# clip_controller

### src/rtl/clip_controller.sv
// Clip record/playback sequencer: steps a per-clip sample address on each audio
// tick, drives the memory write strobe and the (de)serialiser enables.
module clip_controller #(
    parameter int NUM_CLIPS = 4,
    parameter int CLIP_LEN  = 16000,
    parameter int ADDR_W    = 16,
    localparam int SEL_W    = $clog2(NUM_CLIPS)
) (
    input  logic                 i_clk,
    input  logic                 i_rst,
    input  logic                 i_record,
    input  logic                 i_play,
    input  logic                 i_stop,
    input  logic                 i_loop,
    input  logic [SEL_W-1:0]     i_clip_sel,
    input  logic                 i_sample_tick,
    output logic                 o_mem_we,
    output logic [SEL_W-1:0]     o_mem_clip,
    output logic [ADDR_W-1:0]    o_mem_addr,
    output logic                 o_deseriena,
    output logic                 o_seriena,
    output logic                 o_busy,
    output logic                 o_done,
    output logic                 o_error,
    output logic [NUM_CLIPS-1:0] o_clip_valid
);

    typedef enum logic [1:0] {
        S_IDLE = 2'd0,
        S_REC  = 2'd1,
        S_PLAY = 2'd2
    } state_t;

    localparam logic [ADDR_W-1:0] LAST_ADDR   = ADDR_W'(CLIP_LEN - 1);
    localparam logic [SEL_W:0]    NUM_CLIPS_W = (SEL_W + 1)'(NUM_CLIPS);

    state_t                r_state;
    state_t                w_next_state;
    logic [SEL_W-1:0]      r_mem_clip;
    logic [ADDR_W-1:0]     r_mem_addr;
    logic [NUM_CLIPS-1:0]  r_clip_valid;
    logic                  r_done;
    logic                  r_error;

    logic                  w_sel_ok;
    logic                  w_sel_valid;
    logic [NUM_CLIPS-1:0]  w_sel_onehot;
    logic [NUM_CLIPS-1:0]  w_clip_onehot;
    logic                  w_start;
    logic                  w_start_rec;
    logic                  w_reject;
    logic                  w_finish;
    logic                  w_rec_done;
    logic                  w_to_zero;
    logic                  w_adv;
    logic                  w_at_last;

    // One-hot decodes of the requested and latched clip; avoids out-of-range indexing
    always_comb begin
        w_sel_onehot  = '0;
        w_clip_onehot = '0;
        for (int i = 0; i < NUM_CLIPS; i++) begin
            if (i_clip_sel == SEL_W'(i)) begin
                w_sel_onehot[i] = 1'b1;
            end else begin
                w_sel_onehot[i] = 1'b0;
            end
            if (r_mem_clip == SEL_W'(i)) begin
                w_clip_onehot[i] = 1'b1;
            end else begin
                w_clip_onehot[i] = 1'b0;
            end
        end
    end

    assign w_sel_ok    = ({1'b0, i_clip_sel} < NUM_CLIPS_W);
    assign w_sel_valid = |(w_sel_onehot & r_clip_valid);
    assign w_at_last   = (r_mem_addr == LAST_ADDR);

    // State register
    always_ff @(posedge i_clk or posedge i_rst) begin
        if (i_rst) begin
            r_state <= S_IDLE;
        end else begin
            r_state <= w_next_state;
        end
    end

    // Next-state and control decode; stop always wins over a same-cycle tick
    always_comb begin
        w_next_state = r_state;
        w_start      = 1'b0;
        w_start_rec  = 1'b0;
        w_reject     = 1'b0;
        w_finish     = 1'b0;
        w_rec_done   = 1'b0;
        w_to_zero    = 1'b0;
        w_adv        = 1'b0;
        case (r_state)
            S_IDLE: begin
                if (i_stop) begin
                    w_next_state = S_IDLE;
                end else if (i_record) begin
                    if (w_sel_ok) begin
                        w_next_state = S_REC;
                        w_start      = 1'b1;
                        w_start_rec  = 1'b1;
                    end else begin
                        w_reject = 1'b1;
                    end
                end else if (i_play) begin
                    if (w_sel_ok && w_sel_valid) begin
                        w_next_state = S_PLAY;
                        w_start      = 1'b1;
                    end else begin
                        w_reject = 1'b1;
                    end
                end else begin
                    w_next_state = S_IDLE;
                end
            end
            S_REC: begin
                if (i_stop) begin
                    w_next_state = S_IDLE;
                    w_to_zero    = 1'b1;
                end else if (i_sample_tick && w_at_last) begin
                    w_next_state = S_IDLE;
                    w_finish     = 1'b1;
                    w_rec_done   = 1'b1;
                    w_to_zero    = 1'b1;
                end else if (i_sample_tick) begin
                    w_adv = 1'b1;
                end else begin
                    w_next_state = S_REC;
                end
            end
            S_PLAY: begin
                if (i_stop) begin
                    w_next_state = S_IDLE;
                    w_to_zero    = 1'b1;
                end else if (i_sample_tick && w_at_last) begin
                    w_to_zero = 1'b1;
                    if (i_loop) begin
                        w_next_state = S_PLAY;
                    end else begin
                        w_next_state = S_IDLE;
                        w_finish     = 1'b1;
                    end
                end else if (i_sample_tick) begin
                    w_adv = 1'b1;
                end else begin
                    w_next_state = S_PLAY;
                end
            end
            default: begin
                w_next_state = S_IDLE;
            end
        endcase
    end

    // Address, clip latch, valid map and status pulses
    always_ff @(posedge i_clk or posedge i_rst) begin
        if (i_rst) begin
            r_mem_clip   <= '0;
            r_mem_addr   <= '0;
            r_clip_valid <= '0;
            r_done       <= 1'b0;
            r_error      <= 1'b0;
        end else begin
            r_done  <= w_finish;
            r_error <= w_reject;
            if (w_start) begin
                r_mem_clip <= i_clip_sel;
                r_mem_addr <= '0;
            end else if (w_to_zero) begin
                r_mem_addr <= '0;
            end else if (w_adv) begin
                r_mem_addr <= r_mem_addr + ADDR_W'(1);
            end else begin
                r_mem_addr <= r_mem_addr;
            end
            if (w_start_rec) begin
                r_clip_valid <= r_clip_valid & ~w_sel_onehot;
            end else if (w_rec_done) begin
                r_clip_valid <= r_clip_valid | w_clip_onehot;
            end else begin
                r_clip_valid <= r_clip_valid;
            end
        end
    end

    // State-decoded outputs; the write strobe is suppressed when stop aborts the sample
    always_comb begin
        o_mem_we    = (r_state == S_REC) && i_sample_tick && !i_stop;
        o_deseriena = (r_state == S_REC);
        o_seriena   = (r_state == S_PLAY);
        o_busy      = (r_state != S_IDLE);
    end

    assign o_mem_clip   = r_mem_clip;
    assign o_mem_addr   = r_mem_addr;
    assign o_clip_valid = r_clip_valid;
    assign o_done       = r_done;
    assign o_error      = r_error;

endmodule
### config.mk
export PLATFORM = sky130hd
export DESIGN_NAME = clip_controller
export DESIGN_NICKNAME = d
export VERILOG_FILES = /design/src/rtl/clip_controller.sv
export SDC_FILE = /design/constraint.sdc
export NUM_CORES = 1
export LEC_CHECK = 0
export CORE_ASPECT_RATIO = 0.5
export CORE_MARGIN = 2
export CORE_UTILIZATION = 53
export DETAILED_ROUTE_END_ITERATION = 10
export GPL_TIMING_DRIVEN = 0
export HOLD_SLACK_MARGIN = 0.12
export PLACE_DENSITY = 0.84
export SYNTH_ARGS = -nofsm -noshare
export SYNTH_HDL_FRONTEND = slang
export SYNTH_SLANG_ARGS = --single-unit
### constraint.sdc
create_clock -name i_clk -period 4.4 [get_ports i_clk]
set_input_delay 1.32 -clock i_clk [delete_from_list [all_inputs] [get_ports i_clk]]
set_output_delay 1.32 -clock i_clk [all_outputs]
set_load 0.05 [all_outputs]
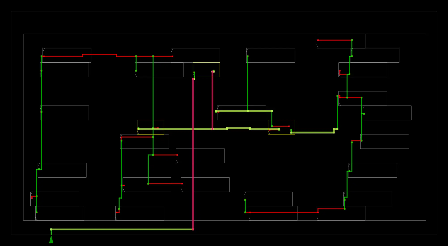
Fig. 1. The clock network (clip_controller).
CTS Buf Count: 3
Worst Skew: 0.002772 ns

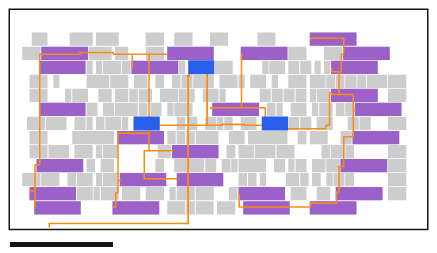
Fig. 2. Clock network drawn from the DEF (clip_controller).
Bar = 20 µm.
[orange] clock wires | length: 333 µm
[blue] clock drivers | count: 3
[purple] flip-flops | count: 26
flops lie: spread over the die
Worst-Skew Late Latency: 0.27 ns
clock network power: 0.000135 W
Clock Power Share: 17.4%

power by group:
part	switching [W]	internal [W]
clock network	0.0000732	0.0000614
registers	0.0000266	0.000262
logic	0.000227	0.000121
total	0.000327	0.000445
how the worst min path moves through the flow:
stage,startpoint,end,slack [ns],cells past startpoint
2_1_floorplan,r_state[0],r_state[0],0.53,1
3_3_place_gp,o_clip_valid[3],o_clip_valid[3],0.50,1
3_5_place_dp,o_clip_valid[3],o_clip_valid[3],0.52,1
4_1_cts,o_clip_valid[3],o_clip_valid[3],0.53,1
5_1_grt,o_clip_valid[0],o_clip_valid[0],0.58,1
6_report,o_clip_valid[3],o_clip_valid[3],0.53,1
placed cells by master (no fill, tap or decap), types with 3 or more instances in the layout:
cell type	count
ha_1	5
inv_1	9
dfrtp_1	26
clkdlybuf4s50_1	35
o21ai_0	7
or4_1	3
clkbuf_8	3
nor2_1	9
nand2_1	8
nor4_1	3
o31ai_1	5
nand3_1	9
a21oi_1	13
nor3_1	4
or3_1	4
nand4_1	9
flip-flops by register name (all words and copies together), names as in the netlist:
signal and flops:
r_state 2, o_done 1, o_error 1, o_mem_addr 16
o_mem_clip 2, o_clip_valid 4
==> qor.txt <==
dominant kind of cell -> multi-input combinational cells
flop count -> 26
DP Wirelength -> 2829 µm
CLK BUF -> 3
largest stage delay on the critical path -> 0.58 ns
die height -> 42.38 µm
worst-path fanout max -> 7
crit path time final -> 4.259 ns
Synth top area share -> 41.67%
yosys simple share -> 27.88%
crit path launch type -> input pin
critical-path cell list -> clkdlybuf4s50_1, nor2b_1, and2_1, dlygate4sd2_1
met2 usage -> 38.00%
status -> completed
syn nets -> 174
Worst path depth -> 4
antenna violations before repair -> 0
clk cell area share -> 2.056%
ys flops -> 26
post-layout net count -> 215

# obuf_tag_scheduler

Fig. 3: obuf_tag_scheduler, clock network drawn from the DEF
Bar = 20 µm.
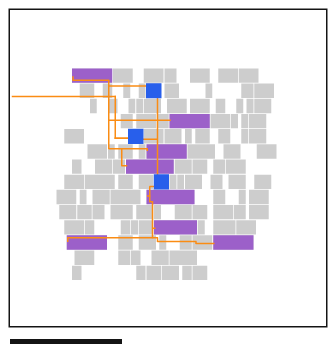
Fig. 4: obuf_tag_scheduler, wire density map
Bar = 20 µm. 11 x 11 tiles, from white (low) to dark blue (high), scaled to the fullest tile. Values are wire area over tile area, all layers added.
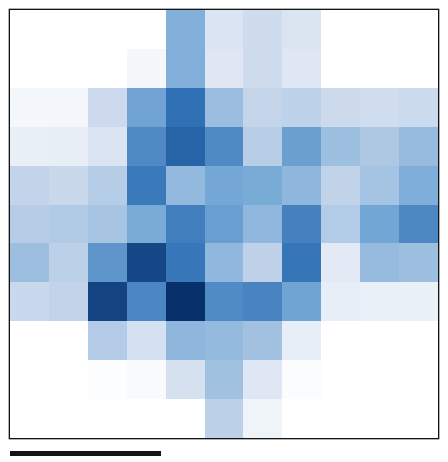
===== config.mk =====
export PLATFORM = sky130hd
export DESIGN_NAME = obuf_tag_scheduler
export DESIGN_NICKNAME = d
export VERILOG_FILES = /design/src/rtl/obuf_tag_scheduler.sv
export SDC_FILE = /design/constraint.sdc
export NUM_CORES = 1
export LEC_CHECK = 0
export CAP_MARGIN = 20
export CORE_MARGIN = 8
export CORE_UTILIZATION = 30
export DETAILED_ROUTE_END_ITERATION = 10
export GPL_TIMING_DRIVEN = 0
export PLACE_DENSITY = 0.81
export SYNTH_ARGS = -nofsm -noshare
export SYNTH_HDL_FRONTEND = slang
export SYNTH_SLANG_ARGS = --single-unit

===== constraint.sdc =====
create_clock -name clk -period 1.7 [get_ports clk]
set_clock_uncertainty 0.05 [all_clocks]
set_input_delay 0.34 -clock clk [delete_from_list [all_inputs] [get_ports clk]]
set_output_delay 0.34 -clock clk [all_outputs]
set_load 0.01 [all_outputs]

===== src/rtl/obuf_tag_scheduler.sv =====
// In-order round-robin tag scheduler for the multi-buffered output buffer.
// Routes global ldmem/compute/stmem handshakes to the owning tag_logic lane.
module obuf_tag_scheduler #(
    parameter int NUM_TAGS      = 2,
    parameter int TAG_W         = 1,
    parameter int STORE_ENABLED = 1
) (
    input  logic                clk,
    input  logic                reset,
    input  logic                tag_req,
    input  logic                tag_reuse,
    input  logic                tag_flush,
    output logic                tag_ready,
    output logic [TAG_W-1:0]    cur_tag,
    output logic [NUM_TAGS-1:0] per_tag_req,
    output logic [NUM_TAGS-1:0] per_tag_reuse,
    output logic [NUM_TAGS-1:0] per_tag_flush,
    input  logic [NUM_TAGS-1:0] per_tag_free,
    input  logic [NUM_TAGS-1:0] per_tag_ldmem_ready,
    input  logic [NUM_TAGS-1:0] per_tag_compute_ready,
    input  logic [NUM_TAGS-1:0] per_tag_next_compute,
    input  logic [NUM_TAGS-1:0] per_tag_stmem_ready,
    input  logic                ldmem_tag_done,
    input  logic                compute_tag_done,
    input  logic                stmem_tag_done,
    output logic [NUM_TAGS-1:0] per_tag_ldmem_done,
    output logic [NUM_TAGS-1:0] per_tag_compute_done,
    output logic [NUM_TAGS-1:0] per_tag_stmem_done,
    output logic [TAG_W-1:0]    ldmem_tag,
    output logic [TAG_W-1:0]    compute_tag,
    output logic [TAG_W-1:0]    stmem_tag,
    output logic                ldmem_ready,
    output logic                compute_ready,
    output logic                stmem_ready,
    output logic [TAG_W:0]      busy_count,
    output logic                all_idle,
    output logic                proto_err
);

    localparam logic [TAG_W-1:0]    LAST_TAG = TAG_W'(NUM_TAGS - 1);
    localparam logic [TAG_W:0]      FULL_CNT = (TAG_W + 1)'(NUM_TAGS);
    localparam logic [NUM_TAGS-1:0] LANE0    = NUM_TAGS'(1);
    localparam logic                STORE_ON = (STORE_ENABLED != 0);

    logic [TAG_W-1:0] r_alloc_ptr;
    logic [TAG_W-1:0] r_ldmem_ptr;
    logic [TAG_W-1:0] r_compute_ptr;
    logic [TAG_W-1:0] r_stmem_ptr;
    logic [TAG_W-1:0] r_cur_tag;
    logic [TAG_W:0]   r_busy;
    logic             r_err;

    logic w_run;
    logic w_busy_nz;
    logic w_accept;
    logic w_reuse_go;
    logic w_flush_go;
    logic w_ld_go;
    logic w_cmp_go;
    logic w_next_cmp;
    logic w_st_go;
    logic w_dec;
    logic w_err;

    function automatic logic [TAG_W-1:0] next_ptr(input logic [TAG_W-1:0] p);
        return (p == LAST_TAG) ? '0 : p + 1'b1;
    endfunction

    function automatic logic [NUM_TAGS-1:0] lane(input logic [TAG_W-1:0] p);
        return LANE0 << p;
    endfunction

    // Routed strobes are suppressed while reset is held so the lanes see nothing.
    always_comb begin
        w_run         = !reset;
        w_busy_nz     = (r_busy != '0);
        tag_ready     = w_run && per_tag_free[r_alloc_ptr] && (r_busy < FULL_CNT);
        w_accept      = tag_req && tag_ready;
        w_reuse_go    = w_run && tag_reuse && w_busy_nz;
        w_flush_go    = w_run && tag_flush && w_busy_nz;

        ldmem_ready   = per_tag_ldmem_ready[r_ldmem_ptr];
        compute_ready = per_tag_compute_ready[r_compute_ptr];
        stmem_ready   = STORE_ON ? per_tag_stmem_ready[r_stmem_ptr] : 1'b0;

        w_ld_go       = w_run && ldmem_tag_done && ldmem_ready;
        w_cmp_go      = w_run && compute_tag_done && compute_ready;
        w_next_cmp    = w_run && per_tag_next_compute[r_compute_ptr];
        w_st_go       = w_run && stmem_tag_done && stmem_ready;
        w_dec         = STORE_ON ? w_st_go : w_next_cmp;

        // A decrement paired with an accept is a legal hand-over even at zero.
        w_err = ((tag_reuse || tag_flush) && !w_busy_nz)
              || (ldmem_tag_done && !ldmem_ready)
              || (STORE_ON && stmem_tag_done && !stmem_ready)
              || (w_dec && !w_accept && !w_busy_nz);

        per_tag_req          = w_accept   ? lane(r_alloc_ptr)   : '0;
        per_tag_reuse        = w_reuse_go ? lane(r_cur_tag)     : '0;
        per_tag_flush        = w_flush_go ? lane(r_cur_tag)     : '0;
        per_tag_ldmem_done   = w_ld_go    ? lane(r_ldmem_ptr)   : '0;
        per_tag_compute_done = w_cmp_go   ? lane(r_compute_ptr) : '0;
        per_tag_stmem_done   = w_st_go    ? lane(r_stmem_ptr)   : '0;
    end

    always_ff @(posedge clk) begin
        if (reset) begin
            r_alloc_ptr   <= '0;
            r_ldmem_ptr   <= '0;
            r_compute_ptr <= '0;
            r_stmem_ptr   <= '0;
            r_cur_tag     <= '0;
            r_busy        <= '0;
            r_err         <= 1'b0;
        end else begin
            if (w_accept) begin
                r_cur_tag   <= r_alloc_ptr;
                r_alloc_ptr <= next_ptr(r_alloc_ptr);
            end
            if (w_ld_go)    r_ldmem_ptr   <= next_ptr(r_ldmem_ptr);
            if (w_next_cmp) r_compute_ptr <= next_ptr(r_compute_ptr);
            if (w_st_go)    r_stmem_ptr   <= next_ptr(r_stmem_ptr);

            if (w_accept && !w_dec)
                r_busy <= r_busy + 1'b1;
            else if (w_dec && !w_accept && w_busy_nz)
                r_busy <= r_busy - 1'b1;

            if (w_err) r_err <= 1'b1;
        end
    end

    assign cur_tag     = r_cur_tag;
    assign ldmem_tag   = r_ldmem_ptr;
    assign compute_tag = r_compute_ptr;
    assign stmem_tag   = r_stmem_ptr;
    assign busy_count  = r_busy;
    assign all_idle    = reset || (r_busy == '0);
    assign proto_err   = r_err;

endmodule


==> qor.txt <==
Final setup viols -> 2
critical path endpoint category -> output pin
status -> complete, but fails checks
top layer in use -> met4
Port-buffer cells -> 41
share of cells above drive strength 1 -> 28.21%
Final WS setup -> -0.03792 ns
CLK BUF -> 3
nonclk buf count -> 50
worst-path fanout max -> 4
Combinational Area -> 340.3 µm²
DR WL met3 -> 199 µm
buffering overhead -> 43.00%
Worst-Margin Slew -> 0.3440 ns
Net Sw Frac -> 29.69%
CTS tree -> done
Pwr Total -> 0.0005578 W
DP Wirelength -> 1446 µm
max FFs per register -> 2
Placed Area -> 925.9 µm²
failing checks -> negative setup slack
max-slew violation count -> 0
hold_ws -> 0.4445 ns
## Picture notes: Fig. 3
[blue] clock drivers | count: 3
[purple] flip-flops | count: 8
[orange] clock wires | length: 140 µm
routed clock nets: 4
Worst-Skew Late Latency: 0.25 ns
Clock Power Share: 27.2%
clock network power: 0.000152 W

## Picture notes: Fig. 4
densest ninth of the die: middle
emptiest ninth of the die: bottom right
mean over tiles: 0.098
Routed WL: 1903 µm
routed len/inst: 14.31 µm
via count: 657
overall global routing resource usage: 11.45%

==> cells in the mapped netlist <==
master	count
a2111oi_1	1
o41ai_1	1
clkbuf_1	1
a211oi_1	3
xnor2_1	1
buf_6	1
mux2_2	1
nor3_1	3
o21a_1	1
and3_1	4
xor2_1	1
nor2_1	15
a311oi_1	2
and2_1	2
or3_1	1
nand2_1	6
o31ai_1	1
and2b_1	1
inv_1	5
and3b_1	1
mux2i_1	2
dfxtp_1	8
nand2b_1	4
==> metrics by stage <==
step / setup slack [ns] / instances
5_1_grt: -0.08563 / 133
6_report: -0.03792 / 133
4_1_cts: -0.09574 / 133
3_5_place_dp: -0.8348 / 123
3_3_place_gp: -0.8241 / 123
2_1_floorplan: 0.06000 / 66
==> routing by layer <==
layer / track usage, % / vias to the layer above
met5: 0 / -
met2: 18.50 / 28
met1: 12.44 / 294
met3: 5.843 / 2
met4: 4.124 / 0
li1: - / 333
==> power groups by stage <==
stage	Combinational (W)	Clock, W	Sequential (W)
floorplan	0.0000691	0	0.000221
global placement	0.000179	0	0.000218
detailed placement	0.000182	0	0.000218
CTS	0.000188	0.000151	0.000215
global route	0.000209	0.000163	0.000218
finish	0.000191	0.000152	0.000216

# arbitro_wrr

Fig. 5: arbitro_wrr, zoomed window
Window x 15 to 55, y 15 to 55 µm. Cells in gray, sequential cells in the stronger gray; small squares are vias.
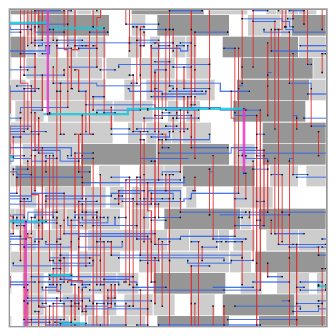
Fig. 6: arbitro_wrr, wire density map
Bar = 20 µm. 14 x 14 tiles, from white (low) to dark blue (high), scaled to the fullest tile. Values are wire area over tile area, all layers added.
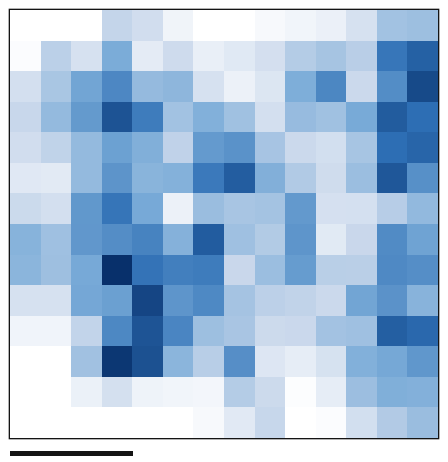
Fig. 7: arbitro_wrr, clock network drawn from the DEF
Bar = 20 µm.
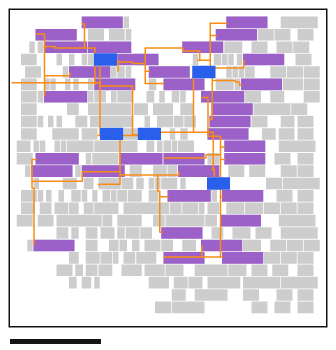
==> src/rtl/arbitro_wrr.sv <==
// Weighted round-robin arbiter moving words from 4 input FIFOs to 4 output FIFOs.
// Pops are combinational; the push side is a two-stage registered pipeline.
module arbitro_wrr #(
    parameter int DATA_WIDTH   = 8,
    parameter int WEIGHT_WIDTH = 3
) (
    input  logic                      clk,
    input  logic                      reset,
    input  logic                      init,
    input  logic [4*WEIGHT_WIDTH-1:0] weights,
    input  logic [3:0]                FIFO_empty,
    input  logic [3:0]                Almost_full,
    input  logic [4*DATA_WIDTH-1:0]   data_in,
    output logic [3:0]                Pops,
    output logic [3:0]                Push,
    output logic [DATA_WIDTH-1:0]     data_out,
    output logic                      idle
);

    typedef enum logic [1:0] {INIT, IDLE, ACTIVE} state_t;

    state_t                  state, state_next;
    logic [WEIGHT_WIDTH-1:0] wt [4];
    logic [WEIGHT_WIDTH-1:0] cnt;
    logic [1:0]              ptr, ptr_next, sel_d;
    logic                    v_d;
    logic [3:0]              eligible;
    logic                    stall, any_eligible, pop, last_grant, found;
    logic [DATA_WIDTH-1:0]   word;

    always_comb begin
        for (int unsigned i = 0; i < 4; i++)
            eligible[i] = !FIFO_empty[i] && (wt[i] != '0);
        stall        = |Almost_full;
        any_eligible = |eligible;
        last_grant   = ({1'b0, cnt} + 1'b1) == {1'b0, wt[ptr]};
        word         = data_in[int'(sel_d)*DATA_WIDTH +: DATA_WIDTH];
    end

    // Circular search ptr+1..ptr+3 then ptr itself; holds if nothing eligible.
    always_comb begin
        ptr_next = ptr;
        found    = 1'b0;
        for (int unsigned k = 1; k <= 4; k++) begin
            if (!found && eligible[2'(ptr + 2'(k))]) begin
                ptr_next = 2'(ptr + 2'(k));
                found    = 1'b1;
            end
        end
    end

    always_comb begin
        Pops = '0;
        if (!reset && state == ACTIVE && eligible[ptr] && !stall && !init)
            Pops[ptr] = 1'b1;
        pop = |Pops;
    end

    always_comb begin
        if (init)
            state_next = INIT;
        else if (state == INIT)
            state_next = IDLE;
        else
            state_next = any_eligible ? ACTIVE : IDLE;
    end

    always_ff @(posedge clk or posedge reset) begin
        if (reset) begin
            state <= IDLE;
            idle  <= 1'b1;
            ptr   <= '0;
            cnt   <= '0;
            wt[0] <= WEIGHT_WIDTH'(4);
            wt[1] <= WEIGHT_WIDTH'(3);
            wt[2] <= WEIGHT_WIDTH'(2);
            wt[3] <= WEIGHT_WIDTH'(1);
        end else begin
            state <= state_next;
            idle  <= (state_next != ACTIVE);
            if (init || state == INIT) begin
                for (int unsigned i = 0; i < 4; i++)
                    wt[i] <= weights[i*WEIGHT_WIDTH +: WEIGHT_WIDTH];
                ptr <= '0;
                cnt <= '0;
            end else if (state == ACTIVE && !stall) begin
                if (eligible[ptr] && !last_grant) begin
                    cnt <= cnt + 1'b1;
                end else begin
                    ptr <= ptr_next;
                    cnt <= '0;
                end
            end
        end
    end

    always_ff @(posedge clk or posedge reset) begin
        if (reset) begin
            v_d      <= 1'b0;
            sel_d    <= '0;
            Push     <= '0;
            data_out <= '0;
        end else begin
            v_d   <= pop;
            sel_d <= ptr;
            if (v_d) begin
                data_out <= word;
                Push     <= 4'b0001 << word[1:0];
            end else begin
                Push <= '0;
            end
        end
    end

endmodule

==> config.mk <==
export PLATFORM = sky130hd
export DESIGN_NAME = arbitro_wrr
export DESIGN_NICKNAME = d
export VERILOG_FILES = /design/src/rtl/arbitro_wrr.sv
export SDC_FILE = /design/constraint.sdc
export NUM_CORES = 1
export LEC_CHECK = 0
export CORE_MARGIN = 1
export CORE_UTILIZATION = 45
export DETAILED_ROUTE_END_ITERATION = 12
export GPL_TIMING_DRIVEN = 1
export PLACE_DENSITY = 0.8
export SETUP_SLACK_MARGIN = 0.5
export SYNTH_ARGS = -nofsm -noshare
export SYNTH_HDL_FRONTEND = slang
export SYNTH_SLANG_ARGS = --single-unit
==> constraint.sdc <==
create_clock -name clk -period 2.55 [get_ports clk]
set_input_delay 0.3825 -clock clk [delete_from_list [all_inputs] [get_ports clk]]
set_output_delay 0.3825 -clock clk [all_outputs]
set_load 0.05 [all_outputs]
==> qor.txt <==
leakage -> 1.334 nW
met1 Track Usage GR -> 26.58%
R2R Setup Slk -> 0.24 ns
DP Wirelength -> 3838 µm
Remaining DRCs -> 0
sequential area share after synthesis -> 43.32%
hold_ws -> 0.4769 ns
cycle use final -> 94.00%
Post-synth EDFFs -> 0
max cap viols -> 0
Mapped Cells -> 192
post-synth top area cell -> dfrtp_1
CP startpoint -> wt[6]
Placed Cells -> 313
Final setup viols -> 0
Layout Utilization -> 70.92%
Clk pin slew, worst setup/hold paths -> 0.07 ns
max-slew violation count -> 0
# resized after CTS -> 11
pre-CTS WS -> 0.04808 ns
status -> completed
Overflow after GRT -> 0
r2r startpoint -> ptr[0]
Die ar. -> 0.004811 mm²
met2 usage -> 38.08%
Worst-Margin Slew -> 0.9074 ns
Synth top cells by count -> nand2_1, dfrtp_1, nor2_1
number of global-route vias before repair -> 1747
slew margin rel. -> 39.28%
About Fig. 5:
[magenta] metal 4
[blue] metal 1
[cyan] metal 3
[red] metal 2
cells with their middle in the window: 110
most frequent: dfrtp_1 (13), nand2_1 (11), buf_4 (9)
netlist names of flops here include: data_out (5), cnt (2), ptr (2)
sequential cells in the window: 17

About Fig. 6:
nearly empty tiles: 9.7%
mean over tiles: 0.17
fullest tile: 0.46
tiles over half the peak: 30%
overall global routing resource usage: 22.22%
via count: 1793

About Fig. 7:
[blue] clock drivers | count: 5
[orange] clock wires | length: 402 µm
[purple] flip-flops | count: 35
routed clock nets: 6
Clock Power Share: 29.7%
clock network power: 0.000407 W
Worst-Skew Late Latency: 0.28 ns

==> routing by layer <==
metal | wire length [µm] | vias to the layer above
li1 | - | 859
met1 | 1966 | 845
met2 | 2559 | 83
met3 | 441 | 6
met4 | 40 | 0
met5 | 0 | -
==> layout make-up <==
| class | count | share of cell area [%] |
|---|---|---|
| clock buffers | 7 | 2.796 |
| clock inverters | 1 | 0.1621 |
| inverters | 7 | 0.9319 |
| multi-input cells | 141 | 38.09 |
| flip-flops and latches | 35 | 28.69 |
| well taps | 52 | 2.107 |
| repair buffers | 84 | 27.23 |
==> critical path, delay by kind of cell (launching register included) <==
kind                   cells  cell delay [ns]
multiplexers               1             0.20
AND/OR/NAND/NOR            3             0.56
buffers and inverters      1             0.13
AND-OR/OR-AND              1             0.27
flip-flops                 1             0.57
==> sequential cells by signal (all words and copies together) (netlist names), 2 cells and up <==
name	cells
sel_d	2
Push	4
ptr	2
data_out	8
wt	12
state	2
cnt	3
==> kinds of logic after synthesis <==
logic type      share of synthesized area, %
mux                                    18.08
simple gates                           19.67
xor+xnor                               1.287
compound gates                         11.46
flops                                  43.32
buf+inv                                3.125
fa+ha+maj                              3.064

# prio_encoder8_3_latched_flat

File: config.mk
export PLATFORM = sky130hd
export DESIGN_NAME = prio_encoder8_3_latched_flat
export DESIGN_NICKNAME = d
export VERILOG_FILES = /design/src/rtl/prio_encoder8_3_latched_pkg.sv /design/src/rtl/prio_encoder8_3_latched_if.sv /design/src/rtl/prio_encoder8_3_latched_prio_enc.sv /design/src/rtl/prio_encoder8_3_latched.sv /design/src/flat_wrapper.sv
export SDC_FILE = /design/constraint.sdc
export NUM_CORES = 1
export LEC_CHECK = 0
export CAP_MARGIN = 20
export CORE_MARGIN = 5
export CORE_UTILIZATION = 39
export DETAILED_ROUTE_END_ITERATION = 8
export PLACE_DENSITY = 0.73
export SYNTH_ARGS = -nofsm -noshare
export SYNTH_HDL_FRONTEND = slang
export SYNTH_SLANG_ARGS = --single-unit
File: constraint.sdc
create_clock -name clk -period 1.5 [get_ports clk]
set_input_delay 0.375 -clock clk [delete_from_list [all_inputs] [get_ports clk]]
set_output_delay 0.375 -clock clk [all_outputs]
set_load 0.05 [all_outputs]
File: src/rtl/prio_encoder8_3_latched_pkg.sv
// Shared widths, FSM state encoding and the one-hot helper for the latched
// priority encoder.
package prio_encoder8_3_latched_pkg;

    localparam int N = 8;
    localparam int W = 3;

    typedef enum logic {
        IDLE  = 1'b0,
        GRANT = 1'b1
    } state_e;

    function automatic logic [N-1:0] onehot(input logic [W-1:0] idx);
        logic [N-1:0] v;
        v      = '0;
        v[idx] = 1'b1;
        return v;
    endfunction

endpackage

File: src/rtl/prio_encoder8_3_latched_if.sv
// Request/grant bundle between event sources, the encoder and its consumer.
// master = consumer/stimulus side, slave = encoder side.
interface prio_encoder8_3_latched_if;
    import prio_encoder8_3_latched_pkg::*;

    logic [N-1:0] req;
    logic [N-1:0] mask;
    logic         ack;
    logic         valid;
    logic [W-1:0] code;
    logic [N-1:0] pending;

    modport master (
        output req, mask, ack,
        input  valid, code, pending
    );

    modport slave (
        input  req, mask, ack,
        output valid, code, pending
    );

endinterface

File: src/rtl/prio_encoder8_3_latched_prio_enc.sv
// Purpose: combinational 8:3 priority encoder, highest or lowest index wins.
// Latency: zero cycles (pure combinational).
// Backpressure: none; consumer samples idx_o/none_o when it needs them.
module prio_enc8_3
    import prio_encoder8_3_latched_pkg::*;
#(
    parameter bit HI_WINS = 1'b1
) (
    input  logic [N-1:0] sel_i,
    output logic [W-1:0] idx_o,
    output logic         none_o
);

    // The scan direction makes the last hit the winner.
    always_comb begin
        idx_o  = '0;
        none_o = (sel_i == '0);
        if (HI_WINS) begin
            for (int i = 0; i < N; i++) begin
                if (sel_i[i]) idx_o = W'(i);
            end
        end else begin
            for (int i = N - 1; i >= 0; i--) begin
                if (sel_i[i]) idx_o = W'(i);
            end
        end
    end

endmodule

File: src/rtl/prio_encoder8_3_latched.sv
// Purpose: sticky pending bits, priority-selected grant code held until ack.
// Latency: req at cycle t -> pending after edge t+1 -> valid after edge t+2.
// Backpressure: code frozen while valid=1 and ack=0; one IDLE bubble per ack.
module prio_encoder8_3_latched
    import prio_encoder8_3_latched_pkg::*;
#(
    parameter bit HI_WINS = 1'b1
) (
    input  logic                           clk,
    input  logic                           rst_n,
    prio_encoder8_3_latched_if.slave       bus
);

    state_e       state_q;
    logic         valid_q;
    logic [W-1:0] code_q;
    logic [N-1:0] pending_q;
    logic [N-1:0] pending_d;
    logic [N-1:0] clr;
    logic [N-1:0] sel;
    logic [W-1:0] prio_idx;
    logic         none;

    assign sel = pending_q & ~bus.mask;

    prio_enc8_3 #(
        .HI_WINS (HI_WINS)
    ) u_enc (
        .sel_i  (sel),
        .idx_o  (prio_idx),
        .none_o (none)
    );

    // A request arriving on the line being cleared keeps it pending.
    always_comb begin
        clr = '0;
        if (valid_q && bus.ack) clr = onehot(code_q);
        pending_d = (pending_q & ~clr) | bus.req;
    end

    always_ff @(posedge clk or negedge rst_n) begin
        if (!rst_n) begin
            pending_q <= '0;
        end else begin
            pending_q <= pending_d;
        end
    end

    always_ff @(posedge clk or negedge rst_n) begin
        if (!rst_n) begin
            state_q <= IDLE;
            valid_q <= 1'b0;
            code_q  <= '0;
        end else begin
            case (state_q)
                IDLE: begin
                    if (!none) begin
                        state_q <= GRANT;
                        valid_q <= 1'b1;
                        code_q  <= prio_idx;
                    end
                end
                GRANT: begin
                    if (bus.ack) begin
                        state_q <= IDLE;
                        valid_q <= 1'b0;
                        code_q  <= '0;
                    end
                end
                default: begin
                    state_q <= IDLE;
                    valid_q <= 1'b0;
                    code_q  <= '0;
                end
            endcase
        end
    end

    assign bus.valid   = valid_q;
    assign bus.code    = code_q;
    assign bus.pending = pending_q;

endmodule

File: src/flat_wrapper.sv
// flat-port wrapper written by rule: the top's interface ports become plain ports
module prio_encoder8_3_latched_flat import prio_encoder8_3_latched_pkg::*;
#(
    parameter bit HI_WINS = 1'b1
)
  (clk, rst_n, bus_req, bus_mask, bus_ack, bus_valid, bus_code, bus_pending);
  prio_encoder8_3_latched_if bus_i ();
  input  logic clk;
  input  logic rst_n;
  input wire logic [$bits(bus_i.req)-1:0] bus_req;
  input wire logic [$bits(bus_i.mask)-1:0] bus_mask;
  input wire logic [$bits(bus_i.ack)-1:0] bus_ack;
  output wire logic [$bits(bus_i.valid)-1:0] bus_valid;
  output wire logic [$bits(bus_i.code)-1:0] bus_code;
  output wire logic [$bits(bus_i.pending)-1:0] bus_pending;
  assign bus_i.req = bus_req;
  assign bus_i.mask = bus_mask;
  assign bus_i.ack = bus_ack;
  assign bus_valid = bus_i.valid;
  assign bus_code = bus_i.code;
  assign bus_pending = bus_i.pending;
  prio_encoder8_3_latched #(.HI_WINS(HI_WINS)) u_core (.clk(clk), .rst_n(rst_n), .bus(bus_i));
endmodule
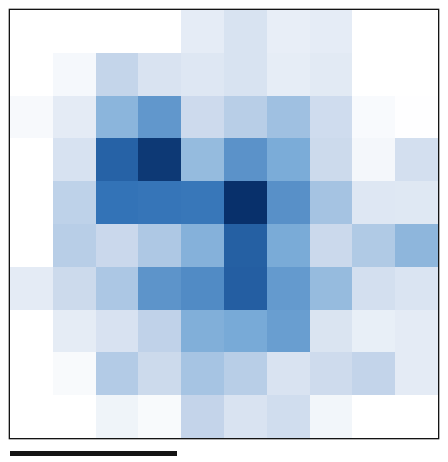
Fig. 8. Wire density map (prio_encoder8_3_latched_flat).
Bar = 20 µm. 10 x 10 tiles, from white (low) to dark blue (high), scaled to the fullest tile. Values are wire area over tile area, all layers added.
densest ninth of the die: middle
emptiest ninth of the die: top right
nearly empty tiles: 19%
tiles over half the peak: 15%
fullest tile: 0.45
mean over tiles: 0.12
via count: 639
Routed WL: 1937 µm
routed len/inst: 15.75 µm

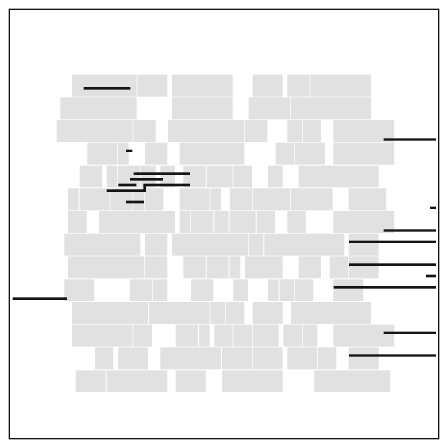
Fig. 9. M3 wires (prio_encoder8_3_latched_flat).
main direction: horizontal
share of all routed wire: 5.0%
met3 usage: 4.070%

==> power by group through the flow <==
stage | clock network, W | registers, W | logic (W)
final | 0.000218 | 0.000425 | 0.000375
after CTS | 0.000219 | 0.000425 | 0.000374
after detailed placement | 0 | 0.000431 | 0.000371
after floorplan | 0 | 0.000495 | 0.0000852
after global routing | 0.000246 | 0.000429 | 0.000395
after global placement | 0 | 0.000430 | 0.000367
==> final cells by class <==
| type | count | area [µm²] | share of cell area, % |
|---|---|---|---|
| tap | 16 | 20.02 | 1.629 |
| sequential | 13 | 330.3 | 26.88 |
| timing repair buffer | 40 | 503.0 | 40.94 |
| inverter | 2 | 7.507 | 0.6110 |
| clock buffer | 4 | 26.28 | 2.138 |
| multi-input combinational | 48 | 341.6 | 27.80 |
==> per-layer routing <==
metal | up-vias | track usage, % | wire (µm)
met5 | - | 0 | 0
met4 | 0 | 7.175 | 7
met3 | 2 | 4.070 | 97
met2 | 23 | 27.90 | 1046
met1 | 302 | 19.89 | 786
li1 | 312 | - | -
==> qor.txt <==
unrepaired setup endpoints after global routing -> no
AND-OR/OR-AND Cells, Area Fraction -> 17.77%
highest clock rate -> 697.8 MHz
die height -> 51.20 µm
Worst Hold Class -> in2async
ys flops -> 13
final std cells w/o fill -> 123
Worst path depth -> 5
cts hold-fix bufs -> 0
Final setup viols -> 0
comb area leader -> simple AND/OR/NAND/NOR gates
synthesized area -> 661.9 µm²
R2R Setup Slk -> 0.07 ns
Worst Skew -> 0.004189 ns
Port-buffer cells -> 30
data required time at the worst endpoint -> 1.66 ns
sequential area share after synthesis -> 49.15%
status -> completed
most frequent logic cell in the layout -> clkdlybuf4s50_1
CTS tree -> done
Cell Rows -> 14
Final ANT Viol Nets -> 0
routed vias/inst -> 5.195
post-layout net count -> 127

# uart_stat_reporter

===== config.mk =====
export PLATFORM = sky130hd
export DESIGN_NAME = uart_stat_reporter
export DESIGN_NICKNAME = d
export VERILOG_FILES = /design/src/rtl/uart_pkg.sv /design/src/rtl/uart_tx_byte.sv /design/src/rtl/uart_stat_reporter.sv
export SDC_FILE = /design/constraint.sdc
export NUM_CORES = 1
export LEC_CHECK = 0
export CORE_ASPECT_RATIO = 1.2
export CORE_MARGIN = 3
export CORE_UTILIZATION = 30
export DETAILED_ROUTE_END_ITERATION = 7
export GPL_ROUTABILITY_DRIVEN = 0
export PLACE_DENSITY_LB_ADDON = 0.05
export SYNTH_ARGS = -nofsm -noshare
export SYNTH_HDL_FRONTEND = slang
export SYNTH_SLANG_ARGS = --single-unit

===== constraint.sdc =====
create_clock -name clk -period 7.4 [get_ports clk]
set_input_delay 1.48 -clock clk [delete_from_list [all_inputs] [get_ports clk]]
set_output_delay 1.48 -clock clk [all_outputs]
set_load 0.1 [all_outputs]

===== src/rtl/uart_pkg.sv =====
// Shared constants and state encodings for the UART stat reporter.
// The byte layout of a report line is defined here.
package uart_pkg;

  localparam logic [7:0] ASCII_COLON = 8'h3A;
  localparam logic [7:0] ASCII_SPACE = 8'h20;
  localparam logic [7:0] ASCII_ZERO  = 8'h30;
  localparam logic [7:0] ASCII_CR    = 8'h0D;
  localparam logic [7:0] ASCII_LF    = 8'h0A;

  localparam int BYTES_PER_LINE = 9;
  localparam int VAL_W          = 9;

  typedef enum logic [1:0] {RX_IDLE, RX_START, RX_DATA, RX_STOP} rx_state_t;
  typedef enum logic [1:0] {SEQ_IDLE, SEQ_SEND, SEQ_LAST} seq_state_t;

  function automatic logic [7:0] ascii_digit(input logic [3:0] d);
    return ASCII_ZERO + {4'd0, d};
  endfunction

endpackage


===== src/rtl/uart_tx_byte.sv =====
// Single-byte UART serialiser (start, 8 data bits LSB-first, stop).
// Handshake: a byte is accepted on a cycle where i_valid and o_ready are both high.
module uart_tx_byte #(
  parameter int CLK_DIV = 234
) (
  input  logic       clk,
  input  logic       rst,
  input  logic       i_valid,
  input  logic [7:0] i_data,
  output logic       o_ready,
  output logic       o_tx
);

  localparam logic [15:0] DIV_MAX = 16'(CLK_DIV - 1);

  logic        r_active;
  logic        r_tx;
  logic [8:0]  r_shift;
  logic [3:0]  r_bit_cnt;
  logic [15:0] r_div_cnt;
  logic        w_last;

  // Ready also in the final stop-bit cycle so consecutive frames abut with no gap.
  assign w_last  = r_active && (r_bit_cnt == 4'd9) && (r_div_cnt == DIV_MAX);
  assign o_ready = !r_active || w_last;
  assign o_tx    = r_tx;

  always_ff @(posedge clk) begin
    if (rst) begin
      r_active  <= 1'b0;
      r_tx      <= 1'b1;
      r_shift   <= '1;
      r_bit_cnt <= '0;
      r_div_cnt <= '0;
    end else if (i_valid && o_ready) begin
      r_active  <= 1'b1;
      r_tx      <= 1'b0;
      r_shift   <= {1'b1, i_data};
      r_bit_cnt <= '0;
      r_div_cnt <= '0;
    end else if (r_active) begin
      if (r_div_cnt == DIV_MAX) begin
        r_div_cnt <= '0;
        if (r_bit_cnt == 4'd9) begin
          r_active <= 1'b0;
        end else begin
          r_tx      <= r_shift[0];
          r_shift   <= {1'b1, r_shift[8:1]};
          r_bit_cnt <= r_bit_cnt + 1'b1;
        end
      end else begin
        r_div_cnt <= r_div_cnt + 1'b1;
      end
    end
  end

endmodule


===== src/rtl/uart_stat_reporter.sv =====
// Receives command bytes and transmits a stat report as "TG: ddd\r\n" per channel.
// RX and TX paths are independent; the report sequencer keeps the serialiser fed back-to-back.
module uart_stat_reporter
  import uart_pkg::*;
#(
  parameter int          CLK_DIV   = 234,
  parameter int          NUM_STATS = 6,
  parameter int          STAT_W    = 5,
  parameter logic [7:0]  CMD_BYTE  = 8'h73
) (
  input  logic                          clk,
  input  logic                          rst,
  input  logic                          uart_rx,
  output logic                          uart_tx,
  input  logic                          trigger,
  input  logic [NUM_STATS*STAT_W-1:0]   stats,
  input  logic [NUM_STATS*16-1:0]       tags,
  output logic [7:0]                    rx_data,
  output logic                          rx_valid,
  output logic                          frame_err,
  output logic                          busy
);

  localparam int              CH_W     = (NUM_STATS > 1) ? $clog2(NUM_STATS) : 1;
  localparam logic [15:0]     DIV_MAX  = 16'(CLK_DIV - 1);
  localparam logic [15:0]     HALF_MAX = 16'(CLK_DIV / 2 - 1);
  localparam logic [CH_W-1:0] LAST_CH  = CH_W'(NUM_STATS - 1);
  localparam logic [3:0]      LAST_POS = 4'(BYTES_PER_LINE - 1);

  logic        r_rx_s1, r_rx_s2;
  rx_state_t   r_rx_state;
  logic [15:0] r_rx_cnt;
  logic [2:0]  r_rx_bit;
  logic [7:0]  r_rx_shift;
  logic [7:0]  r_rx_data;
  logic        r_rx_valid;
  logic        r_frame_err;

  always_ff @(posedge clk) begin
    if (rst) begin
      r_rx_s1     <= 1'b1;
      r_rx_s2     <= 1'b1;
      r_rx_state  <= RX_IDLE;
      r_rx_cnt    <= '0;
      r_rx_bit    <= '0;
      r_rx_shift  <= '0;
      r_rx_data   <= '0;
      r_rx_valid  <= 1'b0;
      r_frame_err <= 1'b0;
    end else begin
      r_rx_s1     <= uart_rx;
      r_rx_s2     <= r_rx_s1;
      r_rx_valid  <= 1'b0;
      r_frame_err <= 1'b0;
      case (r_rx_state)
        RX_IDLE: begin
          if (!r_rx_s2) begin
            r_rx_state <= RX_START;
            r_rx_cnt   <= '0;
          end
        end
        RX_START: begin
          if (r_rx_cnt == HALF_MAX) begin
            r_rx_cnt   <= '0;
            r_rx_bit   <= '0;
            r_rx_state <= r_rx_s2 ? RX_IDLE : RX_DATA;
          end else begin
            r_rx_cnt <= r_rx_cnt + 1'b1;
          end
        end
        RX_DATA: begin
          if (r_rx_cnt == DIV_MAX) begin
            r_rx_cnt   <= '0;
            r_rx_shift <= {r_rx_s2, r_rx_shift[7:1]};
            r_rx_bit   <= r_rx_bit + 1'b1;
            if (r_rx_bit == 3'd7) r_rx_state <= RX_STOP;
          end else begin
            r_rx_cnt <= r_rx_cnt + 1'b1;
          end
        end
        RX_STOP: begin
          if (r_rx_cnt == DIV_MAX) begin
            r_rx_cnt   <= '0;
            r_rx_state <= RX_IDLE;
            if (r_rx_s2) begin
              r_rx_data  <= r_rx_shift;
              r_rx_valid <= 1'b1;
            end else begin
              r_frame_err <= 1'b1;
            end
          end else begin
            r_rx_cnt <= r_rx_cnt + 1'b1;
          end
        end
        default: r_rx_state <= RX_IDLE;
      endcase
    end
  end

  assign rx_data   = r_rx_data;
  assign rx_valid  = r_rx_valid;
  assign frame_err = r_frame_err;

  logic             r_trig_d;
  seq_state_t       r_seq_state;
  logic             r_busy;
  logic             r_pending;
  logic [CH_W-1:0]  r_ch;
  logic [3:0]       r_pos;
  logic [15:0]      r_tag_arr  [NUM_STATS];
  logic [VAL_W-1:0] r_stat_arr [NUM_STATS];
  logic [VAL_W-1:0] r_cv_rem;
  logic [3:0]       r_cv_h, r_cv_t;

  logic             w_req, w_end, w_start, w_send;
  logic             w_tx_valid, w_tx_ready, w_fire, w_cv_load;
  logic [7:0]       w_tx_data;
  logic [VAL_W-1:0] w_cv_in;

  assign w_req      = (trigger && !r_trig_d) || (r_rx_valid && (r_rx_data == CMD_BYTE));
  assign w_end      = (r_seq_state == SEQ_LAST) && w_tx_ready;
  assign w_start    = ((r_seq_state == SEQ_IDLE) && w_req) || (w_end && (r_pending || w_req));
  assign w_send     = (r_seq_state == SEQ_SEND);
  assign w_tx_valid = w_start || w_send;
  assign w_fire     = w_tx_valid && w_tx_ready;
  assign w_cv_load  = w_fire && (!w_send || (r_pos == 4'd0));
  assign w_cv_in    = w_send ? r_stat_arr[r_ch] : VAL_W'(stats[STAT_W-1:0]);

  // The first byte of a report goes out on the start cycle, before the snapshot is visible.
  always_comb begin
    w_tx_data = tags[15:8];
    if (w_send) begin
      case (r_pos)
        4'd0:    w_tx_data = r_tag_arr[r_ch][15:8];
        4'd1:    w_tx_data = r_tag_arr[r_ch][7:0];
        4'd2:    w_tx_data = ASCII_COLON;
        4'd3:    w_tx_data = ASCII_SPACE;
        4'd4:    w_tx_data = ascii_digit(r_cv_h);
        4'd5:    w_tx_data = ascii_digit(r_cv_t);
        4'd6:    w_tx_data = ascii_digit(r_cv_rem[3:0]);
        4'd7:    w_tx_data = ASCII_CR;
        default: w_tx_data = ASCII_LF;
      endcase
    end
  end

  always_ff @(posedge clk) begin
    if (rst) begin
      r_trig_d    <= 1'b0;
      r_seq_state <= SEQ_IDLE;
      r_busy      <= 1'b0;
      r_pending   <= 1'b0;
      r_ch        <= '0;
      r_pos       <= '0;
    end else begin
      r_trig_d <= trigger;
      if (w_start) begin
        r_seq_state <= SEQ_SEND;
        r_busy      <= 1'b1;
        r_pending   <= 1'b0;
        r_ch        <= '0;
        r_pos       <= 4'd1;
      end else begin
        if (w_req && r_busy) r_pending <= 1'b1;
        if (w_send && w_fire) begin
          if (r_pos == LAST_POS) begin
            r_pos <= '0;
            if (r_ch == LAST_CH) r_seq_state <= SEQ_LAST;
            else                 r_ch <= r_ch + 1'b1;
          end else begin
            r_pos <= r_pos + 1'b1;
          end
        end
        if (w_end) begin
          r_seq_state <= SEQ_IDLE;
          r_busy      <= 1'b0;
        end
      end
    end
  end

  always_ff @(posedge clk) begin
    if (w_start) begin
      for (int i = 0; i < NUM_STATS; i++) begin
        r_tag_arr[i]  <= tags[i*16 +: 16];
        r_stat_arr[i] <= VAL_W'(stats[i*STAT_W +: STAT_W]);
      end
    end
  end

  // Repeated subtraction finishes well inside the two tag bytes of each line.
  always_ff @(posedge clk) begin
    if (rst) begin
      r_cv_rem <= '0;
      r_cv_h   <= '0;
      r_cv_t   <= '0;
    end else if (w_cv_load) begin
      r_cv_rem <= w_cv_in;
      r_cv_h   <= '0;
      r_cv_t   <= '0;
    end else if (r_cv_rem >= 9'd100) begin
      r_cv_rem <= r_cv_rem - 9'd100;
      r_cv_h   <= r_cv_h + 1'b1;
    end else if (r_cv_rem >= 9'd10) begin
      r_cv_rem <= r_cv_rem - 9'd10;
      r_cv_t   <= r_cv_t + 1'b1;
    end
  end

  assign busy = r_busy;

  uart_tx_byte #(.CLK_DIV(CLK_DIV)) u_tx (
    .clk     (clk),
    .rst     (rst),
    .i_valid (w_tx_valid),
    .i_data  (w_tx_data),
    .o_ready (w_tx_ready),
    .o_tx    (uart_tx)
  );

endmodule


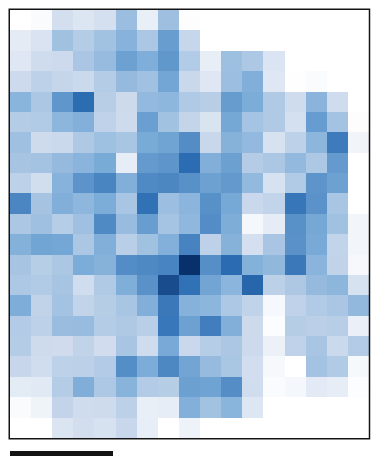
Fig. 10. Wire density map (uart_stat_reporter).
Bar = 50 µm. 17 x 21 tiles, from white (low) to dark blue (high), scaled to the fullest tile. Values are wire area over tile area, all layers added.
fullest tile: 0.34
mean over tiles: 0.11
nearly empty tiles: 14%
overall global routing resource usage: 13.77%
routed len/inst: 17.35 µm

==> qor.txt <==
status -> completed
die height -> 207.9 µm
ys flops -> 229
DP Wirelength -> 17480 µm
Die Width -> 174.3 µm
Reg with most FFs -> r_tag_arr
Post-Syn Area per Cell -> 11.91 µm²
yosys adder share -> 2.701%
highest clock rate -> 248.8 MHz
Yosys Chip Area -> 0.01019 mm²
final setup TNS -> 0 ns
comb area leader -> simple AND/OR/NAND/NOR gates
PD cells -> 247.8 mW/mm²
CP startpoint -> trigger
Initial DRT Pass Iterations -> 5
r2r startpoint -> u_tx.r_div_cnt[4]
AND-OR/OR-AND Cells, Area Fraction -> 12.07%
met2 usage -> 23.06%
max-slew violation count -> 0
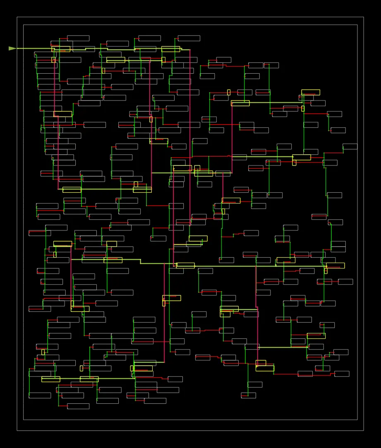
Fig. 11. The clock network (uart_stat_reporter).
Clock Sinks: 229
Worst Skew: 0.009310 ns

[placed cells by master, fill, tap and decap left out, types with 5 or more instances in the layout]
cell type	count
nand3_1	21
a211oi_1	21
nor4b_1	6
o22ai_1	8
clkdlybuf4s50_1	140
a31oi_1	6
a22oi_1	6
nor4_1	6
nor2b_1	7
and3_1	5
a21oi_1	48
dfxtp_1	102
a21o_1	6
a22o_1	8
nor3_1	19
xor2_1	12
mux2i_1	52
nor3b_1	7
clkbuf_1	9
inv_1	29
o21ai_0	19
or2_2	8
clkbuf_16	27
nand2_1	38
ha_1	22
nand2b_1	8
mux4_2	16
nor2_1	76
buf_4	11
o221ai_1	5
edfxtp_1	126
nand4_1	14
or3_1	8
and4_1	5
xnor2_1	17
[report_power, final]
part	total [W]	internal, W	switching (W)
sequential	0.00149	0.00143	0.0000583
clock	0.00120	0.000697	0.000501
combinational	0.000492	0.000225	0.000267
[stage by stage]
stage                     power [W]  setup WS (ns)
after floorplan            0.001832          2.346
after global placement     0.002018          2.846
after detailed placement   0.002015          2.825
after CTS                  0.003241          3.389
after global routing       0.003356          3.201
final                      0.003179          3.381

# usb_rx_decoder

Fig. 12: usb_rx_decoder, wire density map
Bar = 20 µm. 13 x 17 tiles, from white (low) to dark blue (high), scaled to the fullest tile. Values are wire area over tile area, all layers added.
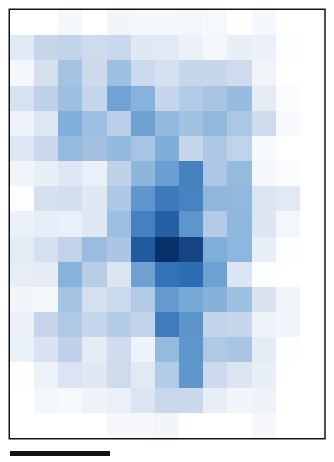
Fig. 13: usb_rx_decoder, M3 wires
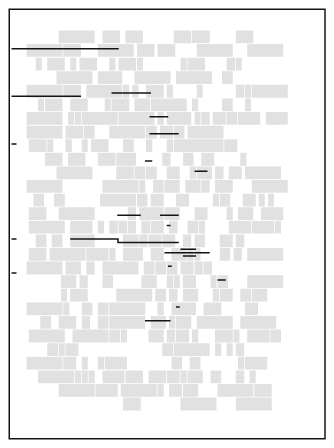
$ cat config.mk
export PLATFORM = sky130hd
export DESIGN_NAME = usb_rx_decoder
export DESIGN_NICKNAME = d
export VERILOG_FILES = /design/src/rtl/usb_rx_pkg.sv /design/src/rtl/usb_rx_bit_sampler.sv /design/src/rtl/usb_rx_decoder.sv
export SDC_FILE = /design/constraint.sdc
export NUM_CORES = 1
export LEC_CHECK = 0
export ABC_CLOCK_PERIOD_IN_PS = 2600
export CORE_ASPECT_RATIO = 1.4
export CORE_MARGIN = 3
export CORE_UTILIZATION = 50
export DETAILED_ROUTE_END_ITERATION = 8
export PLACE_DENSITY_LB_ADDON = 0.2
export SLEW_MARGIN = 30
export SYNTH_ARGS = -nofsm -noshare
export SYNTH_HDL_FRONTEND = slang
export SYNTH_SLANG_ARGS = --single-unit
$ cat constraint.sdc
create_clock -name clk -period 2.6 [get_ports clk]
set_clock_uncertainty 0.2 [all_clocks]
set_input_delay 0.78 -clock clk [delete_from_list [all_inputs] [get_ports clk]]
set_output_delay 0.78 -clock clk [all_outputs]
set_load 0.02 [all_outputs]
$ cat src/rtl/usb_rx_pkg.sv
// Shared types and constants for the full-speed USB receive decoder.
// Line states are encoded as {d_plus, d_minus}.
package usb_rx_pkg;

  localparam int unsigned LINE_W      = 2;
  localparam int unsigned BYTE_W      = 8;
  localparam int unsigned STUFF_LIMIT = 6;
  localparam int unsigned ERR_J_EXIT  = 8;

  typedef logic [LINE_W-1:0] line_t;

  localparam line_t LINE_J   = 2'b10;
  localparam line_t LINE_K   = 2'b01;
  localparam line_t LINE_SE0 = 2'b00;

  localparam logic [BYTE_W-1:0] SYNC_BYTE = 8'h80;

  typedef enum logic [2:0] {
    ST_IDLE,
    ST_SYNC,
    ST_RECV,
    ST_EOP,
    ST_ERR
  } rx_state_e;

endpackage

$ cat src/rtl/usb_rx_bit_sampler.sv
// Synchronizes D+/D-, recovers bit timing from J<->K transitions and NRZI-decodes
// one sample per bit time. All outputs are registered single-cycle qualifiers.
module usb_rx_bit_sampler
  import usb_rx_pkg::*;
#(
  parameter int unsigned CLKS_PER_BIT = 8
) (
  input  logic clk,
  input  logic rst,
  input  logic d_plus_i,
  input  logic d_minus_i,
  output logic bit_strobe_o,
  output logic bit_value_o,
  output logic se0_sample_o,
  output logic j_sample_o
);

  localparam int unsigned PHASE_W    = $clog2(CLKS_PER_BIT);
  localparam int unsigned SAMPLE_AT  = CLKS_PER_BIT / 2 - 1;
  localparam int unsigned LAST_PHASE = CLKS_PER_BIT - 1;

  line_t              meta_q;
  line_t              sync_q;
  line_t              line_q;
  line_t              prev_jk_q;
  line_t              line_c;
  logic [PHASE_W-1:0] phase_q;
  logic               jk_change_c;
  logic               sample_c;
  logic               strobe_q;
  logic               value_q;
  logic               se0_q;
  logic               j_q;

  // (1,1) is illegal on the bus and is folded into SE0
  always_comb begin
    line_c = sync_q;
    if (sync_q != LINE_J && sync_q != LINE_K) begin
      line_c = LINE_SE0;
    end
  end

  assign jk_change_c = ((line_c == LINE_J) && (line_q == LINE_K)) ||
                       ((line_c == LINE_K) && (line_q == LINE_J));
  assign sample_c    = (phase_q == PHASE_W'(SAMPLE_AT));

  always_ff @(posedge clk) begin
    if (rst) begin
      meta_q    <= LINE_J;
      sync_q    <= LINE_J;
      line_q    <= LINE_J;
      prev_jk_q <= LINE_J;
      phase_q   <= '0;
      strobe_q  <= 1'b0;
      value_q   <= 1'b0;
      se0_q     <= 1'b0;
      j_q       <= 1'b0;
    end else begin
      meta_q <= {d_plus_i, d_minus_i};
      sync_q <= meta_q;
      line_q <= line_c;

      if (jk_change_c || (phase_q == PHASE_W'(LAST_PHASE))) begin
        phase_q <= '0;
      end else begin
        phase_q <= phase_q + PHASE_W'(1);
      end

      strobe_q <= sample_c;
      se0_q    <= sample_c && (line_c == LINE_SE0);
      j_q      <= sample_c && (line_c == LINE_J);

      // NRZI: no change since the last J/K sample decodes as 1; SE0 leaves the reference alone
      if (sample_c) begin
        value_q <= (line_c == prev_jk_q);
        if (line_c != LINE_SE0) begin
          prev_jk_q <= line_c;
        end
      end
    end
  end

  assign bit_strobe_o = strobe_q;
  assign bit_value_o  = value_q;
  assign se0_sample_o = se0_q;
  assign j_sample_o   = j_q;

endmodule

$ cat src/rtl/usb_rx_decoder.sv
// Full-speed USB receive decoder: bit unstuffing, SYNC/EOP framing and byte assembly
// on top of the line sampler. Bytes are delivered LSB-first-assembled in rx_data.
module usb_rx_decoder
  import usb_rx_pkg::*;
#(
  parameter int unsigned CLKS_PER_BIT = 8
) (
  input  logic              clk,
  input  logic              rst,
  input  logic              d_plus,
  input  logic              d_minus,
  output logic [BYTE_W-1:0] rx_data,
  output logic              rx_data_valid,
  output logic              receiving,
  output logic              eop,
  output logic              rx_error
);

  localparam int unsigned CNT_W  = $clog2(BYTE_W);
  localparam int unsigned ONES_W = $clog2(STUFF_LIMIT + 1);
  localparam int unsigned JCNT_W = $clog2(ERR_J_EXIT);

  logic bit_strobe;
  logic bit_value;
  logic se0_sample;
  logic j_sample;

  usb_rx_bit_sampler #(
    .CLKS_PER_BIT(CLKS_PER_BIT)
  ) u_sampler (
    .clk         (clk),
    .rst         (rst),
    .d_plus_i    (d_plus),
    .d_minus_i   (d_minus),
    .bit_strobe_o(bit_strobe),
    .bit_value_o (bit_value),
    .se0_sample_o(se0_sample),
    .j_sample_o  (j_sample)
  );

  rx_state_e         state_q;
  logic [BYTE_W-1:0] shift_q;
  logic [BYTE_W-1:0] shift_d;
  logic [CNT_W-1:0]  bit_cnt_q;
  logic [ONES_W-1:0] ones_q;
  logic [ONES_W-1:0] ones_d;
  logic [JCNT_W-1:0] j_cnt_q;
  logic              se0_seen_q;
  logic [BYTE_W-1:0] rx_data_q;
  logic              valid_q;
  logic              receiving_q;
  logic              eop_q;
  logic              err_q;

  logic jk_c;
  logic stuff_pos_c;
  logic stuff_err_c;
  logic data_bit_c;
  logic byte_done_c;

  // After STUFF_LIMIT ones the next J/K sample is a stuff slot: a 0 is dropped, a 1 is an error
  assign jk_c        = bit_strobe && !se0_sample;
  assign stuff_pos_c = (ones_q == ONES_W'(STUFF_LIMIT));
  assign stuff_err_c = jk_c && stuff_pos_c && bit_value;
  assign data_bit_c  = jk_c && !stuff_pos_c;
  assign byte_done_c = (bit_cnt_q == CNT_W'(BYTE_W - 1));
  assign shift_d     = {bit_value, shift_q[BYTE_W-1:1]};
  assign ones_d      = (stuff_pos_c || !bit_value) ? '0 : ones_q + ONES_W'(1);

  always_ff @(posedge clk) begin
    if (rst) begin
      state_q     <= ST_IDLE;
      shift_q     <= '0;
      bit_cnt_q   <= '0;
      ones_q      <= '0;
      j_cnt_q     <= '0;
      se0_seen_q  <= 1'b0;
      rx_data_q   <= '0;
      valid_q     <= 1'b0;
      receiving_q <= 1'b0;
      eop_q       <= 1'b0;
      err_q       <= 1'b0;
    end else begin
      valid_q <= 1'b0;
      eop_q   <= 1'b0;
      err_q   <= 1'b0;

      case (state_q)
        // First K after idle is SYNC bit 0
        ST_IDLE: begin
          ones_q    <= '0;
          bit_cnt_q <= '0;
          if (jk_c && !bit_value) begin
            state_q     <= ST_SYNC;
            receiving_q <= 1'b1;
            shift_q     <= shift_d;
            bit_cnt_q   <= CNT_W'(1);
          end
        end

        ST_SYNC: begin
          if (se0_sample || stuff_err_c) begin
            state_q    <= ST_ERR;
            err_q      <= 1'b1;
            ones_q     <= '0;
            j_cnt_q    <= '0;
            se0_seen_q <= se0_sample;
          end else if (jk_c) begin
            ones_q <= ones_d;
            if (data_bit_c) begin
              shift_q <= shift_d;
              if (!byte_done_c) begin
                bit_cnt_q <= bit_cnt_q + CNT_W'(1);
              end else if (shift_d == SYNC_BYTE) begin
                bit_cnt_q <= '0;
                state_q   <= ST_RECV;
              end else begin
                bit_cnt_q  <= '0;
                state_q    <= ST_ERR;
                err_q      <= 1'b1;
                ones_q     <= '0;
                j_cnt_q    <= '0;
                se0_seen_q <= 1'b0;
              end
            end
          end
        end

        // SE0 is only a legal EOP on a byte boundary
        ST_RECV: begin
          if (se0_sample && (bit_cnt_q == '0)) begin
            state_q <= ST_EOP;
            ones_q  <= '0;
          end else if (se0_sample || stuff_err_c) begin
            state_q    <= ST_ERR;
            err_q      <= 1'b1;
            ones_q     <= '0;
            j_cnt_q    <= '0;
            se0_seen_q <= se0_sample;
          end else if (jk_c) begin
            ones_q <= ones_d;
            if (data_bit_c) begin
              shift_q <= shift_d;
              if (byte_done_c) begin
                rx_data_q <= shift_d;
                valid_q   <= 1'b1;
                bit_cnt_q <= '0;
              end else begin
                bit_cnt_q <= bit_cnt_q + CNT_W'(1);
              end
            end
          end
        end

        ST_EOP: begin
          if (j_sample) begin
            eop_q       <= 1'b1;
            receiving_q <= 1'b0;
            state_q     <= ST_IDLE;
          end else if (jk_c) begin
            state_q    <= ST_ERR;
            err_q      <= 1'b1;
            j_cnt_q    <= '0;
            se0_seen_q <= 1'b0;
          end
        end

        // Leave on SE0 followed by J, or after a long enough run of idle J
        ST_ERR: begin
          if (se0_sample) begin
            se0_seen_q <= 1'b1;
            j_cnt_q    <= '0;
          end else if (j_sample) begin
            if (se0_seen_q || (j_cnt_q == JCNT_W'(ERR_J_EXIT - 1))) begin
              state_q     <= ST_IDLE;
              receiving_q <= 1'b0;
              j_cnt_q     <= '0;
              se0_seen_q  <= 1'b0;
            end else begin
              j_cnt_q    <= j_cnt_q + JCNT_W'(1);
              se0_seen_q <= 1'b0;
            end
          end else if (bit_strobe) begin
            j_cnt_q    <= '0;
            se0_seen_q <= 1'b0;
          end
        end

        default: state_q <= ST_IDLE;
      endcase
    end
  end

  assign rx_data       = rx_data_q;
  assign rx_data_valid = valid_q;
  assign receiving     = receiving_q;
  assign eop           = eop_q;
  assign rx_error      = err_q;

endmodule

==> qor.txt <==
peak supply drop -> 0.0003450 V
status -> completed
Clk pin slew, worst setup/hold paths -> 0.08 ns
Final Wtd Congestion -> 0.9342
Yosys Chip Area -> 0.002263 mm²
Post-CTS Setup Inserts -> 0
layout overhead on the synthesized area -> 13.16%
YS warnings -> 0
most common cell in the netlist -> dfxtp_1
max cap viols -> 0
Net Sw Frac -> 22.73%
worst-path fanout max -> 2
Crit path max-delay family -> buffers and inverters
Worst-Skew Late Latency -> 0.30 ns
Seq. pwr -> 0.000742 W
Clock Power Share -> 33.8%
ys flops -> 47
Worst-Margin Slew -> 0.5602 ns
Final setup viols -> 0
Crit-path slowest cell -> clkdlybuf4s50_1
CP startpoint -> receiving
XORs/XNORs by Area -> 1.161%
slew margin rel. -> 62.51%
AND-OR/OR-AND Cells, Area Fraction -> 15.53%
Top power group -> registers
Int Power -> 0.0009524 W
Notes on Fig. 12 above:
nearly empty tiles: 19%
tiles over half the peak: 10%
densest ninth of the die: middle
mean over tiles: 0.13
Routed WL: 4374 µm
routed len/inst: 13.38 µm
via count: 1793

Notes on Fig. 13 above:
nets with wire on the layer: 13
longest straight run: 21.2 µm
wire length on this layer: 107 µm
share of all routed wire: 2.5%
met3 usage: 3.670%

-- worst register-to-register path, cell delays in order, from the launching register on --
cell and delay [ns]:
dfxtp_1 0.46, nor2_1 0.52, o311a_1 0.26, nor2_1 0.06
o31ai_1 0.37, mux2i_1 0.13
-- cell type report --
cell class / instances / area (µm²)
clock inverters: 1 / 5.005
fillers: 397 / 1748
multi-input cells: 180 / 1231
clock buffers: 7 / 76.32
inverters: 12 / 45.04
well taps: 60 / 75.07
flip-flops and latches: 47 / 940.9
repair buffers: 20 / 187.7
-- registers in the layout, indices dropped and copies added, names as in the netlist --
signal                  count
rx_data                     8
shift_q                     7
bit_cnt_q                   3
j_cnt_q                     3
ones_q                      3
state_q                     3
u_sampler.phase_q           3
u_sampler.line_q            2
u_sampler.meta_q            2
u_sampler.prev_jk_q         2
u_sampler.sync_q            2
eop                         1
receiving                   1
rx_data_valid               1
rx_error                    1
se0_seen_q                  1
u_sampler.bit_strobe_o      1
u_sampler.bit_value_o       1
u_sampler.j_sample_o        1
u_sampler.se0_sample_o      1
-- metal layers --
layer  global-route usage, %  routed length (µm)
met5                       0                   0
met4                   9.237                 116
met3                   3.670                 107
met2                   30.55                2128
met1                   20.77                2023

# binref_game_ctrl_flat

Fig. 14: binref_game_ctrl_flat, M3 wires
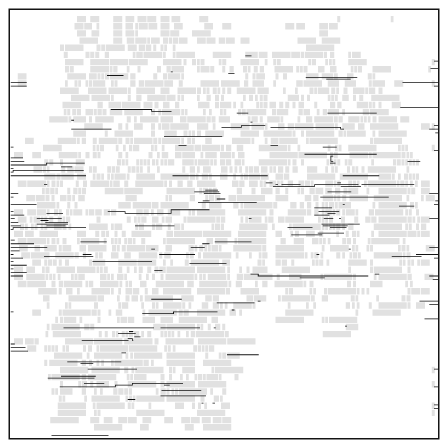
==> config.mk <==
export PLATFORM = sky130hd
export DESIGN_NAME = binref_game_ctrl_flat
export DESIGN_NICKNAME = d
export VERILOG_FILES = /design/src/rtl/binref_game_ctrl_pkg.sv /design/src/rtl/binref_game_ctrl_if.sv /design/src/rtl/binref_game_ctrl_lfsr.sv /design/src/rtl/binref_game_ctrl.sv /design/src/flat_wrapper.sv
export SDC_FILE = /design/constraint.sdc
export NUM_CORES = 1
export LEC_CHECK = 0
export ABC_AREA = 1
export CAP_MARGIN = 25
export CORE_UTILIZATION = 40
export CTS_BUF_LIST = sky130_fd_sc_hd__clkbuf_8
export DETAILED_ROUTE_END_ITERATION = 12
export PLACE_DENSITY = 0.67
export SYNTH_ARGS = -nofsm -noshare
export SYNTH_HDL_FRONTEND = slang
export SYNTH_SLANG_ARGS = --single-unit
==> constraint.sdc <==
create_clock -name clk -period 3.9 [get_ports clk]
set_clock_uncertainty 0.2 [all_clocks]
set_input_delay 0.78 -clock clk [delete_from_list [all_inputs] [get_ports clk]]
set_output_delay 0.78 -clock clk [all_outputs]
set_load 0.02 [all_outputs]
==> src/rtl/binref_game_ctrl_pkg.sv <==
// Shared constants for the binary-refinement game controller: mode codes,
// LFSR seed/taps and the BCD player-name width.
package binref_pkg;

   localparam logic [2:0] MODE_SCORE     = 3'b000;
   localparam logic [2:0] MODE_LEADER    = 3'b001;
   localparam logic [2:0] MODE_GAME      = 3'b010;
   localparam logic [2:0] MODE_RESULT    = 3'b011;
   localparam logic [2:0] MODE_NEWPLAYER = 3'b100;

   typedef enum logic [2:0] {
      ST_SCORE     = MODE_SCORE,
      ST_LEADER    = MODE_LEADER,
      ST_GAME      = MODE_GAME,
      ST_RESULT    = MODE_RESULT,
      ST_NEWPLAYER = MODE_NEWPLAYER
   } mode_e;

   localparam logic [15:0] LFSR_SEED = 16'hACE1;
   // Right-shifting Galois form of taps 16,14,13,11
   localparam logic [15:0] LFSR_TAPS = 16'hB400;
   localparam int          NAME_W    = 12;

   function automatic logic [15:0] lfsr_next(input logic [15:0] s);
      return s[0] ? ((s >> 1) ^ LFSR_TAPS) : (s >> 1);
   endfunction

endpackage

==> src/rtl/binref_game_ctrl_if.sv <==
// Keypad/button/display bundle between the input conditioning, the game
// controller (slave) and whoever drives and observes it (master).
interface binref_game_ctrl_if #(
   parameter int SW_W        = 8,
   parameter int SCORE_W     = 16,
   parameter int NUM_PLAYERS = 4
);
   localparam int SLOT_W = $clog2(NUM_PLAYERS);
   localparam int NAME_W = binref_pkg::NAME_W;

   logic                tick_1hz;
   logic [SW_W-1:0]     sw;
   logic                btn_newgame;
   logic                btn_newplayer;
   logic                btn_score;
   logic                btn_submit;
   logic                key_valid;
   logic [3:0]          key_digit;

   logic [2:0]          mode;
   logic [SW_W-1:0]     chal;
   logic                chal_neg;
   logic [SW_W-1:0]     chal_mag;
   logic [5:0]          time_left;
   logic                last_correct;
   logic [SCORE_W-1:0]  last_points;
   logic [SLOT_W-1:0]   cur_slot;
   logic [NAME_W-1:0]   cur_name;
   logic [SCORE_W-1:0]  cur_score;
   logic [NAME_W-1:0]   leader_name;
   logic [SCORE_W-1:0]  leader_score;

   modport master (
      output tick_1hz, sw, btn_newgame, btn_newplayer, btn_score, btn_submit,
             key_valid, key_digit,
      input  mode, chal, chal_neg, chal_mag, time_left, last_correct, last_points,
             cur_slot, cur_name, cur_score, leader_name, leader_score
   );

   modport slave (
      input  tick_1hz, sw, btn_newgame, btn_newplayer, btn_score, btn_submit,
             key_valid, key_digit,
      output mode, chal, chal_neg, chal_mag, time_left, last_correct, last_points,
             cur_slot, cur_name, cur_score, leader_name, leader_score
   );

endinterface

==> src/rtl/binref_game_ctrl_lfsr.sv <==
// Free-running 16-bit Galois LFSR used as the challenge source.
module binref_lfsr
   import binref_pkg::*;
(
   input  logic        clk,
   input  logic        rst,
   output logic [15:0] state_o
);

   logic [15:0] state_q;

   always_ff @(posedge clk) begin
      if (rst) begin
         state_q <= LFSR_SEED;
      end else begin
         state_q <= lfsr_next(state_q);
      end
   end

   assign state_o = state_q;

endmodule

==> src/rtl/binref_game_ctrl.sv <==
// Binary-refinement game controller: mode FSM, challenge, round timer, scoring.
// Optional macro BINREF_SIGNED_CHAL_EN shows the challenge as a signed value.
module binref_game_ctrl
   import binref_pkg::*;
#(
   parameter int SW_W        = 8,
   parameter int TIME_LIMIT  = 20,
   parameter int RESULT_HOLD = 2,
   parameter int NUM_PLAYERS = 4,
   parameter int SCORE_W     = 16
) (
   input  logic                 clk,
   input  logic                 rst,
   binref_game_ctrl_if.slave    bus
);

   localparam int SLOT_W = $clog2(NUM_PLAYERS);
   localparam int HOLD_W = $clog2(RESULT_HOLD + 1);

   logic [15:0]          lfsr_state;

   mode_e                mode_q;
   logic [SLOT_W-1:0]    slot_q;
   logic [NAME_W-1:0]    name_tbl_q  [NUM_PLAYERS];
   logic [SCORE_W-1:0]   score_tbl_q [NUM_PLAYERS];
   logic [SW_W-1:0]      chal_q;
   logic                 chal_neg_q;
   logic [SW_W-1:0]      chal_mag_q;
   logic [5:0]           time_q;
   logic                 last_correct_q;
   logic [SCORE_W-1:0]   last_points_q;
   logic [HOLD_W-1:0]    hold_q;
   logic                 wr_vld_q;
   logic [NAME_W-1:0]    wr_name_q;
   logic [SCORE_W-1:0]   wr_score_q;
   logic [NAME_W-1:0]    leader_name_q;
   logic [SCORE_W-1:0]   leader_score_q;

   logic [SLOT_W-1:0]    slot_d;
   logic [NAME_W-1:0]    name_d;
   logic [SW_W-1:0]      chal_d;
   logic                 chal_neg_d;
   logic [SW_W-1:0]      chal_mag_d;
   logic                 correct_d;
   logic [SCORE_W-1:0]   points_d;
   logic [SCORE_W-1:0]   score_d;

   function automatic logic [SCORE_W-1:0] sat_add(input logic [SCORE_W-1:0] a,
                                                  input logic [SCORE_W-1:0] b);
      logic [SCORE_W:0] s;
      s = {1'b0, a} + {1'b0, b};
      return s[SCORE_W] ? {SCORE_W{1'b1}} : s[SCORE_W-1:0];
   endfunction

   function automatic logic [SW_W-1:0] chal_sample(input logic [SW_W-1:0] raw);
      return (raw == '0) ? SW_W'(1) : raw;
   endfunction

`ifdef BINREF_SIGNED_CHAL_EN
   // Negating the most negative value wraps back to itself, which read as
   // unsigned is exactly 2^(SW_W-1).
   function automatic logic [SW_W-1:0] chal_abs(input logic signed [SW_W-1:0] v);
      return v[SW_W-1] ? SW_W'(-v) : SW_W'(v);
   endfunction
`endif

   binref_lfsr u_lfsr (
      .clk     (clk),
      .rst     (rst),
      .state_o (lfsr_state)
   );

   if (SW_W < 16) begin : g_lfsr_hi
      logic unused_lfsr_hi;
      assign unused_lfsr_hi = ^lfsr_state[15:SW_W];
   end

   assign slot_d    = slot_q + SLOT_W'(1);
   assign name_d    = {name_tbl_q[slot_q][NAME_W-5:0], bus.key_digit};
   assign chal_d    = chal_sample(lfsr_state[SW_W-1:0]);
   assign correct_d = (bus.sw == chal_q);
   assign points_d  = correct_d ? SCORE_W'(time_q) : '0;
   assign score_d   = sat_add(score_tbl_q[slot_q], points_d);

`ifdef BINREF_SIGNED_CHAL_EN
   assign chal_neg_d = chal_d[SW_W-1];
   assign chal_mag_d = chal_abs(chal_d);
`else
   assign chal_neg_d = 1'b0;
   assign chal_mag_d = chal_d;
`endif

   always_ff @(posedge clk) begin
      if (rst) begin
         mode_q         <= ST_NEWPLAYER;
         slot_q         <= '0;
         for (int i = 0; i < NUM_PLAYERS; i++) begin
            name_tbl_q[i]  <= '0;
            score_tbl_q[i] <= '0;
         end
         chal_q         <= '0;
         chal_neg_q     <= 1'b0;
         chal_mag_q     <= '0;
         time_q         <= '0;
         last_correct_q <= 1'b0;
         last_points_q  <= '0;
         hold_q         <= '0;
         wr_vld_q       <= 1'b0;
         wr_name_q      <= '0;
         wr_score_q     <= '0;
      end else begin
         wr_vld_q <= 1'b0;
         if (bus.btn_newplayer) begin
            slot_q              <= slot_d;
            name_tbl_q[slot_d]  <= '0;
            score_tbl_q[slot_d] <= '0;
            mode_q              <= ST_NEWPLAYER;
         end else begin
            case (mode_q)
               ST_NEWPLAYER: begin
                  if (bus.key_valid && (bus.key_digit <= 4'd9)) begin
                     name_tbl_q[slot_q] <= name_d;
                  end
                  if (bus.btn_submit) begin
                     mode_q <= ST_SCORE;
                  end
               end
               ST_SCORE, ST_LEADER: begin
                  if (bus.btn_newgame) begin
                     chal_q     <= chal_d;
                     chal_neg_q <= chal_neg_d;
                     chal_mag_q <= chal_mag_d;
                     time_q     <= 6'(TIME_LIMIT);
                     mode_q     <= ST_GAME;
                  end else if (bus.btn_score) begin
                     mode_q <= (mode_q == ST_SCORE) ? ST_LEADER : ST_SCORE;
                  end
               end
               ST_GAME: begin
                  // Submit takes priority over a same-cycle tick and scores the
                  // time still showing.
                  if (bus.btn_submit) begin
                     last_correct_q      <= correct_d;
                     last_points_q       <= points_d;
                     score_tbl_q[slot_q] <= score_d;
                     wr_vld_q            <= 1'b1;
                     wr_name_q           <= name_tbl_q[slot_q];
                     wr_score_q          <= score_d;
                     hold_q              <= HOLD_W'(RESULT_HOLD);
                     mode_q              <= ST_RESULT;
                  end else if (bus.tick_1hz) begin
                     time_q <= time_q - 6'd1;
                     if (time_q <= 6'd1) begin
                        last_correct_q <= 1'b0;
                        last_points_q  <= '0;
                        hold_q         <= HOLD_W'(RESULT_HOLD);
                        mode_q         <= ST_RESULT;
                     end
                  end
               end
               ST_RESULT: begin
                  if (bus.tick_1hz) begin
                     hold_q <= hold_q - HOLD_W'(1);
                     if (hold_q <= HOLD_W'(1)) begin
                        mode_q <= ST_SCORE;
                     end
                  end
               end
               default: mode_q <= ST_NEWPLAYER;
            endcase
         end
      end
   end

   // Leader compares against the captured write, so a later clear of that
   // slot cannot disturb the record.
   always_ff @(posedge clk) begin
      if (rst) begin
         leader_name_q  <= '0;
         leader_score_q <= '0;
      end else if (wr_vld_q && (wr_score_q > leader_score_q)) begin
         leader_name_q  <= wr_name_q;
         leader_score_q <= wr_score_q;
      end
   end

   assign bus.mode         = mode_q;
   assign bus.chal         = chal_q;
   assign bus.chal_neg     = chal_neg_q;
   assign bus.chal_mag     = chal_mag_q;
   assign bus.time_left    = time_q;
   assign bus.last_correct = last_correct_q;
   assign bus.last_points  = last_points_q;
   assign bus.cur_slot     = slot_q;
   assign bus.cur_name     = name_tbl_q[slot_q];
   assign bus.cur_score    = score_tbl_q[slot_q];
   assign bus.leader_name  = leader_name_q;
   assign bus.leader_score = leader_score_q;

endmodule

==> src/flat_wrapper.sv <==
// flat-port wrapper written by rule: the top's interface ports become plain ports
module binref_game_ctrl_flat import binref_pkg::*;
#(
   parameter int SW_W        = 8,
   parameter int TIME_LIMIT  = 20,
   parameter int RESULT_HOLD = 2,
   parameter int NUM_PLAYERS = 4,
   parameter int SCORE_W     = 16
)
  (clk, rst, bus_tick_1hz, bus_sw, bus_btn_newgame, bus_btn_newplayer, bus_btn_score, bus_btn_submit, bus_key_valid, bus_key_digit, bus_mode, bus_chal, bus_chal_neg, bus_chal_mag, bus_time_left, bus_last_correct, bus_last_points, bus_cur_slot, bus_cur_name, bus_cur_score, bus_leader_name, bus_leader_score);
  binref_game_ctrl_if #(.SW_W(SW_W), .SCORE_W(SCORE_W), .NUM_PLAYERS(NUM_PLAYERS)) bus_i ();
  input  logic clk;
  input  logic rst;
  input wire logic [$bits(bus_i.tick_1hz)-1:0] bus_tick_1hz;
  input wire logic [$bits(bus_i.sw)-1:0] bus_sw;
  input wire logic [$bits(bus_i.btn_newgame)-1:0] bus_btn_newgame;
  input wire logic [$bits(bus_i.btn_newplayer)-1:0] bus_btn_newplayer;
  input wire logic [$bits(bus_i.btn_score)-1:0] bus_btn_score;
  input wire logic [$bits(bus_i.btn_submit)-1:0] bus_btn_submit;
  input wire logic [$bits(bus_i.key_valid)-1:0] bus_key_valid;
  input wire logic [$bits(bus_i.key_digit)-1:0] bus_key_digit;
  output wire logic [$bits(bus_i.mode)-1:0] bus_mode;
  output wire logic [$bits(bus_i.chal)-1:0] bus_chal;
  output wire logic [$bits(bus_i.chal_neg)-1:0] bus_chal_neg;
  output wire logic [$bits(bus_i.chal_mag)-1:0] bus_chal_mag;
  output wire logic [$bits(bus_i.time_left)-1:0] bus_time_left;
  output wire logic [$bits(bus_i.last_correct)-1:0] bus_last_correct;
  output wire logic [$bits(bus_i.last_points)-1:0] bus_last_points;
  output wire logic [$bits(bus_i.cur_slot)-1:0] bus_cur_slot;
  output wire logic [$bits(bus_i.cur_name)-1:0] bus_cur_name;
  output wire logic [$bits(bus_i.cur_score)-1:0] bus_cur_score;
  output wire logic [$bits(bus_i.leader_name)-1:0] bus_leader_name;
  output wire logic [$bits(bus_i.leader_score)-1:0] bus_leader_score;
  assign bus_i.tick_1hz = bus_tick_1hz;
  assign bus_i.sw = bus_sw;
  assign bus_i.btn_newgame = bus_btn_newgame;
  assign bus_i.btn_newplayer = bus_btn_newplayer;
  assign bus_i.btn_score = bus_btn_score;
  assign bus_i.btn_submit = bus_btn_submit;
  assign bus_i.key_valid = bus_key_valid;
  assign bus_i.key_digit = bus_key_digit;
  assign bus_mode = bus_i.mode;
  assign bus_chal = bus_i.chal;
  assign bus_chal_neg = bus_i.chal_neg;
  assign bus_chal_mag = bus_i.chal_mag;
  assign bus_time_left = bus_i.time_left;
  assign bus_last_correct = bus_i.last_correct;
  assign bus_last_points = bus_i.last_points;
  assign bus_cur_slot = bus_i.cur_slot;
  assign bus_cur_name = bus_i.cur_name;
  assign bus_cur_score = bus_i.cur_score;
  assign bus_leader_name = bus_i.leader_name;
  assign bus_leader_score = bus_i.leader_score;
  binref_game_ctrl #(.SW_W(SW_W), .TIME_LIMIT(TIME_LIMIT), .RESULT_HOLD(RESULT_HOLD), .NUM_PLAYERS(NUM_PLAYERS), .SCORE_W(SCORE_W)) u_core (.clk(clk), .rst(rst), .bus(bus_i));
endmodule
==> qor.txt <==
crit path time final -> 3.662 ns
hold_ws -> 0.2025 ns
cycle use final -> 93.89%
Worst R2R End -> u_core.score_tbl_q[1][15]
FF+latch area -> 0.005426 mm²
clock root buffer -> clkbuf_8
Final Wtd Congestion -> 0.9235
Die ar. -> 0.02643 mm²
Post-Syn Area per Cell -> 8.433 µm²
Power Combinational -> 0.000675 W
Overflow after GRT -> 0
clk cell area share -> 6.508%
number of global-route vias before repair -> 8315
core area -> 0.02525 mm²
status -> completed
Combinational Area -> 0.003966 mm²
Final ANT Viol Nets -> 0
H-tree depth -> 2
About Fig. 14:
wire length on this layer: 1430 µm
main direction: horizontal
met3 usage: 3.667%
Routed WL: 26110 µm

-- kinds of logic after synthesis --
kind of cell | after synthesis | share of synthesized area [%]
compound gates | 182 | 9.863
flops | 215 | 52.60
buf+inv | 222 | 9.657
other cells | 1 | 0.03636
xor+xnor | 13 | 1.104
simple gates | 564 | 23.51
fa+ha+maj | 26 | 3.227
-- through the flow --
step	worst slack [ns]	setup TNS, ns
floorplan	0.2163	0
global placement	-0.2415	-12.75
detailed placement	-0.3232	-18.04
CTS	0.0004374	0
global route	0.02045	0
finish	0.2383	0
-- how the worst min path moves through the flow --
stage                              startpoint                        end  slack [ns]  cells after the start
floorplan           u_core.u_lfsr.state_o[15]  u_core.u_lfsr.state_o[14]        0.19                      2
global placement     u_core.u_lfsr.state_o[9]   u_core.u_lfsr.state_o[8]        0.19                      2
detailed placement  u_core.u_lfsr.state_o[15]  u_core.u_lfsr.state_o[14]        0.20                      2
CTS                 u_core.u_lfsr.state_o[15]  u_core.u_lfsr.state_o[14]        0.20                      2
global route         u_core.u_lfsr.state_o[9]   u_core.u_lfsr.state_o[8]        0.22                      2
finish               u_core.u_lfsr.state_o[9]   u_core.u_lfsr.state_o[8]        0.20                      2

# vga_pixel_engine

**config.mk**
```make
export PLATFORM = sky130hd
export DESIGN_NAME = vga_pixel_engine
export DESIGN_NICKNAME = d
export VERILOG_FILES = /design/src/rtl/vga_pixel_engine.sv
export SDC_FILE = /design/constraint.sdc
export NUM_CORES = 1
export LEC_CHECK = 0
export CAP_MARGIN = 25
export CORE_ASPECT_RATIO = 0.5
export CORE_MARGIN = 2
export CORE_UTILIZATION = 47
export CTS_CLUSTER_SIZE = 24
export DETAILED_ROUTE_END_ITERATION = 16
export PLACE_DENSITY = 0.85
export SLEW_MARGIN = 10
export SYNTH_ARGS = -nofsm -noshare
export SYNTH_HDL_FRONTEND = slang
export SYNTH_SLANG_ARGS = --single-unit
export TNS_END_PERCENT = 5
```
**constraint.sdc**
```tcl
create_clock -name c25 -period 1.9 [get_ports c25]
set_clock_uncertainty 0.05 [all_clocks]
set_input_delay 0.57 -clock c25 [delete_from_list [all_inputs] [get_ports c25]]
set_output_delay 0.57 -clock c25 [all_outputs]
set_load 0.005 [all_outputs]
```
**src/rtl/vga_pixel_engine.sv**
```systemverilog
// vga_pixel_engine: raster timing generator, framebuffer read port, pixel
// expansion (RGB332 / RGB565 / colour bars) and latency-matched VGA DAC drive.
module vga_pixel_engine #(
    parameter int H_ACTIVE = 640,
    parameter int H_FP     = 16,
    parameter int H_SYNC   = 96,
    parameter int H_BP     = 48,
    parameter int V_ACTIVE = 480,
    parameter int V_FP     = 10,
    parameter int V_SYNC   = 2,
    parameter int V_BP     = 33,
    parameter int DAC_W    = 10,
    parameter int RD_LAT   = 2,
    parameter int ADDR_W   = 19
) (
    input  logic              c25,
    input  logic              Reset,
    input  logic [1:0]        mode,
    input  logic [15:0]       pixel_in,
    output logic              rd_en,
    output logic [ADDR_W-1:0] rd_addr,
    output logic              frame_start,
    output logic              line_start,
    output logic [DAC_W-1:0]  VGA_R,
    output logic [DAC_W-1:0]  VGA_G,
    output logic [DAC_W-1:0]  VGA_B,
    output logic              VGA_CLK,
    output logic              VGA_BLANK,
    output logic              VGA_HS,
    output logic              VGA_VS,
    output logic              VGA_SYNC
);

    localparam int H_TOTAL = H_ACTIVE + H_FP + H_SYNC + H_BP;
    localparam int V_TOTAL = V_ACTIVE + V_FP + V_SYNC + V_BP;
    localparam int HW      = $clog2(H_TOTAL);
    localparam int VW      = $clog2(V_TOTAL);

    localparam logic [HW-1:0] H_LAST = HW'(H_TOTAL - 1);
    localparam logic [HW-1:0] H_ACT  = HW'(H_ACTIVE);
    localparam logic [HW-1:0] HS_BEG = HW'(H_ACTIVE + H_FP);
    localparam logic [HW-1:0] HS_END = HW'(H_ACTIVE + H_FP + H_SYNC);
    localparam logic [VW-1:0] V_LAST = VW'(V_TOTAL - 1);
    localparam logic [VW-1:0] V_ACT  = VW'(V_ACTIVE);
    localparam logic [VW-1:0] VS_BEG = VW'(V_ACTIVE + V_FP);
    localparam logic [VW-1:0] VS_END = VW'(V_ACTIVE + V_FP + V_SYNC);

    // Pipeline tag layout: {mode[1:0], bar[2:0], vs, hs, active}.
    // Reset value is inactive with both syncs high.
    localparam logic [7:0] TAG_RST = 8'b0000_0110;

    // Replicate a w-bit field MSB-first until DAC_W bits are filled.
    function automatic logic [DAC_W-1:0] f_expand(input logic [7:0] fld, input int w);
        logic [DAC_W-1:0] res;
        int               k;
        logic [2:0]       idx;
        res = '0;
        for (int i = 0; i < DAC_W; i++) begin
            k   = w - 1 - (i % w);
            idx = k[2:0];
            res = {res[DAC_W-2:0], fld[idx]};
        end
        return res;
    endfunction

    // Colour-bar index: eight equal-width bars across the visible line.
    function automatic logic [2:0] f_bar(input logic [HW-1:0] h);
        logic [HW-1:0] q;
        q = h / HW'(H_ACTIVE / 8);
        return q[2:0];
    endfunction

    logic              r_run;
    logic [HW-1:0]     r_h;
    logic [VW-1:0]     r_v;
    logic [ADDR_W-1:0] r_addr;
    logic [1:0]        r_mode_q;

    logic [HW-1:0]     w_h_nx;
    logic [VW-1:0]     w_v_nx;
    logic              w_wrap;
    logic              w_act_p0;
    logic              w_hs_p0;
    logic              w_vs_p0;
    logic [7:0]        w_tag_p0;
    logic [7:0]        w_tag_pn;
    logic [DAC_W-1:0]  w_r;
    logic [DAC_W-1:0]  w_g;
    logic [DAC_W-1:0]  w_b;

    // Next raster position; both counters return to 0 together at frame end.
    always_comb begin
        w_h_nx = r_h + HW'(1);
        w_v_nx = r_v;
        w_wrap = 1'b0;
        if (r_h == H_LAST) begin
            w_h_nx = '0;
            if (r_v == V_LAST) begin
                w_v_nx = '0;
                w_wrap = 1'b1;
            end else begin
                w_v_nx = r_v + VW'(1);
            end
        end
    end

    assign w_act_p0    = r_run && (r_h < H_ACT) && (r_v < V_ACT);
    assign w_hs_p0     = !(r_run && (r_h >= HS_BEG) && (r_h < HS_END));
    assign w_vs_p0     = !(r_run && (r_v >= VS_BEG) && (r_v < VS_END));
    assign w_tag_p0    = {r_mode_q, f_bar(r_h), w_vs_p0, w_hs_p0, w_act_p0};

    assign rd_en       = w_act_p0;
    assign rd_addr     = r_addr;
    assign frame_start = r_run && (r_h == '0) && (r_v == '0);
    assign line_start  = r_run && (r_h == '0) && (r_v < V_ACT);
    assign VGA_CLK     = ~c25;
    assign VGA_SYNC    = 1'b0;

    // Counter stage: first edge after reset parks at (0,0), then the raster runs.
    always_ff @(posedge c25 or negedge Reset) begin
        if (!Reset) begin
            r_run    <= 1'b0;
            r_h      <= '0;
            r_v      <= '0;
            r_addr   <= '0;
            r_mode_q <= 2'd0;
        end else if (!r_run) begin
            r_run    <= 1'b1;
            r_addr   <= '0;
            r_mode_q <= mode;
        end else begin
            r_h <= w_h_nx;
            r_v <= w_v_nx;
            if (w_wrap) begin
                r_addr   <= '0;
                r_mode_q <= mode;
            end else if (w_act_p0) begin
                r_addr <= r_addr + ADDR_W'(1);
            end
        end
    end

    generate
        if (RD_LAT == 0) begin : g_nodly
            assign w_tag_pn = w_tag_p0;
        end else begin : g_dly
            localparam int DLW = 8 * RD_LAT;
            logic [DLW-1:0] r_tag_dly;
            // Delay line matching the framebuffer read latency.
            always_ff @(posedge c25 or negedge Reset) begin
                if (!Reset) r_tag_dly <= {RD_LAT{TAG_RST}};
                else        r_tag_dly <= DLW'({r_tag_dly, w_tag_p0});
            end
            assign w_tag_pn = r_tag_dly[DLW-1 -: 8];
        end
    endgenerate

    // Pixel decode at the read-data stage; blanking forces black.
    always_comb begin
        w_r = '0;
        w_g = '0;
        w_b = '0;
        case (w_tag_pn[7:6])
            2'd1: begin
                w_r = f_expand({3'd0, pixel_in[15:11]}, 5);
                w_g = f_expand({2'd0, pixel_in[10:5]}, 6);
                w_b = f_expand({3'd0, pixel_in[4:0]}, 5);
            end
            2'd2: begin
                w_r = {DAC_W{w_tag_pn[5]}};
                w_g = {DAC_W{w_tag_pn[4]}};
                w_b = {DAC_W{w_tag_pn[3]}};
            end
            default: begin
                w_r = f_expand({5'd0, pixel_in[7:5]}, 3);
                w_g = f_expand({5'd0, pixel_in[4:2]}, 3);
                w_b = f_expand({6'd0, pixel_in[1:0]}, 2);
            end
        endcase
        if (!w_tag_pn[0]) begin
            w_r = '0;
            w_g = '0;
            w_b = '0;
        end
    end

    // Output register driving the DAC pins.
    always_ff @(posedge c25 or negedge Reset) begin
        if (!Reset) begin
            VGA_R     <= '0;
            VGA_G     <= '0;
            VGA_B     <= '0;
            VGA_BLANK <= 1'b0;
            VGA_HS    <= 1'b1;
            VGA_VS    <= 1'b1;
        end else begin
            VGA_R     <= w_r;
            VGA_G     <= w_g;
            VGA_B     <= w_b;
            VGA_BLANK <= w_tag_pn[0];
            VGA_HS    <= w_tag_pn[1];
            VGA_VS    <= w_tag_pn[2];
        end
    end

endmodule

```
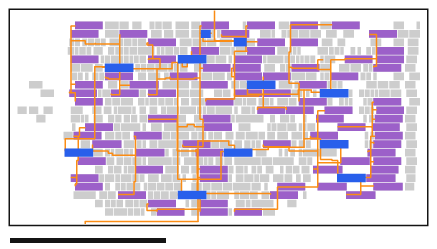
Fig. 15. Clock network drawn from the DEF (vga_pixel_engine).
Bar = 50 µm.
[blue] clock drivers | count: 11
[orange] clock wires | length: 1050 µm
[purple] flip-flops | count: 87
flops lie: spread over the die
Clock Power Share: 37.4%
Worst-Skew Late Latency: 0.35 ns
clock network power: 0.00179 W

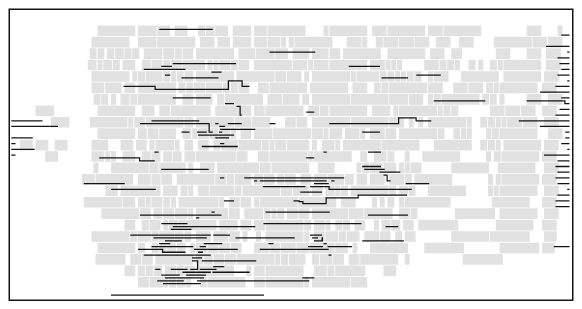
Fig. 16. M3 wires (vga_pixel_engine).
wire length on this layer: 940 µm
longest straight run: 36.1 µm
via count: 3724
Routed WL: 11550 µm
met3 usage: 6.067%

## flip-flops by register name, summed over array words and instances, names as in the netlist, 2 cells and up
| signal | cells |
|---|---|
| VGA_R | 10 |
| r_h | 10 |
| r_v | 10 |
| r_mode_q | 2 |
| VGA_B | 10 |
| rd_addr | 19 |
| g_dly.r_tag_dly | 16 |
| VGA_G | 6 |
## cells in the final DEF (no fill, tap or decap), drive strengths merged, types with 2 or more instances in the layout
cell type      instances
nor4                   2
o21ai                 37
clkbuf                11
buf                   80
nor3                   5
nand2                 29
maj3                   2
inv                   15
dfstp                  6
mux2                   2
nor4b                  4
o211ai                 2
or4                    5
conb                   2
or3                   11
nor2b                  2
nand4                 12
dlymetal6s2s           8
nor2                  37
dfrtp                 81
clkdlybuf4s50         50
xnor2                  7
o31ai                  7
and3                   7
dlygate4sd2           12
nand3                 20
mux2i                  2
ha                     8
clkinv                 5
and4                   6
xor2                   7
a21o                   2
a21oi                 31
a31oi                  3
## layer usage
metal  vias to the layer above  track usage [%]  share of wire (%)
li1                       1667                -                  -
met1                      1788            28.51                 40
met2                       214            41.09                 48
met3                        55            6.067                8.1
met4                         0            9.309                3.8
met5                         -                0                  0
==> qor.txt <==
Port-buffer cells -> 75
critical path class -> reg2out
status -> complete, but fails checks
Final setup viols -> 26
largest net degree at the start of global routing -> 30
FF+latch area -> 0.002190 mm²
Crit path arrival time -> 1.66 ns
Post-CTS Setup Inserts -> 12
ys flops -> 87
Yosys cell types -> 50
die height -> 68.86 µm
Placed Area -> 0.005216 mm²
nonclk buf count -> 149
Final WS setup -> -0.3825 ns
routed vias/inst -> 5.765
peak supply drop -> 0.0005483 V
ys flop type -> dfrtp_1
Worst Setup EP -> frame_start
failing checks -> negative setup slack

# rv_multicycle_core

**config.mk**
```make
export PLATFORM = sky130hd
export DESIGN_NAME = rv_multicycle_core
export DESIGN_NICKNAME = d
export VERILOG_FILES = /design/src/rtl/rv_multicycle_core.sv
export SDC_FILE = /design/constraint.sdc
export NUM_CORES = 2
export LEC_CHECK = 0
export ABC_AREA = 1
export ABC_CLOCK_PERIOD_IN_PS = 4750
export CAP_MARGIN = 40
export CORE_ASPECT_RATIO = 0.9
export CORE_MARGIN = 1.5
export CORE_UTILIZATION = 40
export CTS_CLUSTER_SIZE = 16
export DETAILED_ROUTE_END_ITERATION = 6
export MAX_ROUTING_LAYER = met4
export SKIP_CTS_REPAIR_TIMING = 1
export SYNTH_ARGS = -nofsm -noshare
export SYNTH_HDL_FRONTEND = slang
export SYNTH_SLANG_ARGS = --single-unit
```
**constraint.sdc**
```tcl
create_clock -name clk -period 4.75 [get_ports clk]
set_input_delay 1.425 -clock clk [delete_from_list [all_inputs] [get_ports clk]]
set_output_delay 1.425 -clock clk [all_outputs]
set_load 0.03 [all_outputs]
```
**src/rtl/rv_multicycle_core.sv**
```systemverilog
// rv_multicycle_core: multi-cycle RV32I/RV64I integer-ALU core with a req/valid fetch port,
// sticky illegal-instruction halt, retire pulse and a combinational debug register read port.
module rv_multicycle_core #(
  parameter int unsigned     XLEN     = 32,
  parameter int unsigned     NREGS    = 32,
  parameter logic [XLEN-1:0] PC_RESET = '0
) (
  input  logic            clk,
  input  logic            reset,
  output logic            imem_req,
  output logic [XLEN-1:0] imem_addr,
  input  logic            imem_rvalid,
  input  logic [31:0]     imem_rdata,
  input  logic [4:0]      dbg_addr,
  output logic [XLEN-1:0] dbg_data,
  output logic            retire,
  output logic            zero_f,
  output logic            halt
);
  localparam int unsigned SW = $clog2(XLEN);
  localparam int unsigned IW = $clog2(NREGS);
  localparam logic [6:0] OPC_R = 7'b0110011;
  localparam logic [6:0] OPC_I = 7'b0010011;

  typedef enum logic [2:0] {
    S_FETCH, S_DECODE, S_EXECUTE, S_WRITEBACK, S_HALT
  } state_t;

  state_t          state;
  logic [31:0]     ir;
  logic [XLEN-1:0] pc;
  logic [XLEN-1:0] op_a;
  logic [XLEN-1:0] op_b;
  logic [XLEN-1:0] result_q;
  logic [2:0]      f3_q;
  logic            alt_q;
  logic [4:0]      rd_q;
  logic [XLEN-1:0] regs [NREGS];

  logic [6:0]      opcode;
  logic [2:0]      funct3;
  logic [6:0]      funct7;
  logic [4:0]      rd;
  logic [4:0]      rs1;
  logic [4:0]      rs2;
  logic [XLEN-1:0] imm;

  assign opcode = ir[6:0];
  assign rd     = ir[11:7];
  assign funct3 = ir[14:12];
  assign rs1    = ir[19:15];
  assign rs2    = ir[24:20];
  assign funct7 = ir[31:25];
  assign imm    = {{(XLEN-12){ir[31]}}, ir[31:20]};
  assign imem_addr = pc;

  // Register reads: x0 and indices beyond the implemented file read as zero.
  logic [XLEN-1:0] rs1_val;
  logic [XLEN-1:0] rs2_val;
  always_comb begin
    rs1_val  = '0;
    rs2_val  = '0;
    dbg_data = '0;
    if (rs1 != 5'd0 && 32'(rs1) < NREGS) rs1_val = regs[rs1[IW-1:0]];
    if (rs2 != 5'd0 && 32'(rs2) < NREGS) rs2_val = regs[rs2[IW-1:0]];
    if (dbg_addr != 5'd0 && 32'(dbg_addr) < NREGS) dbg_data = regs[dbg_addr[IW-1:0]];
  end

  // Decode: legality check and the SUB/SRA selector.
  logic shift_hi_zero;
  logic shift_hi_sra;
  logic illegal_c;
  logic alt_c;
  logic is_r;
  always_comb begin
    shift_hi_zero = (XLEN == 64) ? (ir[31:26] == 6'b000000) : (ir[31:25] == 7'b0000000);
    shift_hi_sra  = (XLEN == 64) ? (ir[31:26] == 6'b010000) : (ir[31:25] == 7'b0100000);
    illegal_c = 1'b0;
    alt_c     = 1'b0;
    is_r      = 1'b0;
    case (opcode)
      OPC_R: begin
        is_r  = 1'b1;
        alt_c = (funct7 == 7'b0100000);
        if (!(funct7 == 7'b0000000 || (alt_c && (funct3 == 3'b000 || funct3 == 3'b101))))
          illegal_c = 1'b1;
      end
      OPC_I: begin
        case (funct3)
          3'b001: illegal_c = !shift_hi_zero;
          3'b101: begin
            alt_c     = shift_hi_sra;
            illegal_c = !(shift_hi_zero || shift_hi_sra);
          end
          default: ;
        endcase
      end
      default: illegal_c = 1'b1;
    endcase
    if (NREGS < 32 && (rd[4] || rs1[4] || (is_r && rs2[4]))) illegal_c = 1'b1;
  end

  // ALU on the operands latched in DECODE.
  logic [SW-1:0]   shamt;
  logic [XLEN-1:0] alu_c;
  always_comb begin
    shamt = op_b[SW-1:0];
    case (f3_q)
      3'b000:  alu_c = alt_q ? (op_a - op_b) : (op_a + op_b);
      3'b001:  alu_c = op_a << shamt;
      3'b010:  alu_c = XLEN'($signed(op_a) < $signed(op_b));
      3'b011:  alu_c = XLEN'(op_a < op_b);
      3'b100:  alu_c = op_a ^ op_b;
      3'b101:  alu_c = alt_q ? XLEN'($signed(op_a) >>> shamt) : (op_a >> shamt);
      3'b110:  alu_c = op_a | op_b;
      default: alu_c = op_a & op_b;
    endcase
  end

  always_ff @(posedge clk or negedge reset) begin
    if (!reset) begin
      state    <= S_FETCH;
      pc       <= PC_RESET;
      ir       <= '0;
      op_a     <= '0;
      op_b     <= '0;
      result_q <= '0;
      f3_q     <= '0;
      alt_q    <= 1'b0;
      rd_q     <= '0;
      imem_req <= 1'b0;
      retire   <= 1'b0;
      zero_f   <= 1'b0;
      halt     <= 1'b0;
      for (int unsigned i = 0; i < NREGS; i++) regs[IW'(i)] <= '0;
    end else begin
      retire <= 1'b0;
      case (state)
        S_FETCH: begin
          // The request is raised one cycle before a fetch can complete.
          if (imem_req && imem_rvalid) begin
            ir       <= imem_rdata;
            imem_req <= 1'b0;
            state    <= S_DECODE;
          end else begin
            imem_req <= 1'b1;
          end
        end
        S_DECODE: begin
          if (illegal_c) begin
            halt  <= 1'b1;
            state <= S_HALT;
          end else begin
            op_a  <= rs1_val;
            op_b  <= is_r ? rs2_val : imm;
            f3_q  <= funct3;
            alt_q <= alt_c;
            rd_q  <= rd;
            state <= S_EXECUTE;
          end
        end
        S_EXECUTE: begin
          result_q <= alu_c;
          zero_f   <= (alu_c == '0);
          retire   <= 1'b1;
          state    <= S_WRITEBACK;
        end
        S_WRITEBACK: begin
          if (rd_q != 5'd0) regs[rd_q[IW-1:0]] <= result_q;
          pc       <= pc + XLEN'(4);
          imem_req <= 1'b1;
          state    <= S_FETCH;
        end
        S_HALT: begin
          imem_req <= 1'b0;
          halt     <= 1'b1;
        end
        default: state <= S_HALT;
      endcase
    end
  end

endmodule

```
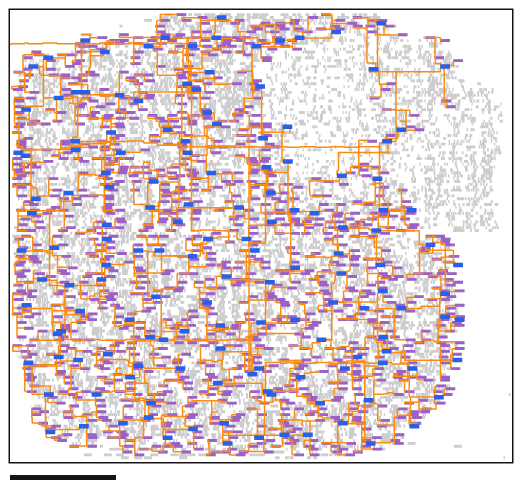
Fig. 17. Clock network drawn from the DEF (rv_multicycle_core).
Bar = 100 µm.
[purple] flip-flops | count: 1198
[blue] clock drivers | count: 148
[orange] clock wires | length: 18300 µm
flops lie: spread over the die
routed clock nets: 149
Clock Power Share: 50.7%
Worst-Skew Late Latency: 0.84 ns
Worst Skew: 0.03673 ns
clock network power: 0.0120 W

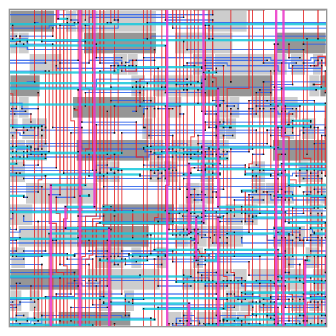
Fig. 18. Zoomed window (rv_multicycle_core).
Window x 217 to 257, y 194 to 234 µm. Cells in gray, sequential cells in the stronger gray; small squares are vias.
[red] metal 2
[cyan] metal 3
[blue] metal 1
[magenta] metal 4
sequential cells in the window: 11
cells with their middle in the window: 118
most frequent: o21ai_0 (33), nand2_1 (17), a21oi_1 (15)
netlist names of flops here include: regs (11)

==> qor.txt <==
status -> complete, but fails checks
Remaining DRCs -> 4
Final Wtd Congestion -> 1.017
critical path endpoint category -> output pin
AND-OR/OR-AND Cells, Area Fraction -> 30.19%
max-slew violation count -> 0
failing checks -> design-rule violations
ys flop type -> dfrtp_1
post-synth top area cell -> dfrtp_1
yosys simple share -> 20.98%
Die Width -> 474.5 µm
worst hold stages -> 0
Reg with most FFs -> regs
largest net degree at the start of global routing -> 202
cell count in the Yosys report -> 11890
per-layer routing:
metal / vias up / part of all wire [%]
met1: 42430 / 40
li1: 39590 / -
met3: 1340 / 12
met5: - / 0
met4: 0 / 6.5
met2: 6372 / 42
through the flow:
stage          power [W]  utilization (%)  worst slack [ns]  hold slack, ns  cell area [µm²]
2_1_floorplan    0.01096                -          0.008349          0.4458            80030
3_3_place_gp     0.01181            42.67           -0.3476          0.3858            84740
4_1_cts          0.02379            45.74           -0.3159          0.4023            90840
3_5_place_dp     0.01182            43.18           -0.2963          0.3895            85760
6_report         0.02377            45.99           0.01062          0.4002            91330
5_1_grt          0.02438            45.98           -0.1159          0.4116            91310
area by class of cell:
| type | instances | area [µm²] |
|---|---|---|
| tap | 2669 | 3339 |
| antenna | 27 | 67.56 |
| sequential | 1198 | 30020 |
| timing repair buffer | 512 | 6394 |
| inverter | 849 | 3263 |
| timing repair inverter | 1 | 11.26 |
| multi-input combinational | 8739 | 43150 |
| fill | 20090 | 107300 |
| clock inverter | 67 | 917.1 |
| clock buffer | 200 | 4169 |

# keccak_ibytes_tx

Fig. 19: keccak_ibytes_tx, clock network drawn from the DEF
Bar = 20 µm.
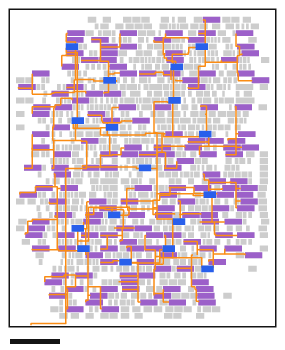
File: src/rtl/keccak_ibytes_tx_pkg.sv
// keccak_ibytes_tx_pkg: shared keccak widths (BW_DATA, BW_IBLEN, MAX_IBYTES) and transmitter state encodings
`ifndef KECCAK_DEFINES
`define KECCAK_DEFINES
`define BW_DATA 64
`define BW_IBLEN 11
`define MAX_IBYTES 1184
`define TX_IDLE 2'd0
`define TX_PACK 2'd1
`define TX_SEND 2'd2
`define TX_DONE 2'd3
`endif
package keccak_ibytes_tx_pkg;
  typedef enum logic [1:0] {
    TX_IDLE = `TX_IDLE,
    TX_PACK = `TX_PACK,
    TX_SEND = `TX_SEND,
    TX_DONE = `TX_DONE
  } tx_state_e;
endpackage

File: src/rtl/keccak_word_packer.sv
// keccak_word_packer: MSB-first byte lane insert register with zero fill and 3-bit byte counter
// Ports: i_clk/i_rstn clock and sync active-low reset; i_clr restarts the word; i_load inserts
// i_byte at lane o_cnt; o_next is the word including the byte being inserted this cycle.
module keccak_word_packer #(
  parameter int BW_DATA = `BW_DATA
) (
  input  logic               i_clk,
  input  logic               i_rstn,
  input  logic               i_clr,
  input  logic               i_load,
  input  logic [7:0]         i_byte,
  output logic [BW_DATA-1:0] o_next,
  output logic [2:0]         o_cnt
);
  logic [BW_DATA-1:0] word;
  // a fresh word starts from zero, so the unused tail of a partial word is already padding
  assign o_next = (o_cnt == 3'd0 ? '0 : word) | ({i_byte, {(BW_DATA-8){1'b0}}} >> {o_cnt, 3'b000});
  always_ff @(posedge i_clk) begin
    if (!i_rstn || i_clr) begin
      word  <= '0;
      o_cnt <= '0;
    end else if (i_load) begin
      word  <= o_next;
      o_cnt <= o_cnt + 3'd1;
    end
  end
endmodule

File: src/rtl/keccak_ibytes_tx.sv
// keccak_ibytes_tx: packs an upstream byte stream MSB-first into zero-padded words for keccak absorb
// Ports: i_clk/i_rstn clock and sync active-low reset; i_start/i_ibytes_len start a message;
// i_byte/i_byte_valid/o_byte_ready byte input; o_ibytes/o_ibytes_valid/i_ibytes_ready/o_ibytes_len
// word output to keccak; o_busy while a message is in flight; o_done one-cycle completion pulse.
// Option: define KECCAK_TX_SKID_EN for a second word register so packing overlaps a stalled word.
module keccak_ibytes_tx
  import keccak_ibytes_tx_pkg::*;
#(
  parameter int BW_DATA  = `BW_DATA,
  parameter int BW_IBLEN = `BW_IBLEN
) (
  input  logic                i_clk,
  input  logic                i_rstn,
  input  logic                i_start,
  input  logic [BW_IBLEN-1:0] i_ibytes_len,
  input  logic [7:0]          i_byte,
  input  logic                i_byte_valid,
  output logic                o_byte_ready,
  output logic [BW_DATA-1:0]  o_ibytes,
  output logic                o_ibytes_valid,
  input  logic                i_ibytes_ready,
  output logic [BW_IBLEN-1:0] o_ibytes_len,
  output logic                o_busy,
  output logic                o_done
);
  tx_state_e           state;
  logic [BW_IBLEN-1:0] bytes_left, bl_n;
  logic [BW_DATA-1:0]  pk_next;
  logic [2:0]          pk_cnt;
  logic                accept, word_end, out_fire;
  assign accept   = i_byte_valid && o_byte_ready;
  assign word_end = accept && (pk_cnt == 3'd7 || bytes_left == BW_IBLEN'(1));
  assign out_fire = o_ibytes_valid && i_ibytes_ready;
  assign bl_n     = bytes_left - BW_IBLEN'(accept);
`ifdef KECCAK_TX_SKID_EN
  logic [BW_DATA-1:0] skid_word;
  logic               skid_full, skid_full_n, out_free;
  assign out_free    = !o_ibytes_valid || out_fire;
  assign skid_full_n = skid_full ? !out_free : (word_end && !out_free);
`endif
  keccak_word_packer #(.BW_DATA(BW_DATA)) u_packer (
    .i_clk  (i_clk),
    .i_rstn (i_rstn),
    .i_clr  ((state == TX_IDLE && i_start) || word_end),
    .i_load (accept),
    .i_byte (i_byte),
    .o_next (pk_next),
    .o_cnt  (pk_cnt)
  );
  always_ff @(posedge i_clk) begin
    if (!i_rstn) begin
      state          <= TX_IDLE;
      bytes_left     <= '0;
      o_ibytes       <= '0;
      o_ibytes_valid <= 1'b0;
      o_ibytes_len   <= '0;
      o_byte_ready   <= 1'b0;
      o_busy         <= 1'b0;
      o_done         <= 1'b0;
`ifdef KECCAK_TX_SKID_EN
      skid_word      <= '0;
      skid_full      <= 1'b0;
`endif
    end else begin
      case (state)
        TX_IDLE: if (i_start) begin
          o_ibytes_len <= i_ibytes_len;
          bytes_left   <= i_ibytes_len;
          o_busy       <= 1'b1;
          o_byte_ready <= i_ibytes_len != '0;
          state        <= i_ibytes_len != '0 ? TX_PACK : TX_DONE;
        end
`ifdef KECCAK_TX_SKID_EN
        // PACK accepts bytes, SEND only drains; both keep the output/skid pair moving in order
        TX_PACK, TX_SEND: begin
          bytes_left <= bl_n;
          if (out_free && skid_full) begin
            o_ibytes       <= skid_word;
            o_ibytes_valid <= 1'b1;
          end else if (out_free && word_end) begin
            o_ibytes       <= pk_next;
            o_ibytes_valid <= 1'b1;
          end else if (out_fire) o_ibytes_valid <= 1'b0;
          if (word_end && !out_free) skid_word <= pk_next;
          skid_full    <= skid_full_n;
          o_byte_ready <= bl_n != '0 && !skid_full_n;
          if (state == TX_PACK && bl_n == '0) state <= TX_SEND;
          if (state == TX_SEND && !skid_full && out_fire) begin
            state  <= TX_DONE;
            o_done <= 1'b1;
            o_busy <= 1'b0;
          end
        end
`else
        TX_PACK: begin
          bytes_left <= bl_n;
          if (word_end) begin
            o_ibytes       <= pk_next;
            o_ibytes_valid <= 1'b1;
            o_byte_ready   <= 1'b0;
            state          <= TX_SEND;
          end
        end
        TX_SEND: if (out_fire) begin
          o_ibytes_valid <= 1'b0;
          if (bytes_left != '0) begin
            o_byte_ready <= 1'b1;
            state        <= TX_PACK;
          end else begin
            o_done <= 1'b1;
            o_busy <= 1'b0;
            state  <= TX_DONE;
          end
        end
`endif
        // entered with o_done already set after a word, or clear for a zero-length message
        TX_DONE: begin
          o_done <= !o_done;
          o_busy <= 1'b0;
          if (o_done) state <= TX_IDLE;
        end
      endcase
    end
  end
endmodule

File: config.mk
export PLATFORM = sky130hd
export DESIGN_NAME = keccak_ibytes_tx
export DESIGN_NICKNAME = d
export VERILOG_FILES = /design/src/rtl/keccak_ibytes_tx_pkg.sv /design/src/rtl/keccak_word_packer.sv /design/src/rtl/keccak_ibytes_tx.sv
export SDC_FILE = /design/constraint.sdc
export NUM_CORES = 1
export LEC_CHECK = 0
export CAP_MARGIN = 20
export CORE_ASPECT_RATIO = 1.2
export CORE_MARGIN = 2
export CORE_UTILIZATION = 56
export CTS_BUF_LIST = sky130_fd_sc_hd__clkbuf_8
export DETAILED_ROUTE_END_ITERATION = 10
export PLACE_DENSITY = 0.89
export SYNTH_ARGS = -nofsm -noshare
export SYNTH_HDL_FRONTEND = slang
export SYNTH_SLANG_ARGS = --single-unit
File: constraint.sdc
create_clock -name i_clk -period 3.37 [get_ports i_clk]
set_input_delay 0.674 -clock i_clk [delete_from_list [all_inputs] [get_ports i_clk]]
set_output_delay 0.674 -clock i_clk [all_outputs]
set_load 0.03 [all_outputs]
==> qor.txt <==
Sequential Power Share -> 43.5%
max-slew violation count -> 0
Post-Layout Inst Area -> 0.008546 mm²
status -> completed
Async SR Flop Fraction -> 0%
overall global routing resource usage -> 27.44%
Post-synth EDFFs -> 0
GR peak layer -> met2
Reg2Reg Depth -> 6
routed len/inst -> 17.11 µm
clock network power -> 0.00138 W
Mapped Cells -> 868
Placed Area -> 0.008163 mm²
Hold Path Origin -> u_packer.word[20]
WP buf/inv -> 3
Crit-path slowest cell -> buf_4
ys flop type -> dfxtp_1
Port-buffer cells -> 102
data required time at the worst endpoint -> 3.77 ns
Hold Crit Endpoint -> u_packer.word[20]
met3 usage -> 5.796%
Die Width -> 107.1 µm
final setup TNS -> 0 ns
Yosys cell types -> 59
Final Wtd Congestion -> 0.9139
Synth top cells by count -> dfxtp_1, a21oi_1, nand2_1
critical-path cell list -> clkdlybuf4s50_1, nand2_1, inv_2, buf_4, a21oi_1, a221oi_2, mux2i_1
Initial DRT Pass Iterations -> 6
Crit path max-delay family -> buffers and inverters
Placed Cells -> 1065
Notes on Fig. 19 above:
[purple] flip-flops | count: 159
[orange] clock wires | length: 1730 µm
[blue] clock drivers | count: 17
flops lie: spread over the die
routed clock nets: 18
Worst Skew: 0.01416 ns
Worst-Skew Late Latency: 0.48 ns

-- cell families after synthesis --
family / count (synthesis) / share of synthesized area, %
xor gates and xnor gates: 1 / 0.1227
AOI/OAI and AO/OA: 323 / 28.59
DFF: 159 / 44.60
buffers and inverters: 119 / 7.100
and+or+nand+nor: 253 / 17.43
muxes: 4 / 0.5785
adders and majority gates: 9 / 1.578
-- registers in the layout (all words and copies together), names as in the netlist --
| name | count |
|---|---|
| o_done | 1 |
| state | 2 |
| o_busy | 1 |
| o_ibytes_valid | 1 |
| u_packer.o_cnt | 3 |
| o_ibytes | 64 |
| bytes_left | 11 |
| o_ibytes_len | 11 |
| o_byte_ready | 1 |
| u_packer.word | 64 |
-- layout make-up --
| type | count | area, µm² | share of cell area, % |
|---|---|---|---|
| inverters | 30 | 112.6 | 1.318 |
| clock buffers | 17 | 234.0 | 2.738 |
| repair buffers | 122 | 1196 | 14.00 |
| well taps | 164 | 205.2 | 2.401 |
| flip-flops and latches | 159 | 3183 | 37.25 |
| multi-input cells | 590 | 3466 | 40.56 |
| clock inverters | 15 | 148.9 | 1.742 |

# inst_fetch_unit

$ cat src/rtl/mips_pkg.sv
// Shared definitions for the instruction fetch slice: opcode constants,
// instruction field positions and the fetch state enumeration.
package mips_pkg;

    localparam int OPC_MSB = 31;
    localparam int OPC_LSB = 26;

    localparam logic [5:0] OPC_RTYPE = 6'h00;
    localparam logic [5:0] OPC_J     = 6'h02;
    localparam logic [5:0] OPC_ADDI  = 6'h08;
    localparam logic [5:0] OPC_SW    = 6'h2B;
    localparam logic [5:0] OPC_HALT  = 6'h3F;

    typedef enum logic [0:0] {
        ST_RUN  = 1'b0,
        ST_HALT = 1'b1
    } fetch_state_e;

    function automatic logic [5:0] opcode_of(input logic [31:0] instr);
        return instr[OPC_MSB:OPC_LSB];
    endfunction

endpackage

$ cat src/rtl/pc_next_sel.sv
// Next program counter selection: reset, redirect, sequential advance or hold,
// plus a one-cycle strobe when a redirect target is not word aligned.
module pc_next_sel
    import mips_pkg::*;
#(
    parameter int                ADDR_W   = 32,
    parameter logic [ADDR_W-1:0] RESET_PC = {ADDR_W{1'b0}}
) (
    input  logic              reset,
    input  logic              redirect_en,
    input  logic [ADDR_W-1:0] redirect_pc,
    input  logic              advance,
    input  logic [ADDR_W-1:0] pc,
    output logic [ADDR_W-1:0] pc_next,
    output logic              misalign_strobe
);

    // Priority chain: reset, redirect, advance, hold.
    always_comb begin
        pc_next         = pc;
        misalign_strobe = 1'b0;
        if (reset) begin
            pc_next = RESET_PC;
        end else if (redirect_en) begin
            pc_next         = {redirect_pc[ADDR_W-1:2], 2'b00};
            misalign_strobe = (redirect_pc[1:0] != 2'b00);
        end else if (advance) begin
            pc_next = pc + ADDR_W'(4);
        end else begin
            pc_next = pc;
        end
    end

endmodule

$ cat src/rtl/inst_fetch_unit.sv
// Instruction fetch: owns the PC, reads instMemory combinationally and holds
// one fetched entry for decode behind a valid/ready handshake.
module inst_fetch_unit
    import mips_pkg::*;
#(
    parameter int                ADDR_W      = 32,
    parameter logic [ADDR_W-1:0] RESET_PC    = 32'h0000_0000,
    parameter logic [5:0]        HALT_OPCODE = OPC_HALT
) (
    input  logic              clk,
    input  logic              reset,
    output logic [ADDR_W-1:0] imem_addr,
    input  logic [31:0]       imem_instr,
    input  logic              redirect_en,
    input  logic [ADDR_W-1:0] redirect_pc,
    output logic              out_valid,
    input  logic              out_ready,
    output logic [31:0]       out_instr,
    output logic [ADDR_W-1:0] out_pc,
    output logic [ADDR_W-1:0] out_pc_plus4,
    output logic              halted,
    output logic              misalign
);

    fetch_state_e      state_r;
    fetch_state_e      state_next_s;
    logic [ADDR_W-1:0] pc_r;
    logic [ADDR_W-1:0] pc_next_s;
    logic              wr_s;
    logic              halt_hit_s;
    logic              advance_s;
    logic              misalign_strobe_s;

    assign imem_addr  = pc_r;
    assign wr_s       = (state_r == ST_RUN) && (!out_valid || out_ready);
    assign halt_hit_s = (opcode_of(imem_instr) == HALT_OPCODE);
    // A fetched HALT is buffered but the PC stays on it.
    assign advance_s  = wr_s && !halt_hit_s;

    pc_next_sel #(
        .ADDR_W   (ADDR_W),
        .RESET_PC (RESET_PC)
    ) u_pc_next_sel (
        .reset           (reset),
        .redirect_en     (redirect_en),
        .redirect_pc     (redirect_pc),
        .advance         (advance_s),
        .pc              (pc_r),
        .pc_next         (pc_next_s),
        .misalign_strobe (misalign_strobe_s)
    );

    // Fetch state transitions; redirect always returns to RUN.
    always_comb begin
        state_next_s = state_r;
        case (state_r)
            ST_RUN: begin
                if (redirect_en) begin
                    state_next_s = ST_RUN;
                end else if (wr_s && halt_hit_s) begin
                    state_next_s = ST_HALT;
                end else begin
                    state_next_s = ST_RUN;
                end
            end
            ST_HALT: begin
                if (redirect_en) begin
                    state_next_s = ST_RUN;
                end else begin
                    state_next_s = ST_HALT;
                end
            end
            default: state_next_s = ST_RUN;
        endcase
    end

    // State, PC and status flag registers.
    always_ff @(posedge clk) begin
        if (reset) begin
            state_r  <= ST_RUN;
            pc_r     <= RESET_PC;
            halted   <= 1'b0;
            misalign <= 1'b0;
        end else begin
            state_r  <= state_next_s;
            pc_r     <= pc_next_s;
            halted   <= (state_next_s == ST_HALT);
            misalign <= misalign | misalign_strobe_s;
        end
    end

    // One-entry fetch buffer; a redirect flushes even a consumed entry.
    always_ff @(posedge clk) begin
        if (reset) begin
            out_valid    <= 1'b0;
            out_instr    <= 32'h0000_0000;
            out_pc       <= {ADDR_W{1'b0}};
            out_pc_plus4 <= {ADDR_W{1'b0}};
        end else if (redirect_en) begin
            out_valid <= 1'b0;
        end else if (wr_s) begin
            out_valid    <= 1'b1;
            out_instr    <= imem_instr;
            out_pc       <= pc_r;
            out_pc_plus4 <= pc_r + ADDR_W'(4);
        end else if (out_ready) begin
            out_valid <= 1'b0;
        end else begin
            out_valid <= out_valid;
        end
    end

endmodule
$ cat config.mk
export PLATFORM = sky130hd
export DESIGN_NAME = inst_fetch_unit
export DESIGN_NICKNAME = d
export VERILOG_FILES = /design/src/rtl/mips_pkg.sv /design/src/rtl/pc_next_sel.sv /design/src/rtl/inst_fetch_unit.sv
export SDC_FILE = /design/constraint.sdc
export NUM_CORES = 1
export LEC_CHECK = 0
export ABC_AREA = 1
export CAP_MARGIN = 0
export CORE_ASPECT_RATIO = 0.8
export CORE_UTILIZATION = 40
export CTS_CLUSTER_SIZE = 24
export DETAILED_ROUTE_END_ITERATION = 6
export PLACE_DENSITY = 0.7
export SLEW_MARGIN = 20
export SYNTH_ARGS = -nofsm -noshare
export SYNTH_HDL_FRONTEND = slang
export SYNTH_SLANG_ARGS = --single-unit
export TNS_END_PERCENT = 20
$ cat constraint.sdc
create_clock -name clk -period 1.65 [get_ports clk]
set_input_delay 0.33 -clock clk [delete_from_list [all_inputs] [get_ports clk]]
set_output_delay 0.33 -clock clk [all_outputs]
set_load 0.02 [all_outputs]
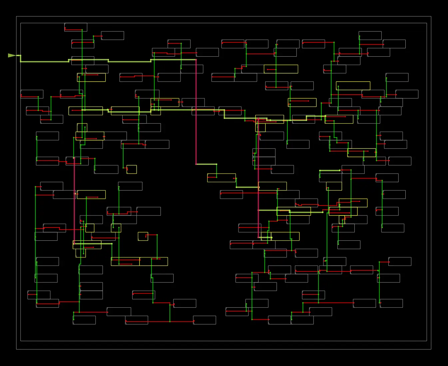
Fig. 20. The clock network (inst_fetch_unit).
Clock Sinks: 125
clock network power: 0.00406 W
Worst Skew: 0.01054 ns

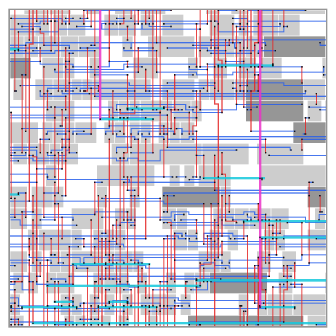
Fig. 21. Zoomed window (inst_fetch_unit).
Window x 47 to 87, y 34 to 74 µm. Cells in gray, sequential cells in the stronger gray; small squares are vias.
[magenta] metal 4
[blue] metal 1
[red] metal 2
[cyan] metal 3
most frequent: nand2_1 (48), nor2_1 (19), inv_1 (16)
cells with their middle in the window: 157
netlist names of flops here include: imem_addr (6), out_pc (2)
sequential cells in the window: 8

==> qor.txt <==
status -> completed
worst-path fanout max -> 5
layout overhead on the synthesized area -> 53.44%
# resized after CTS -> 129
max cap viols -> 0
Synth top cells by count -> nand2_1, dfxtp_1, a21oi_1
Combinational Area -> 0.002743 mm²
Fill cells -> 1250
critical path class -> reg2out
routed len/inst -> 14.55 µm
1st-iter DRT viols -> 345
Crit path arrival time -> 1.29 ns
CTS tree -> done
leakage -> 4.203 nW
most common cell in the netlist -> nand2_1
Worst Setup EP -> imem_addr[17]
YS warnings -> 0
Inverters -> 72
share of cells above drive strength 1 -> 12.95%
Clk pin slew, worst setup/hold paths -> 0.06 ns
AND-OR/OR-AND Cells, Area Fraction -> 15.63%
Async SR Flop Fraction -> 0%
overall global routing resource usage -> 24.20%
critical path endpoint category -> output pin
dominant kind of cell -> multi-input combinational cells
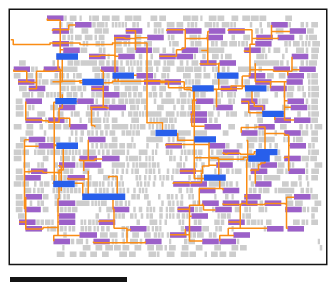
Fig. 22. Clock network drawn from the DEF (inst_fetch_unit).
Bar = 50 µm.
[purple] flip-flops | count: 125
[orange] clock wires | length: 1640 µm
[blue] clock drivers | count: 17
routed clock nets: 18
Clock Power Share: 46.2%
Worst-Skew Late Latency: 0.41 ns

metal layers:
layer / wire length (µm) / part of all wire (%) / track usage (%) / up-vias
met1: 8794 / 50 / 35.85 / 2605
met3: 1259 / 7.1 / 6.048 / 13
met5: 0 / 0 / 0 / -
li1: - / - / - / 2983
met2: 7476 / 42 / 34.57 / 178
met4: 144 / 0.81 / 6.019 / 0
power by group:
group	switching (W)	internal, W
Sequential	0.000137	0.00321
Combinational	0.000778	0.000597
Clock	0.00146	0.00260
Total	0.00238	0.00640
worst reg2reg max path, stage by stage, from the launching register on:
cell      delay (ns)
dfxtp_2         0.35
ha_4            0.15
nand2_1         0.08
nor2_2          0.17
nand2_2         0.12
nor2_4          0.19
nand2_1         0.07
nand2_1         0.06
nand2_1         0.08
o21bai_1        0.13
inv_1           0.06
sequential cells by signal, summed over array words and instances (netlist names):
signal	flops
imem_addr	30
out_pc	30
out_pc_plus4	30
state_r	1
out_valid	1
out_instr	32
misalign	1


==> notes/layouts.md <==
Pictures saved along the way, in no particular order.

The clock network.
picture 1
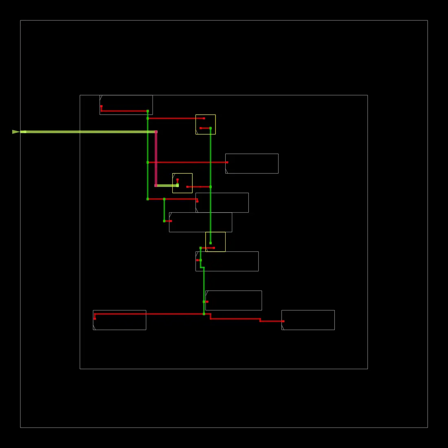
picture 2
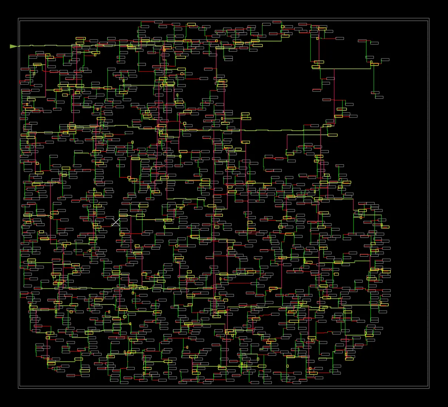
picture 3
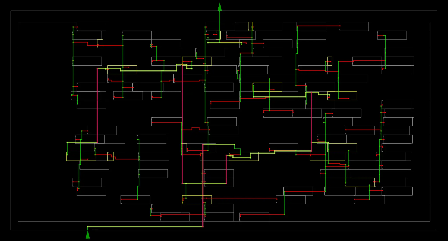
picture 4
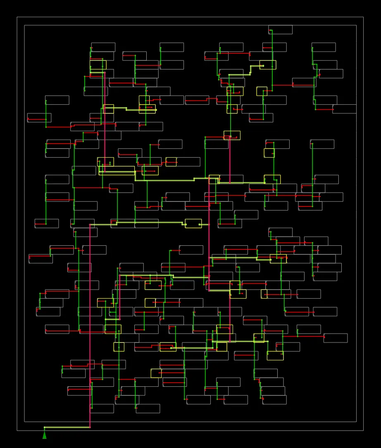
picture 5
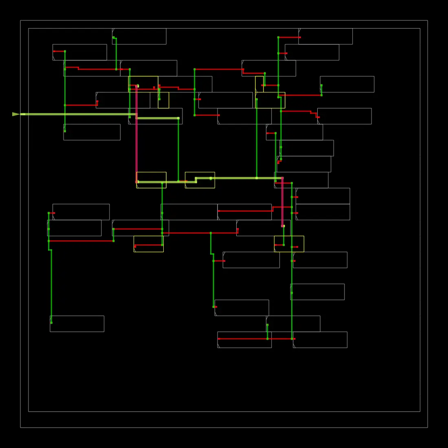
picture 6
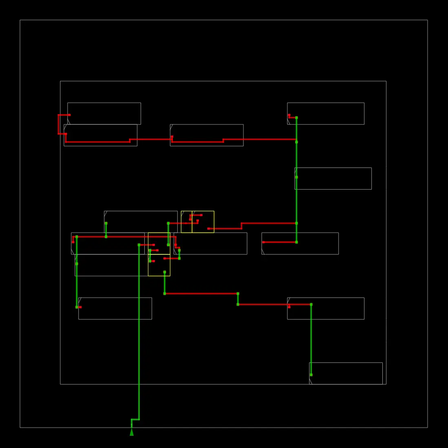
arbitro_wrr is picture 5.
vga_pixel_engine is picture 3.
prio_encoder8_3_latched_flat is picture 6.
keccak_ibytes_tx is picture 4.
rv_multicycle_core is picture 2.
obuf_tag_scheduler is picture 1.
The one with the most sequential cells is picture 2.
The one with the most clock buffers is picture 2.


## Gallery

Wire density map.
image #1
Bar = 50 µm. 27 x 14 tiles, from white (low) to dark blue (high), scaled to the fullest tile. Values are wire area over tile area, all layers added.
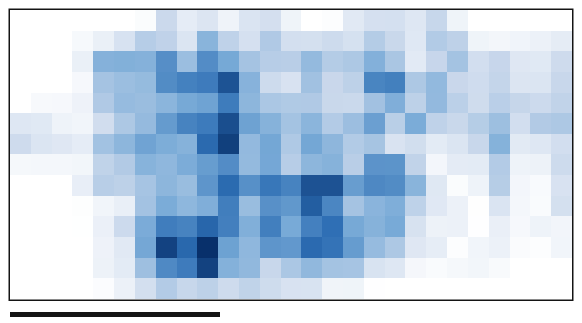
image #2
Bar = 50 µm. 33 x 33 tiles, from white (low) to dark blue (high), scaled to the fullest tile. Values are wire area over tile area, all layers added.
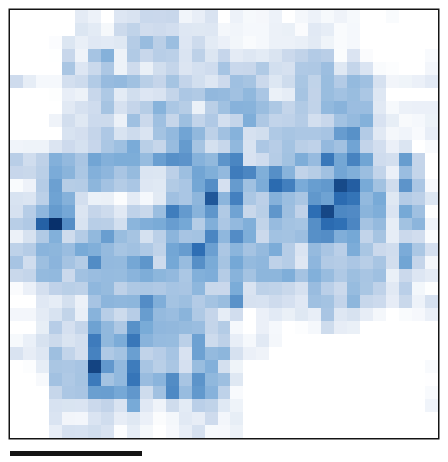
image #3
Bar = 50 µm. 27 x 22 tiles, from white (low) to dark blue (high), scaled to the fullest tile. Values are wire area over tile area, all layers added.
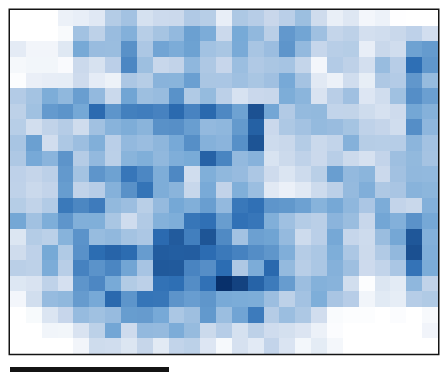
image #4
Bar = 20 µm. 16 x 8 tiles, from white (low) to dark blue (high), scaled to the fullest tile. Values are wire area over tile area, all layers added.
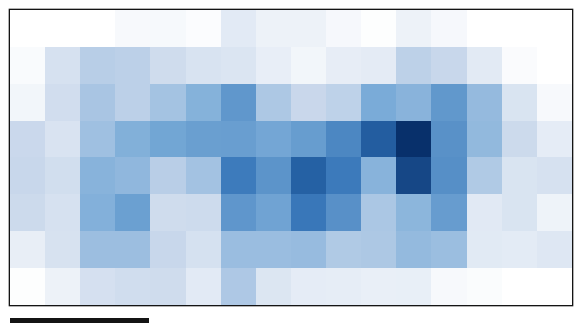
image #5
Bar = 100 µm. 24 x 21 tiles, from white (low) to dark blue (high), scaled to the fullest tile. Values are wire area over tile area, all layers added.
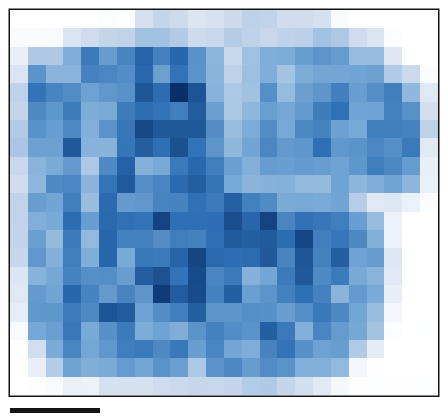
image #6
Bar = 20 µm. 21 x 26 tiles, from white (low) to dark blue (high), scaled to the fullest tile. Values are wire area over tile area, all layers added.
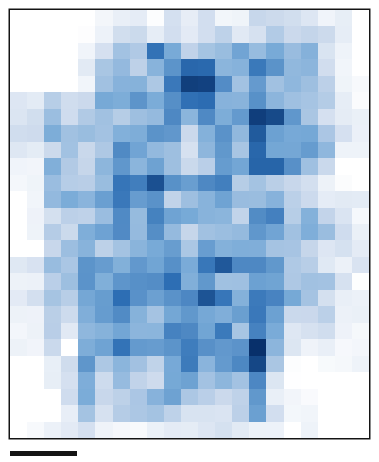
image #3: inst_fetch_unit
image #1: vga_pixel_engine
image #4: clip_controller
image #6: keccak_ibytes_tx
image #2: binref_game_ctrl_flat
image #5: rv_multicycle_core

Key to image #3:
tiles over half the peak: 25%
nearly empty tiles: 5.9%
emptiest ninth of the die: bottom right

Power figures rest on the tool's default switching activity, not on a simulated workload.
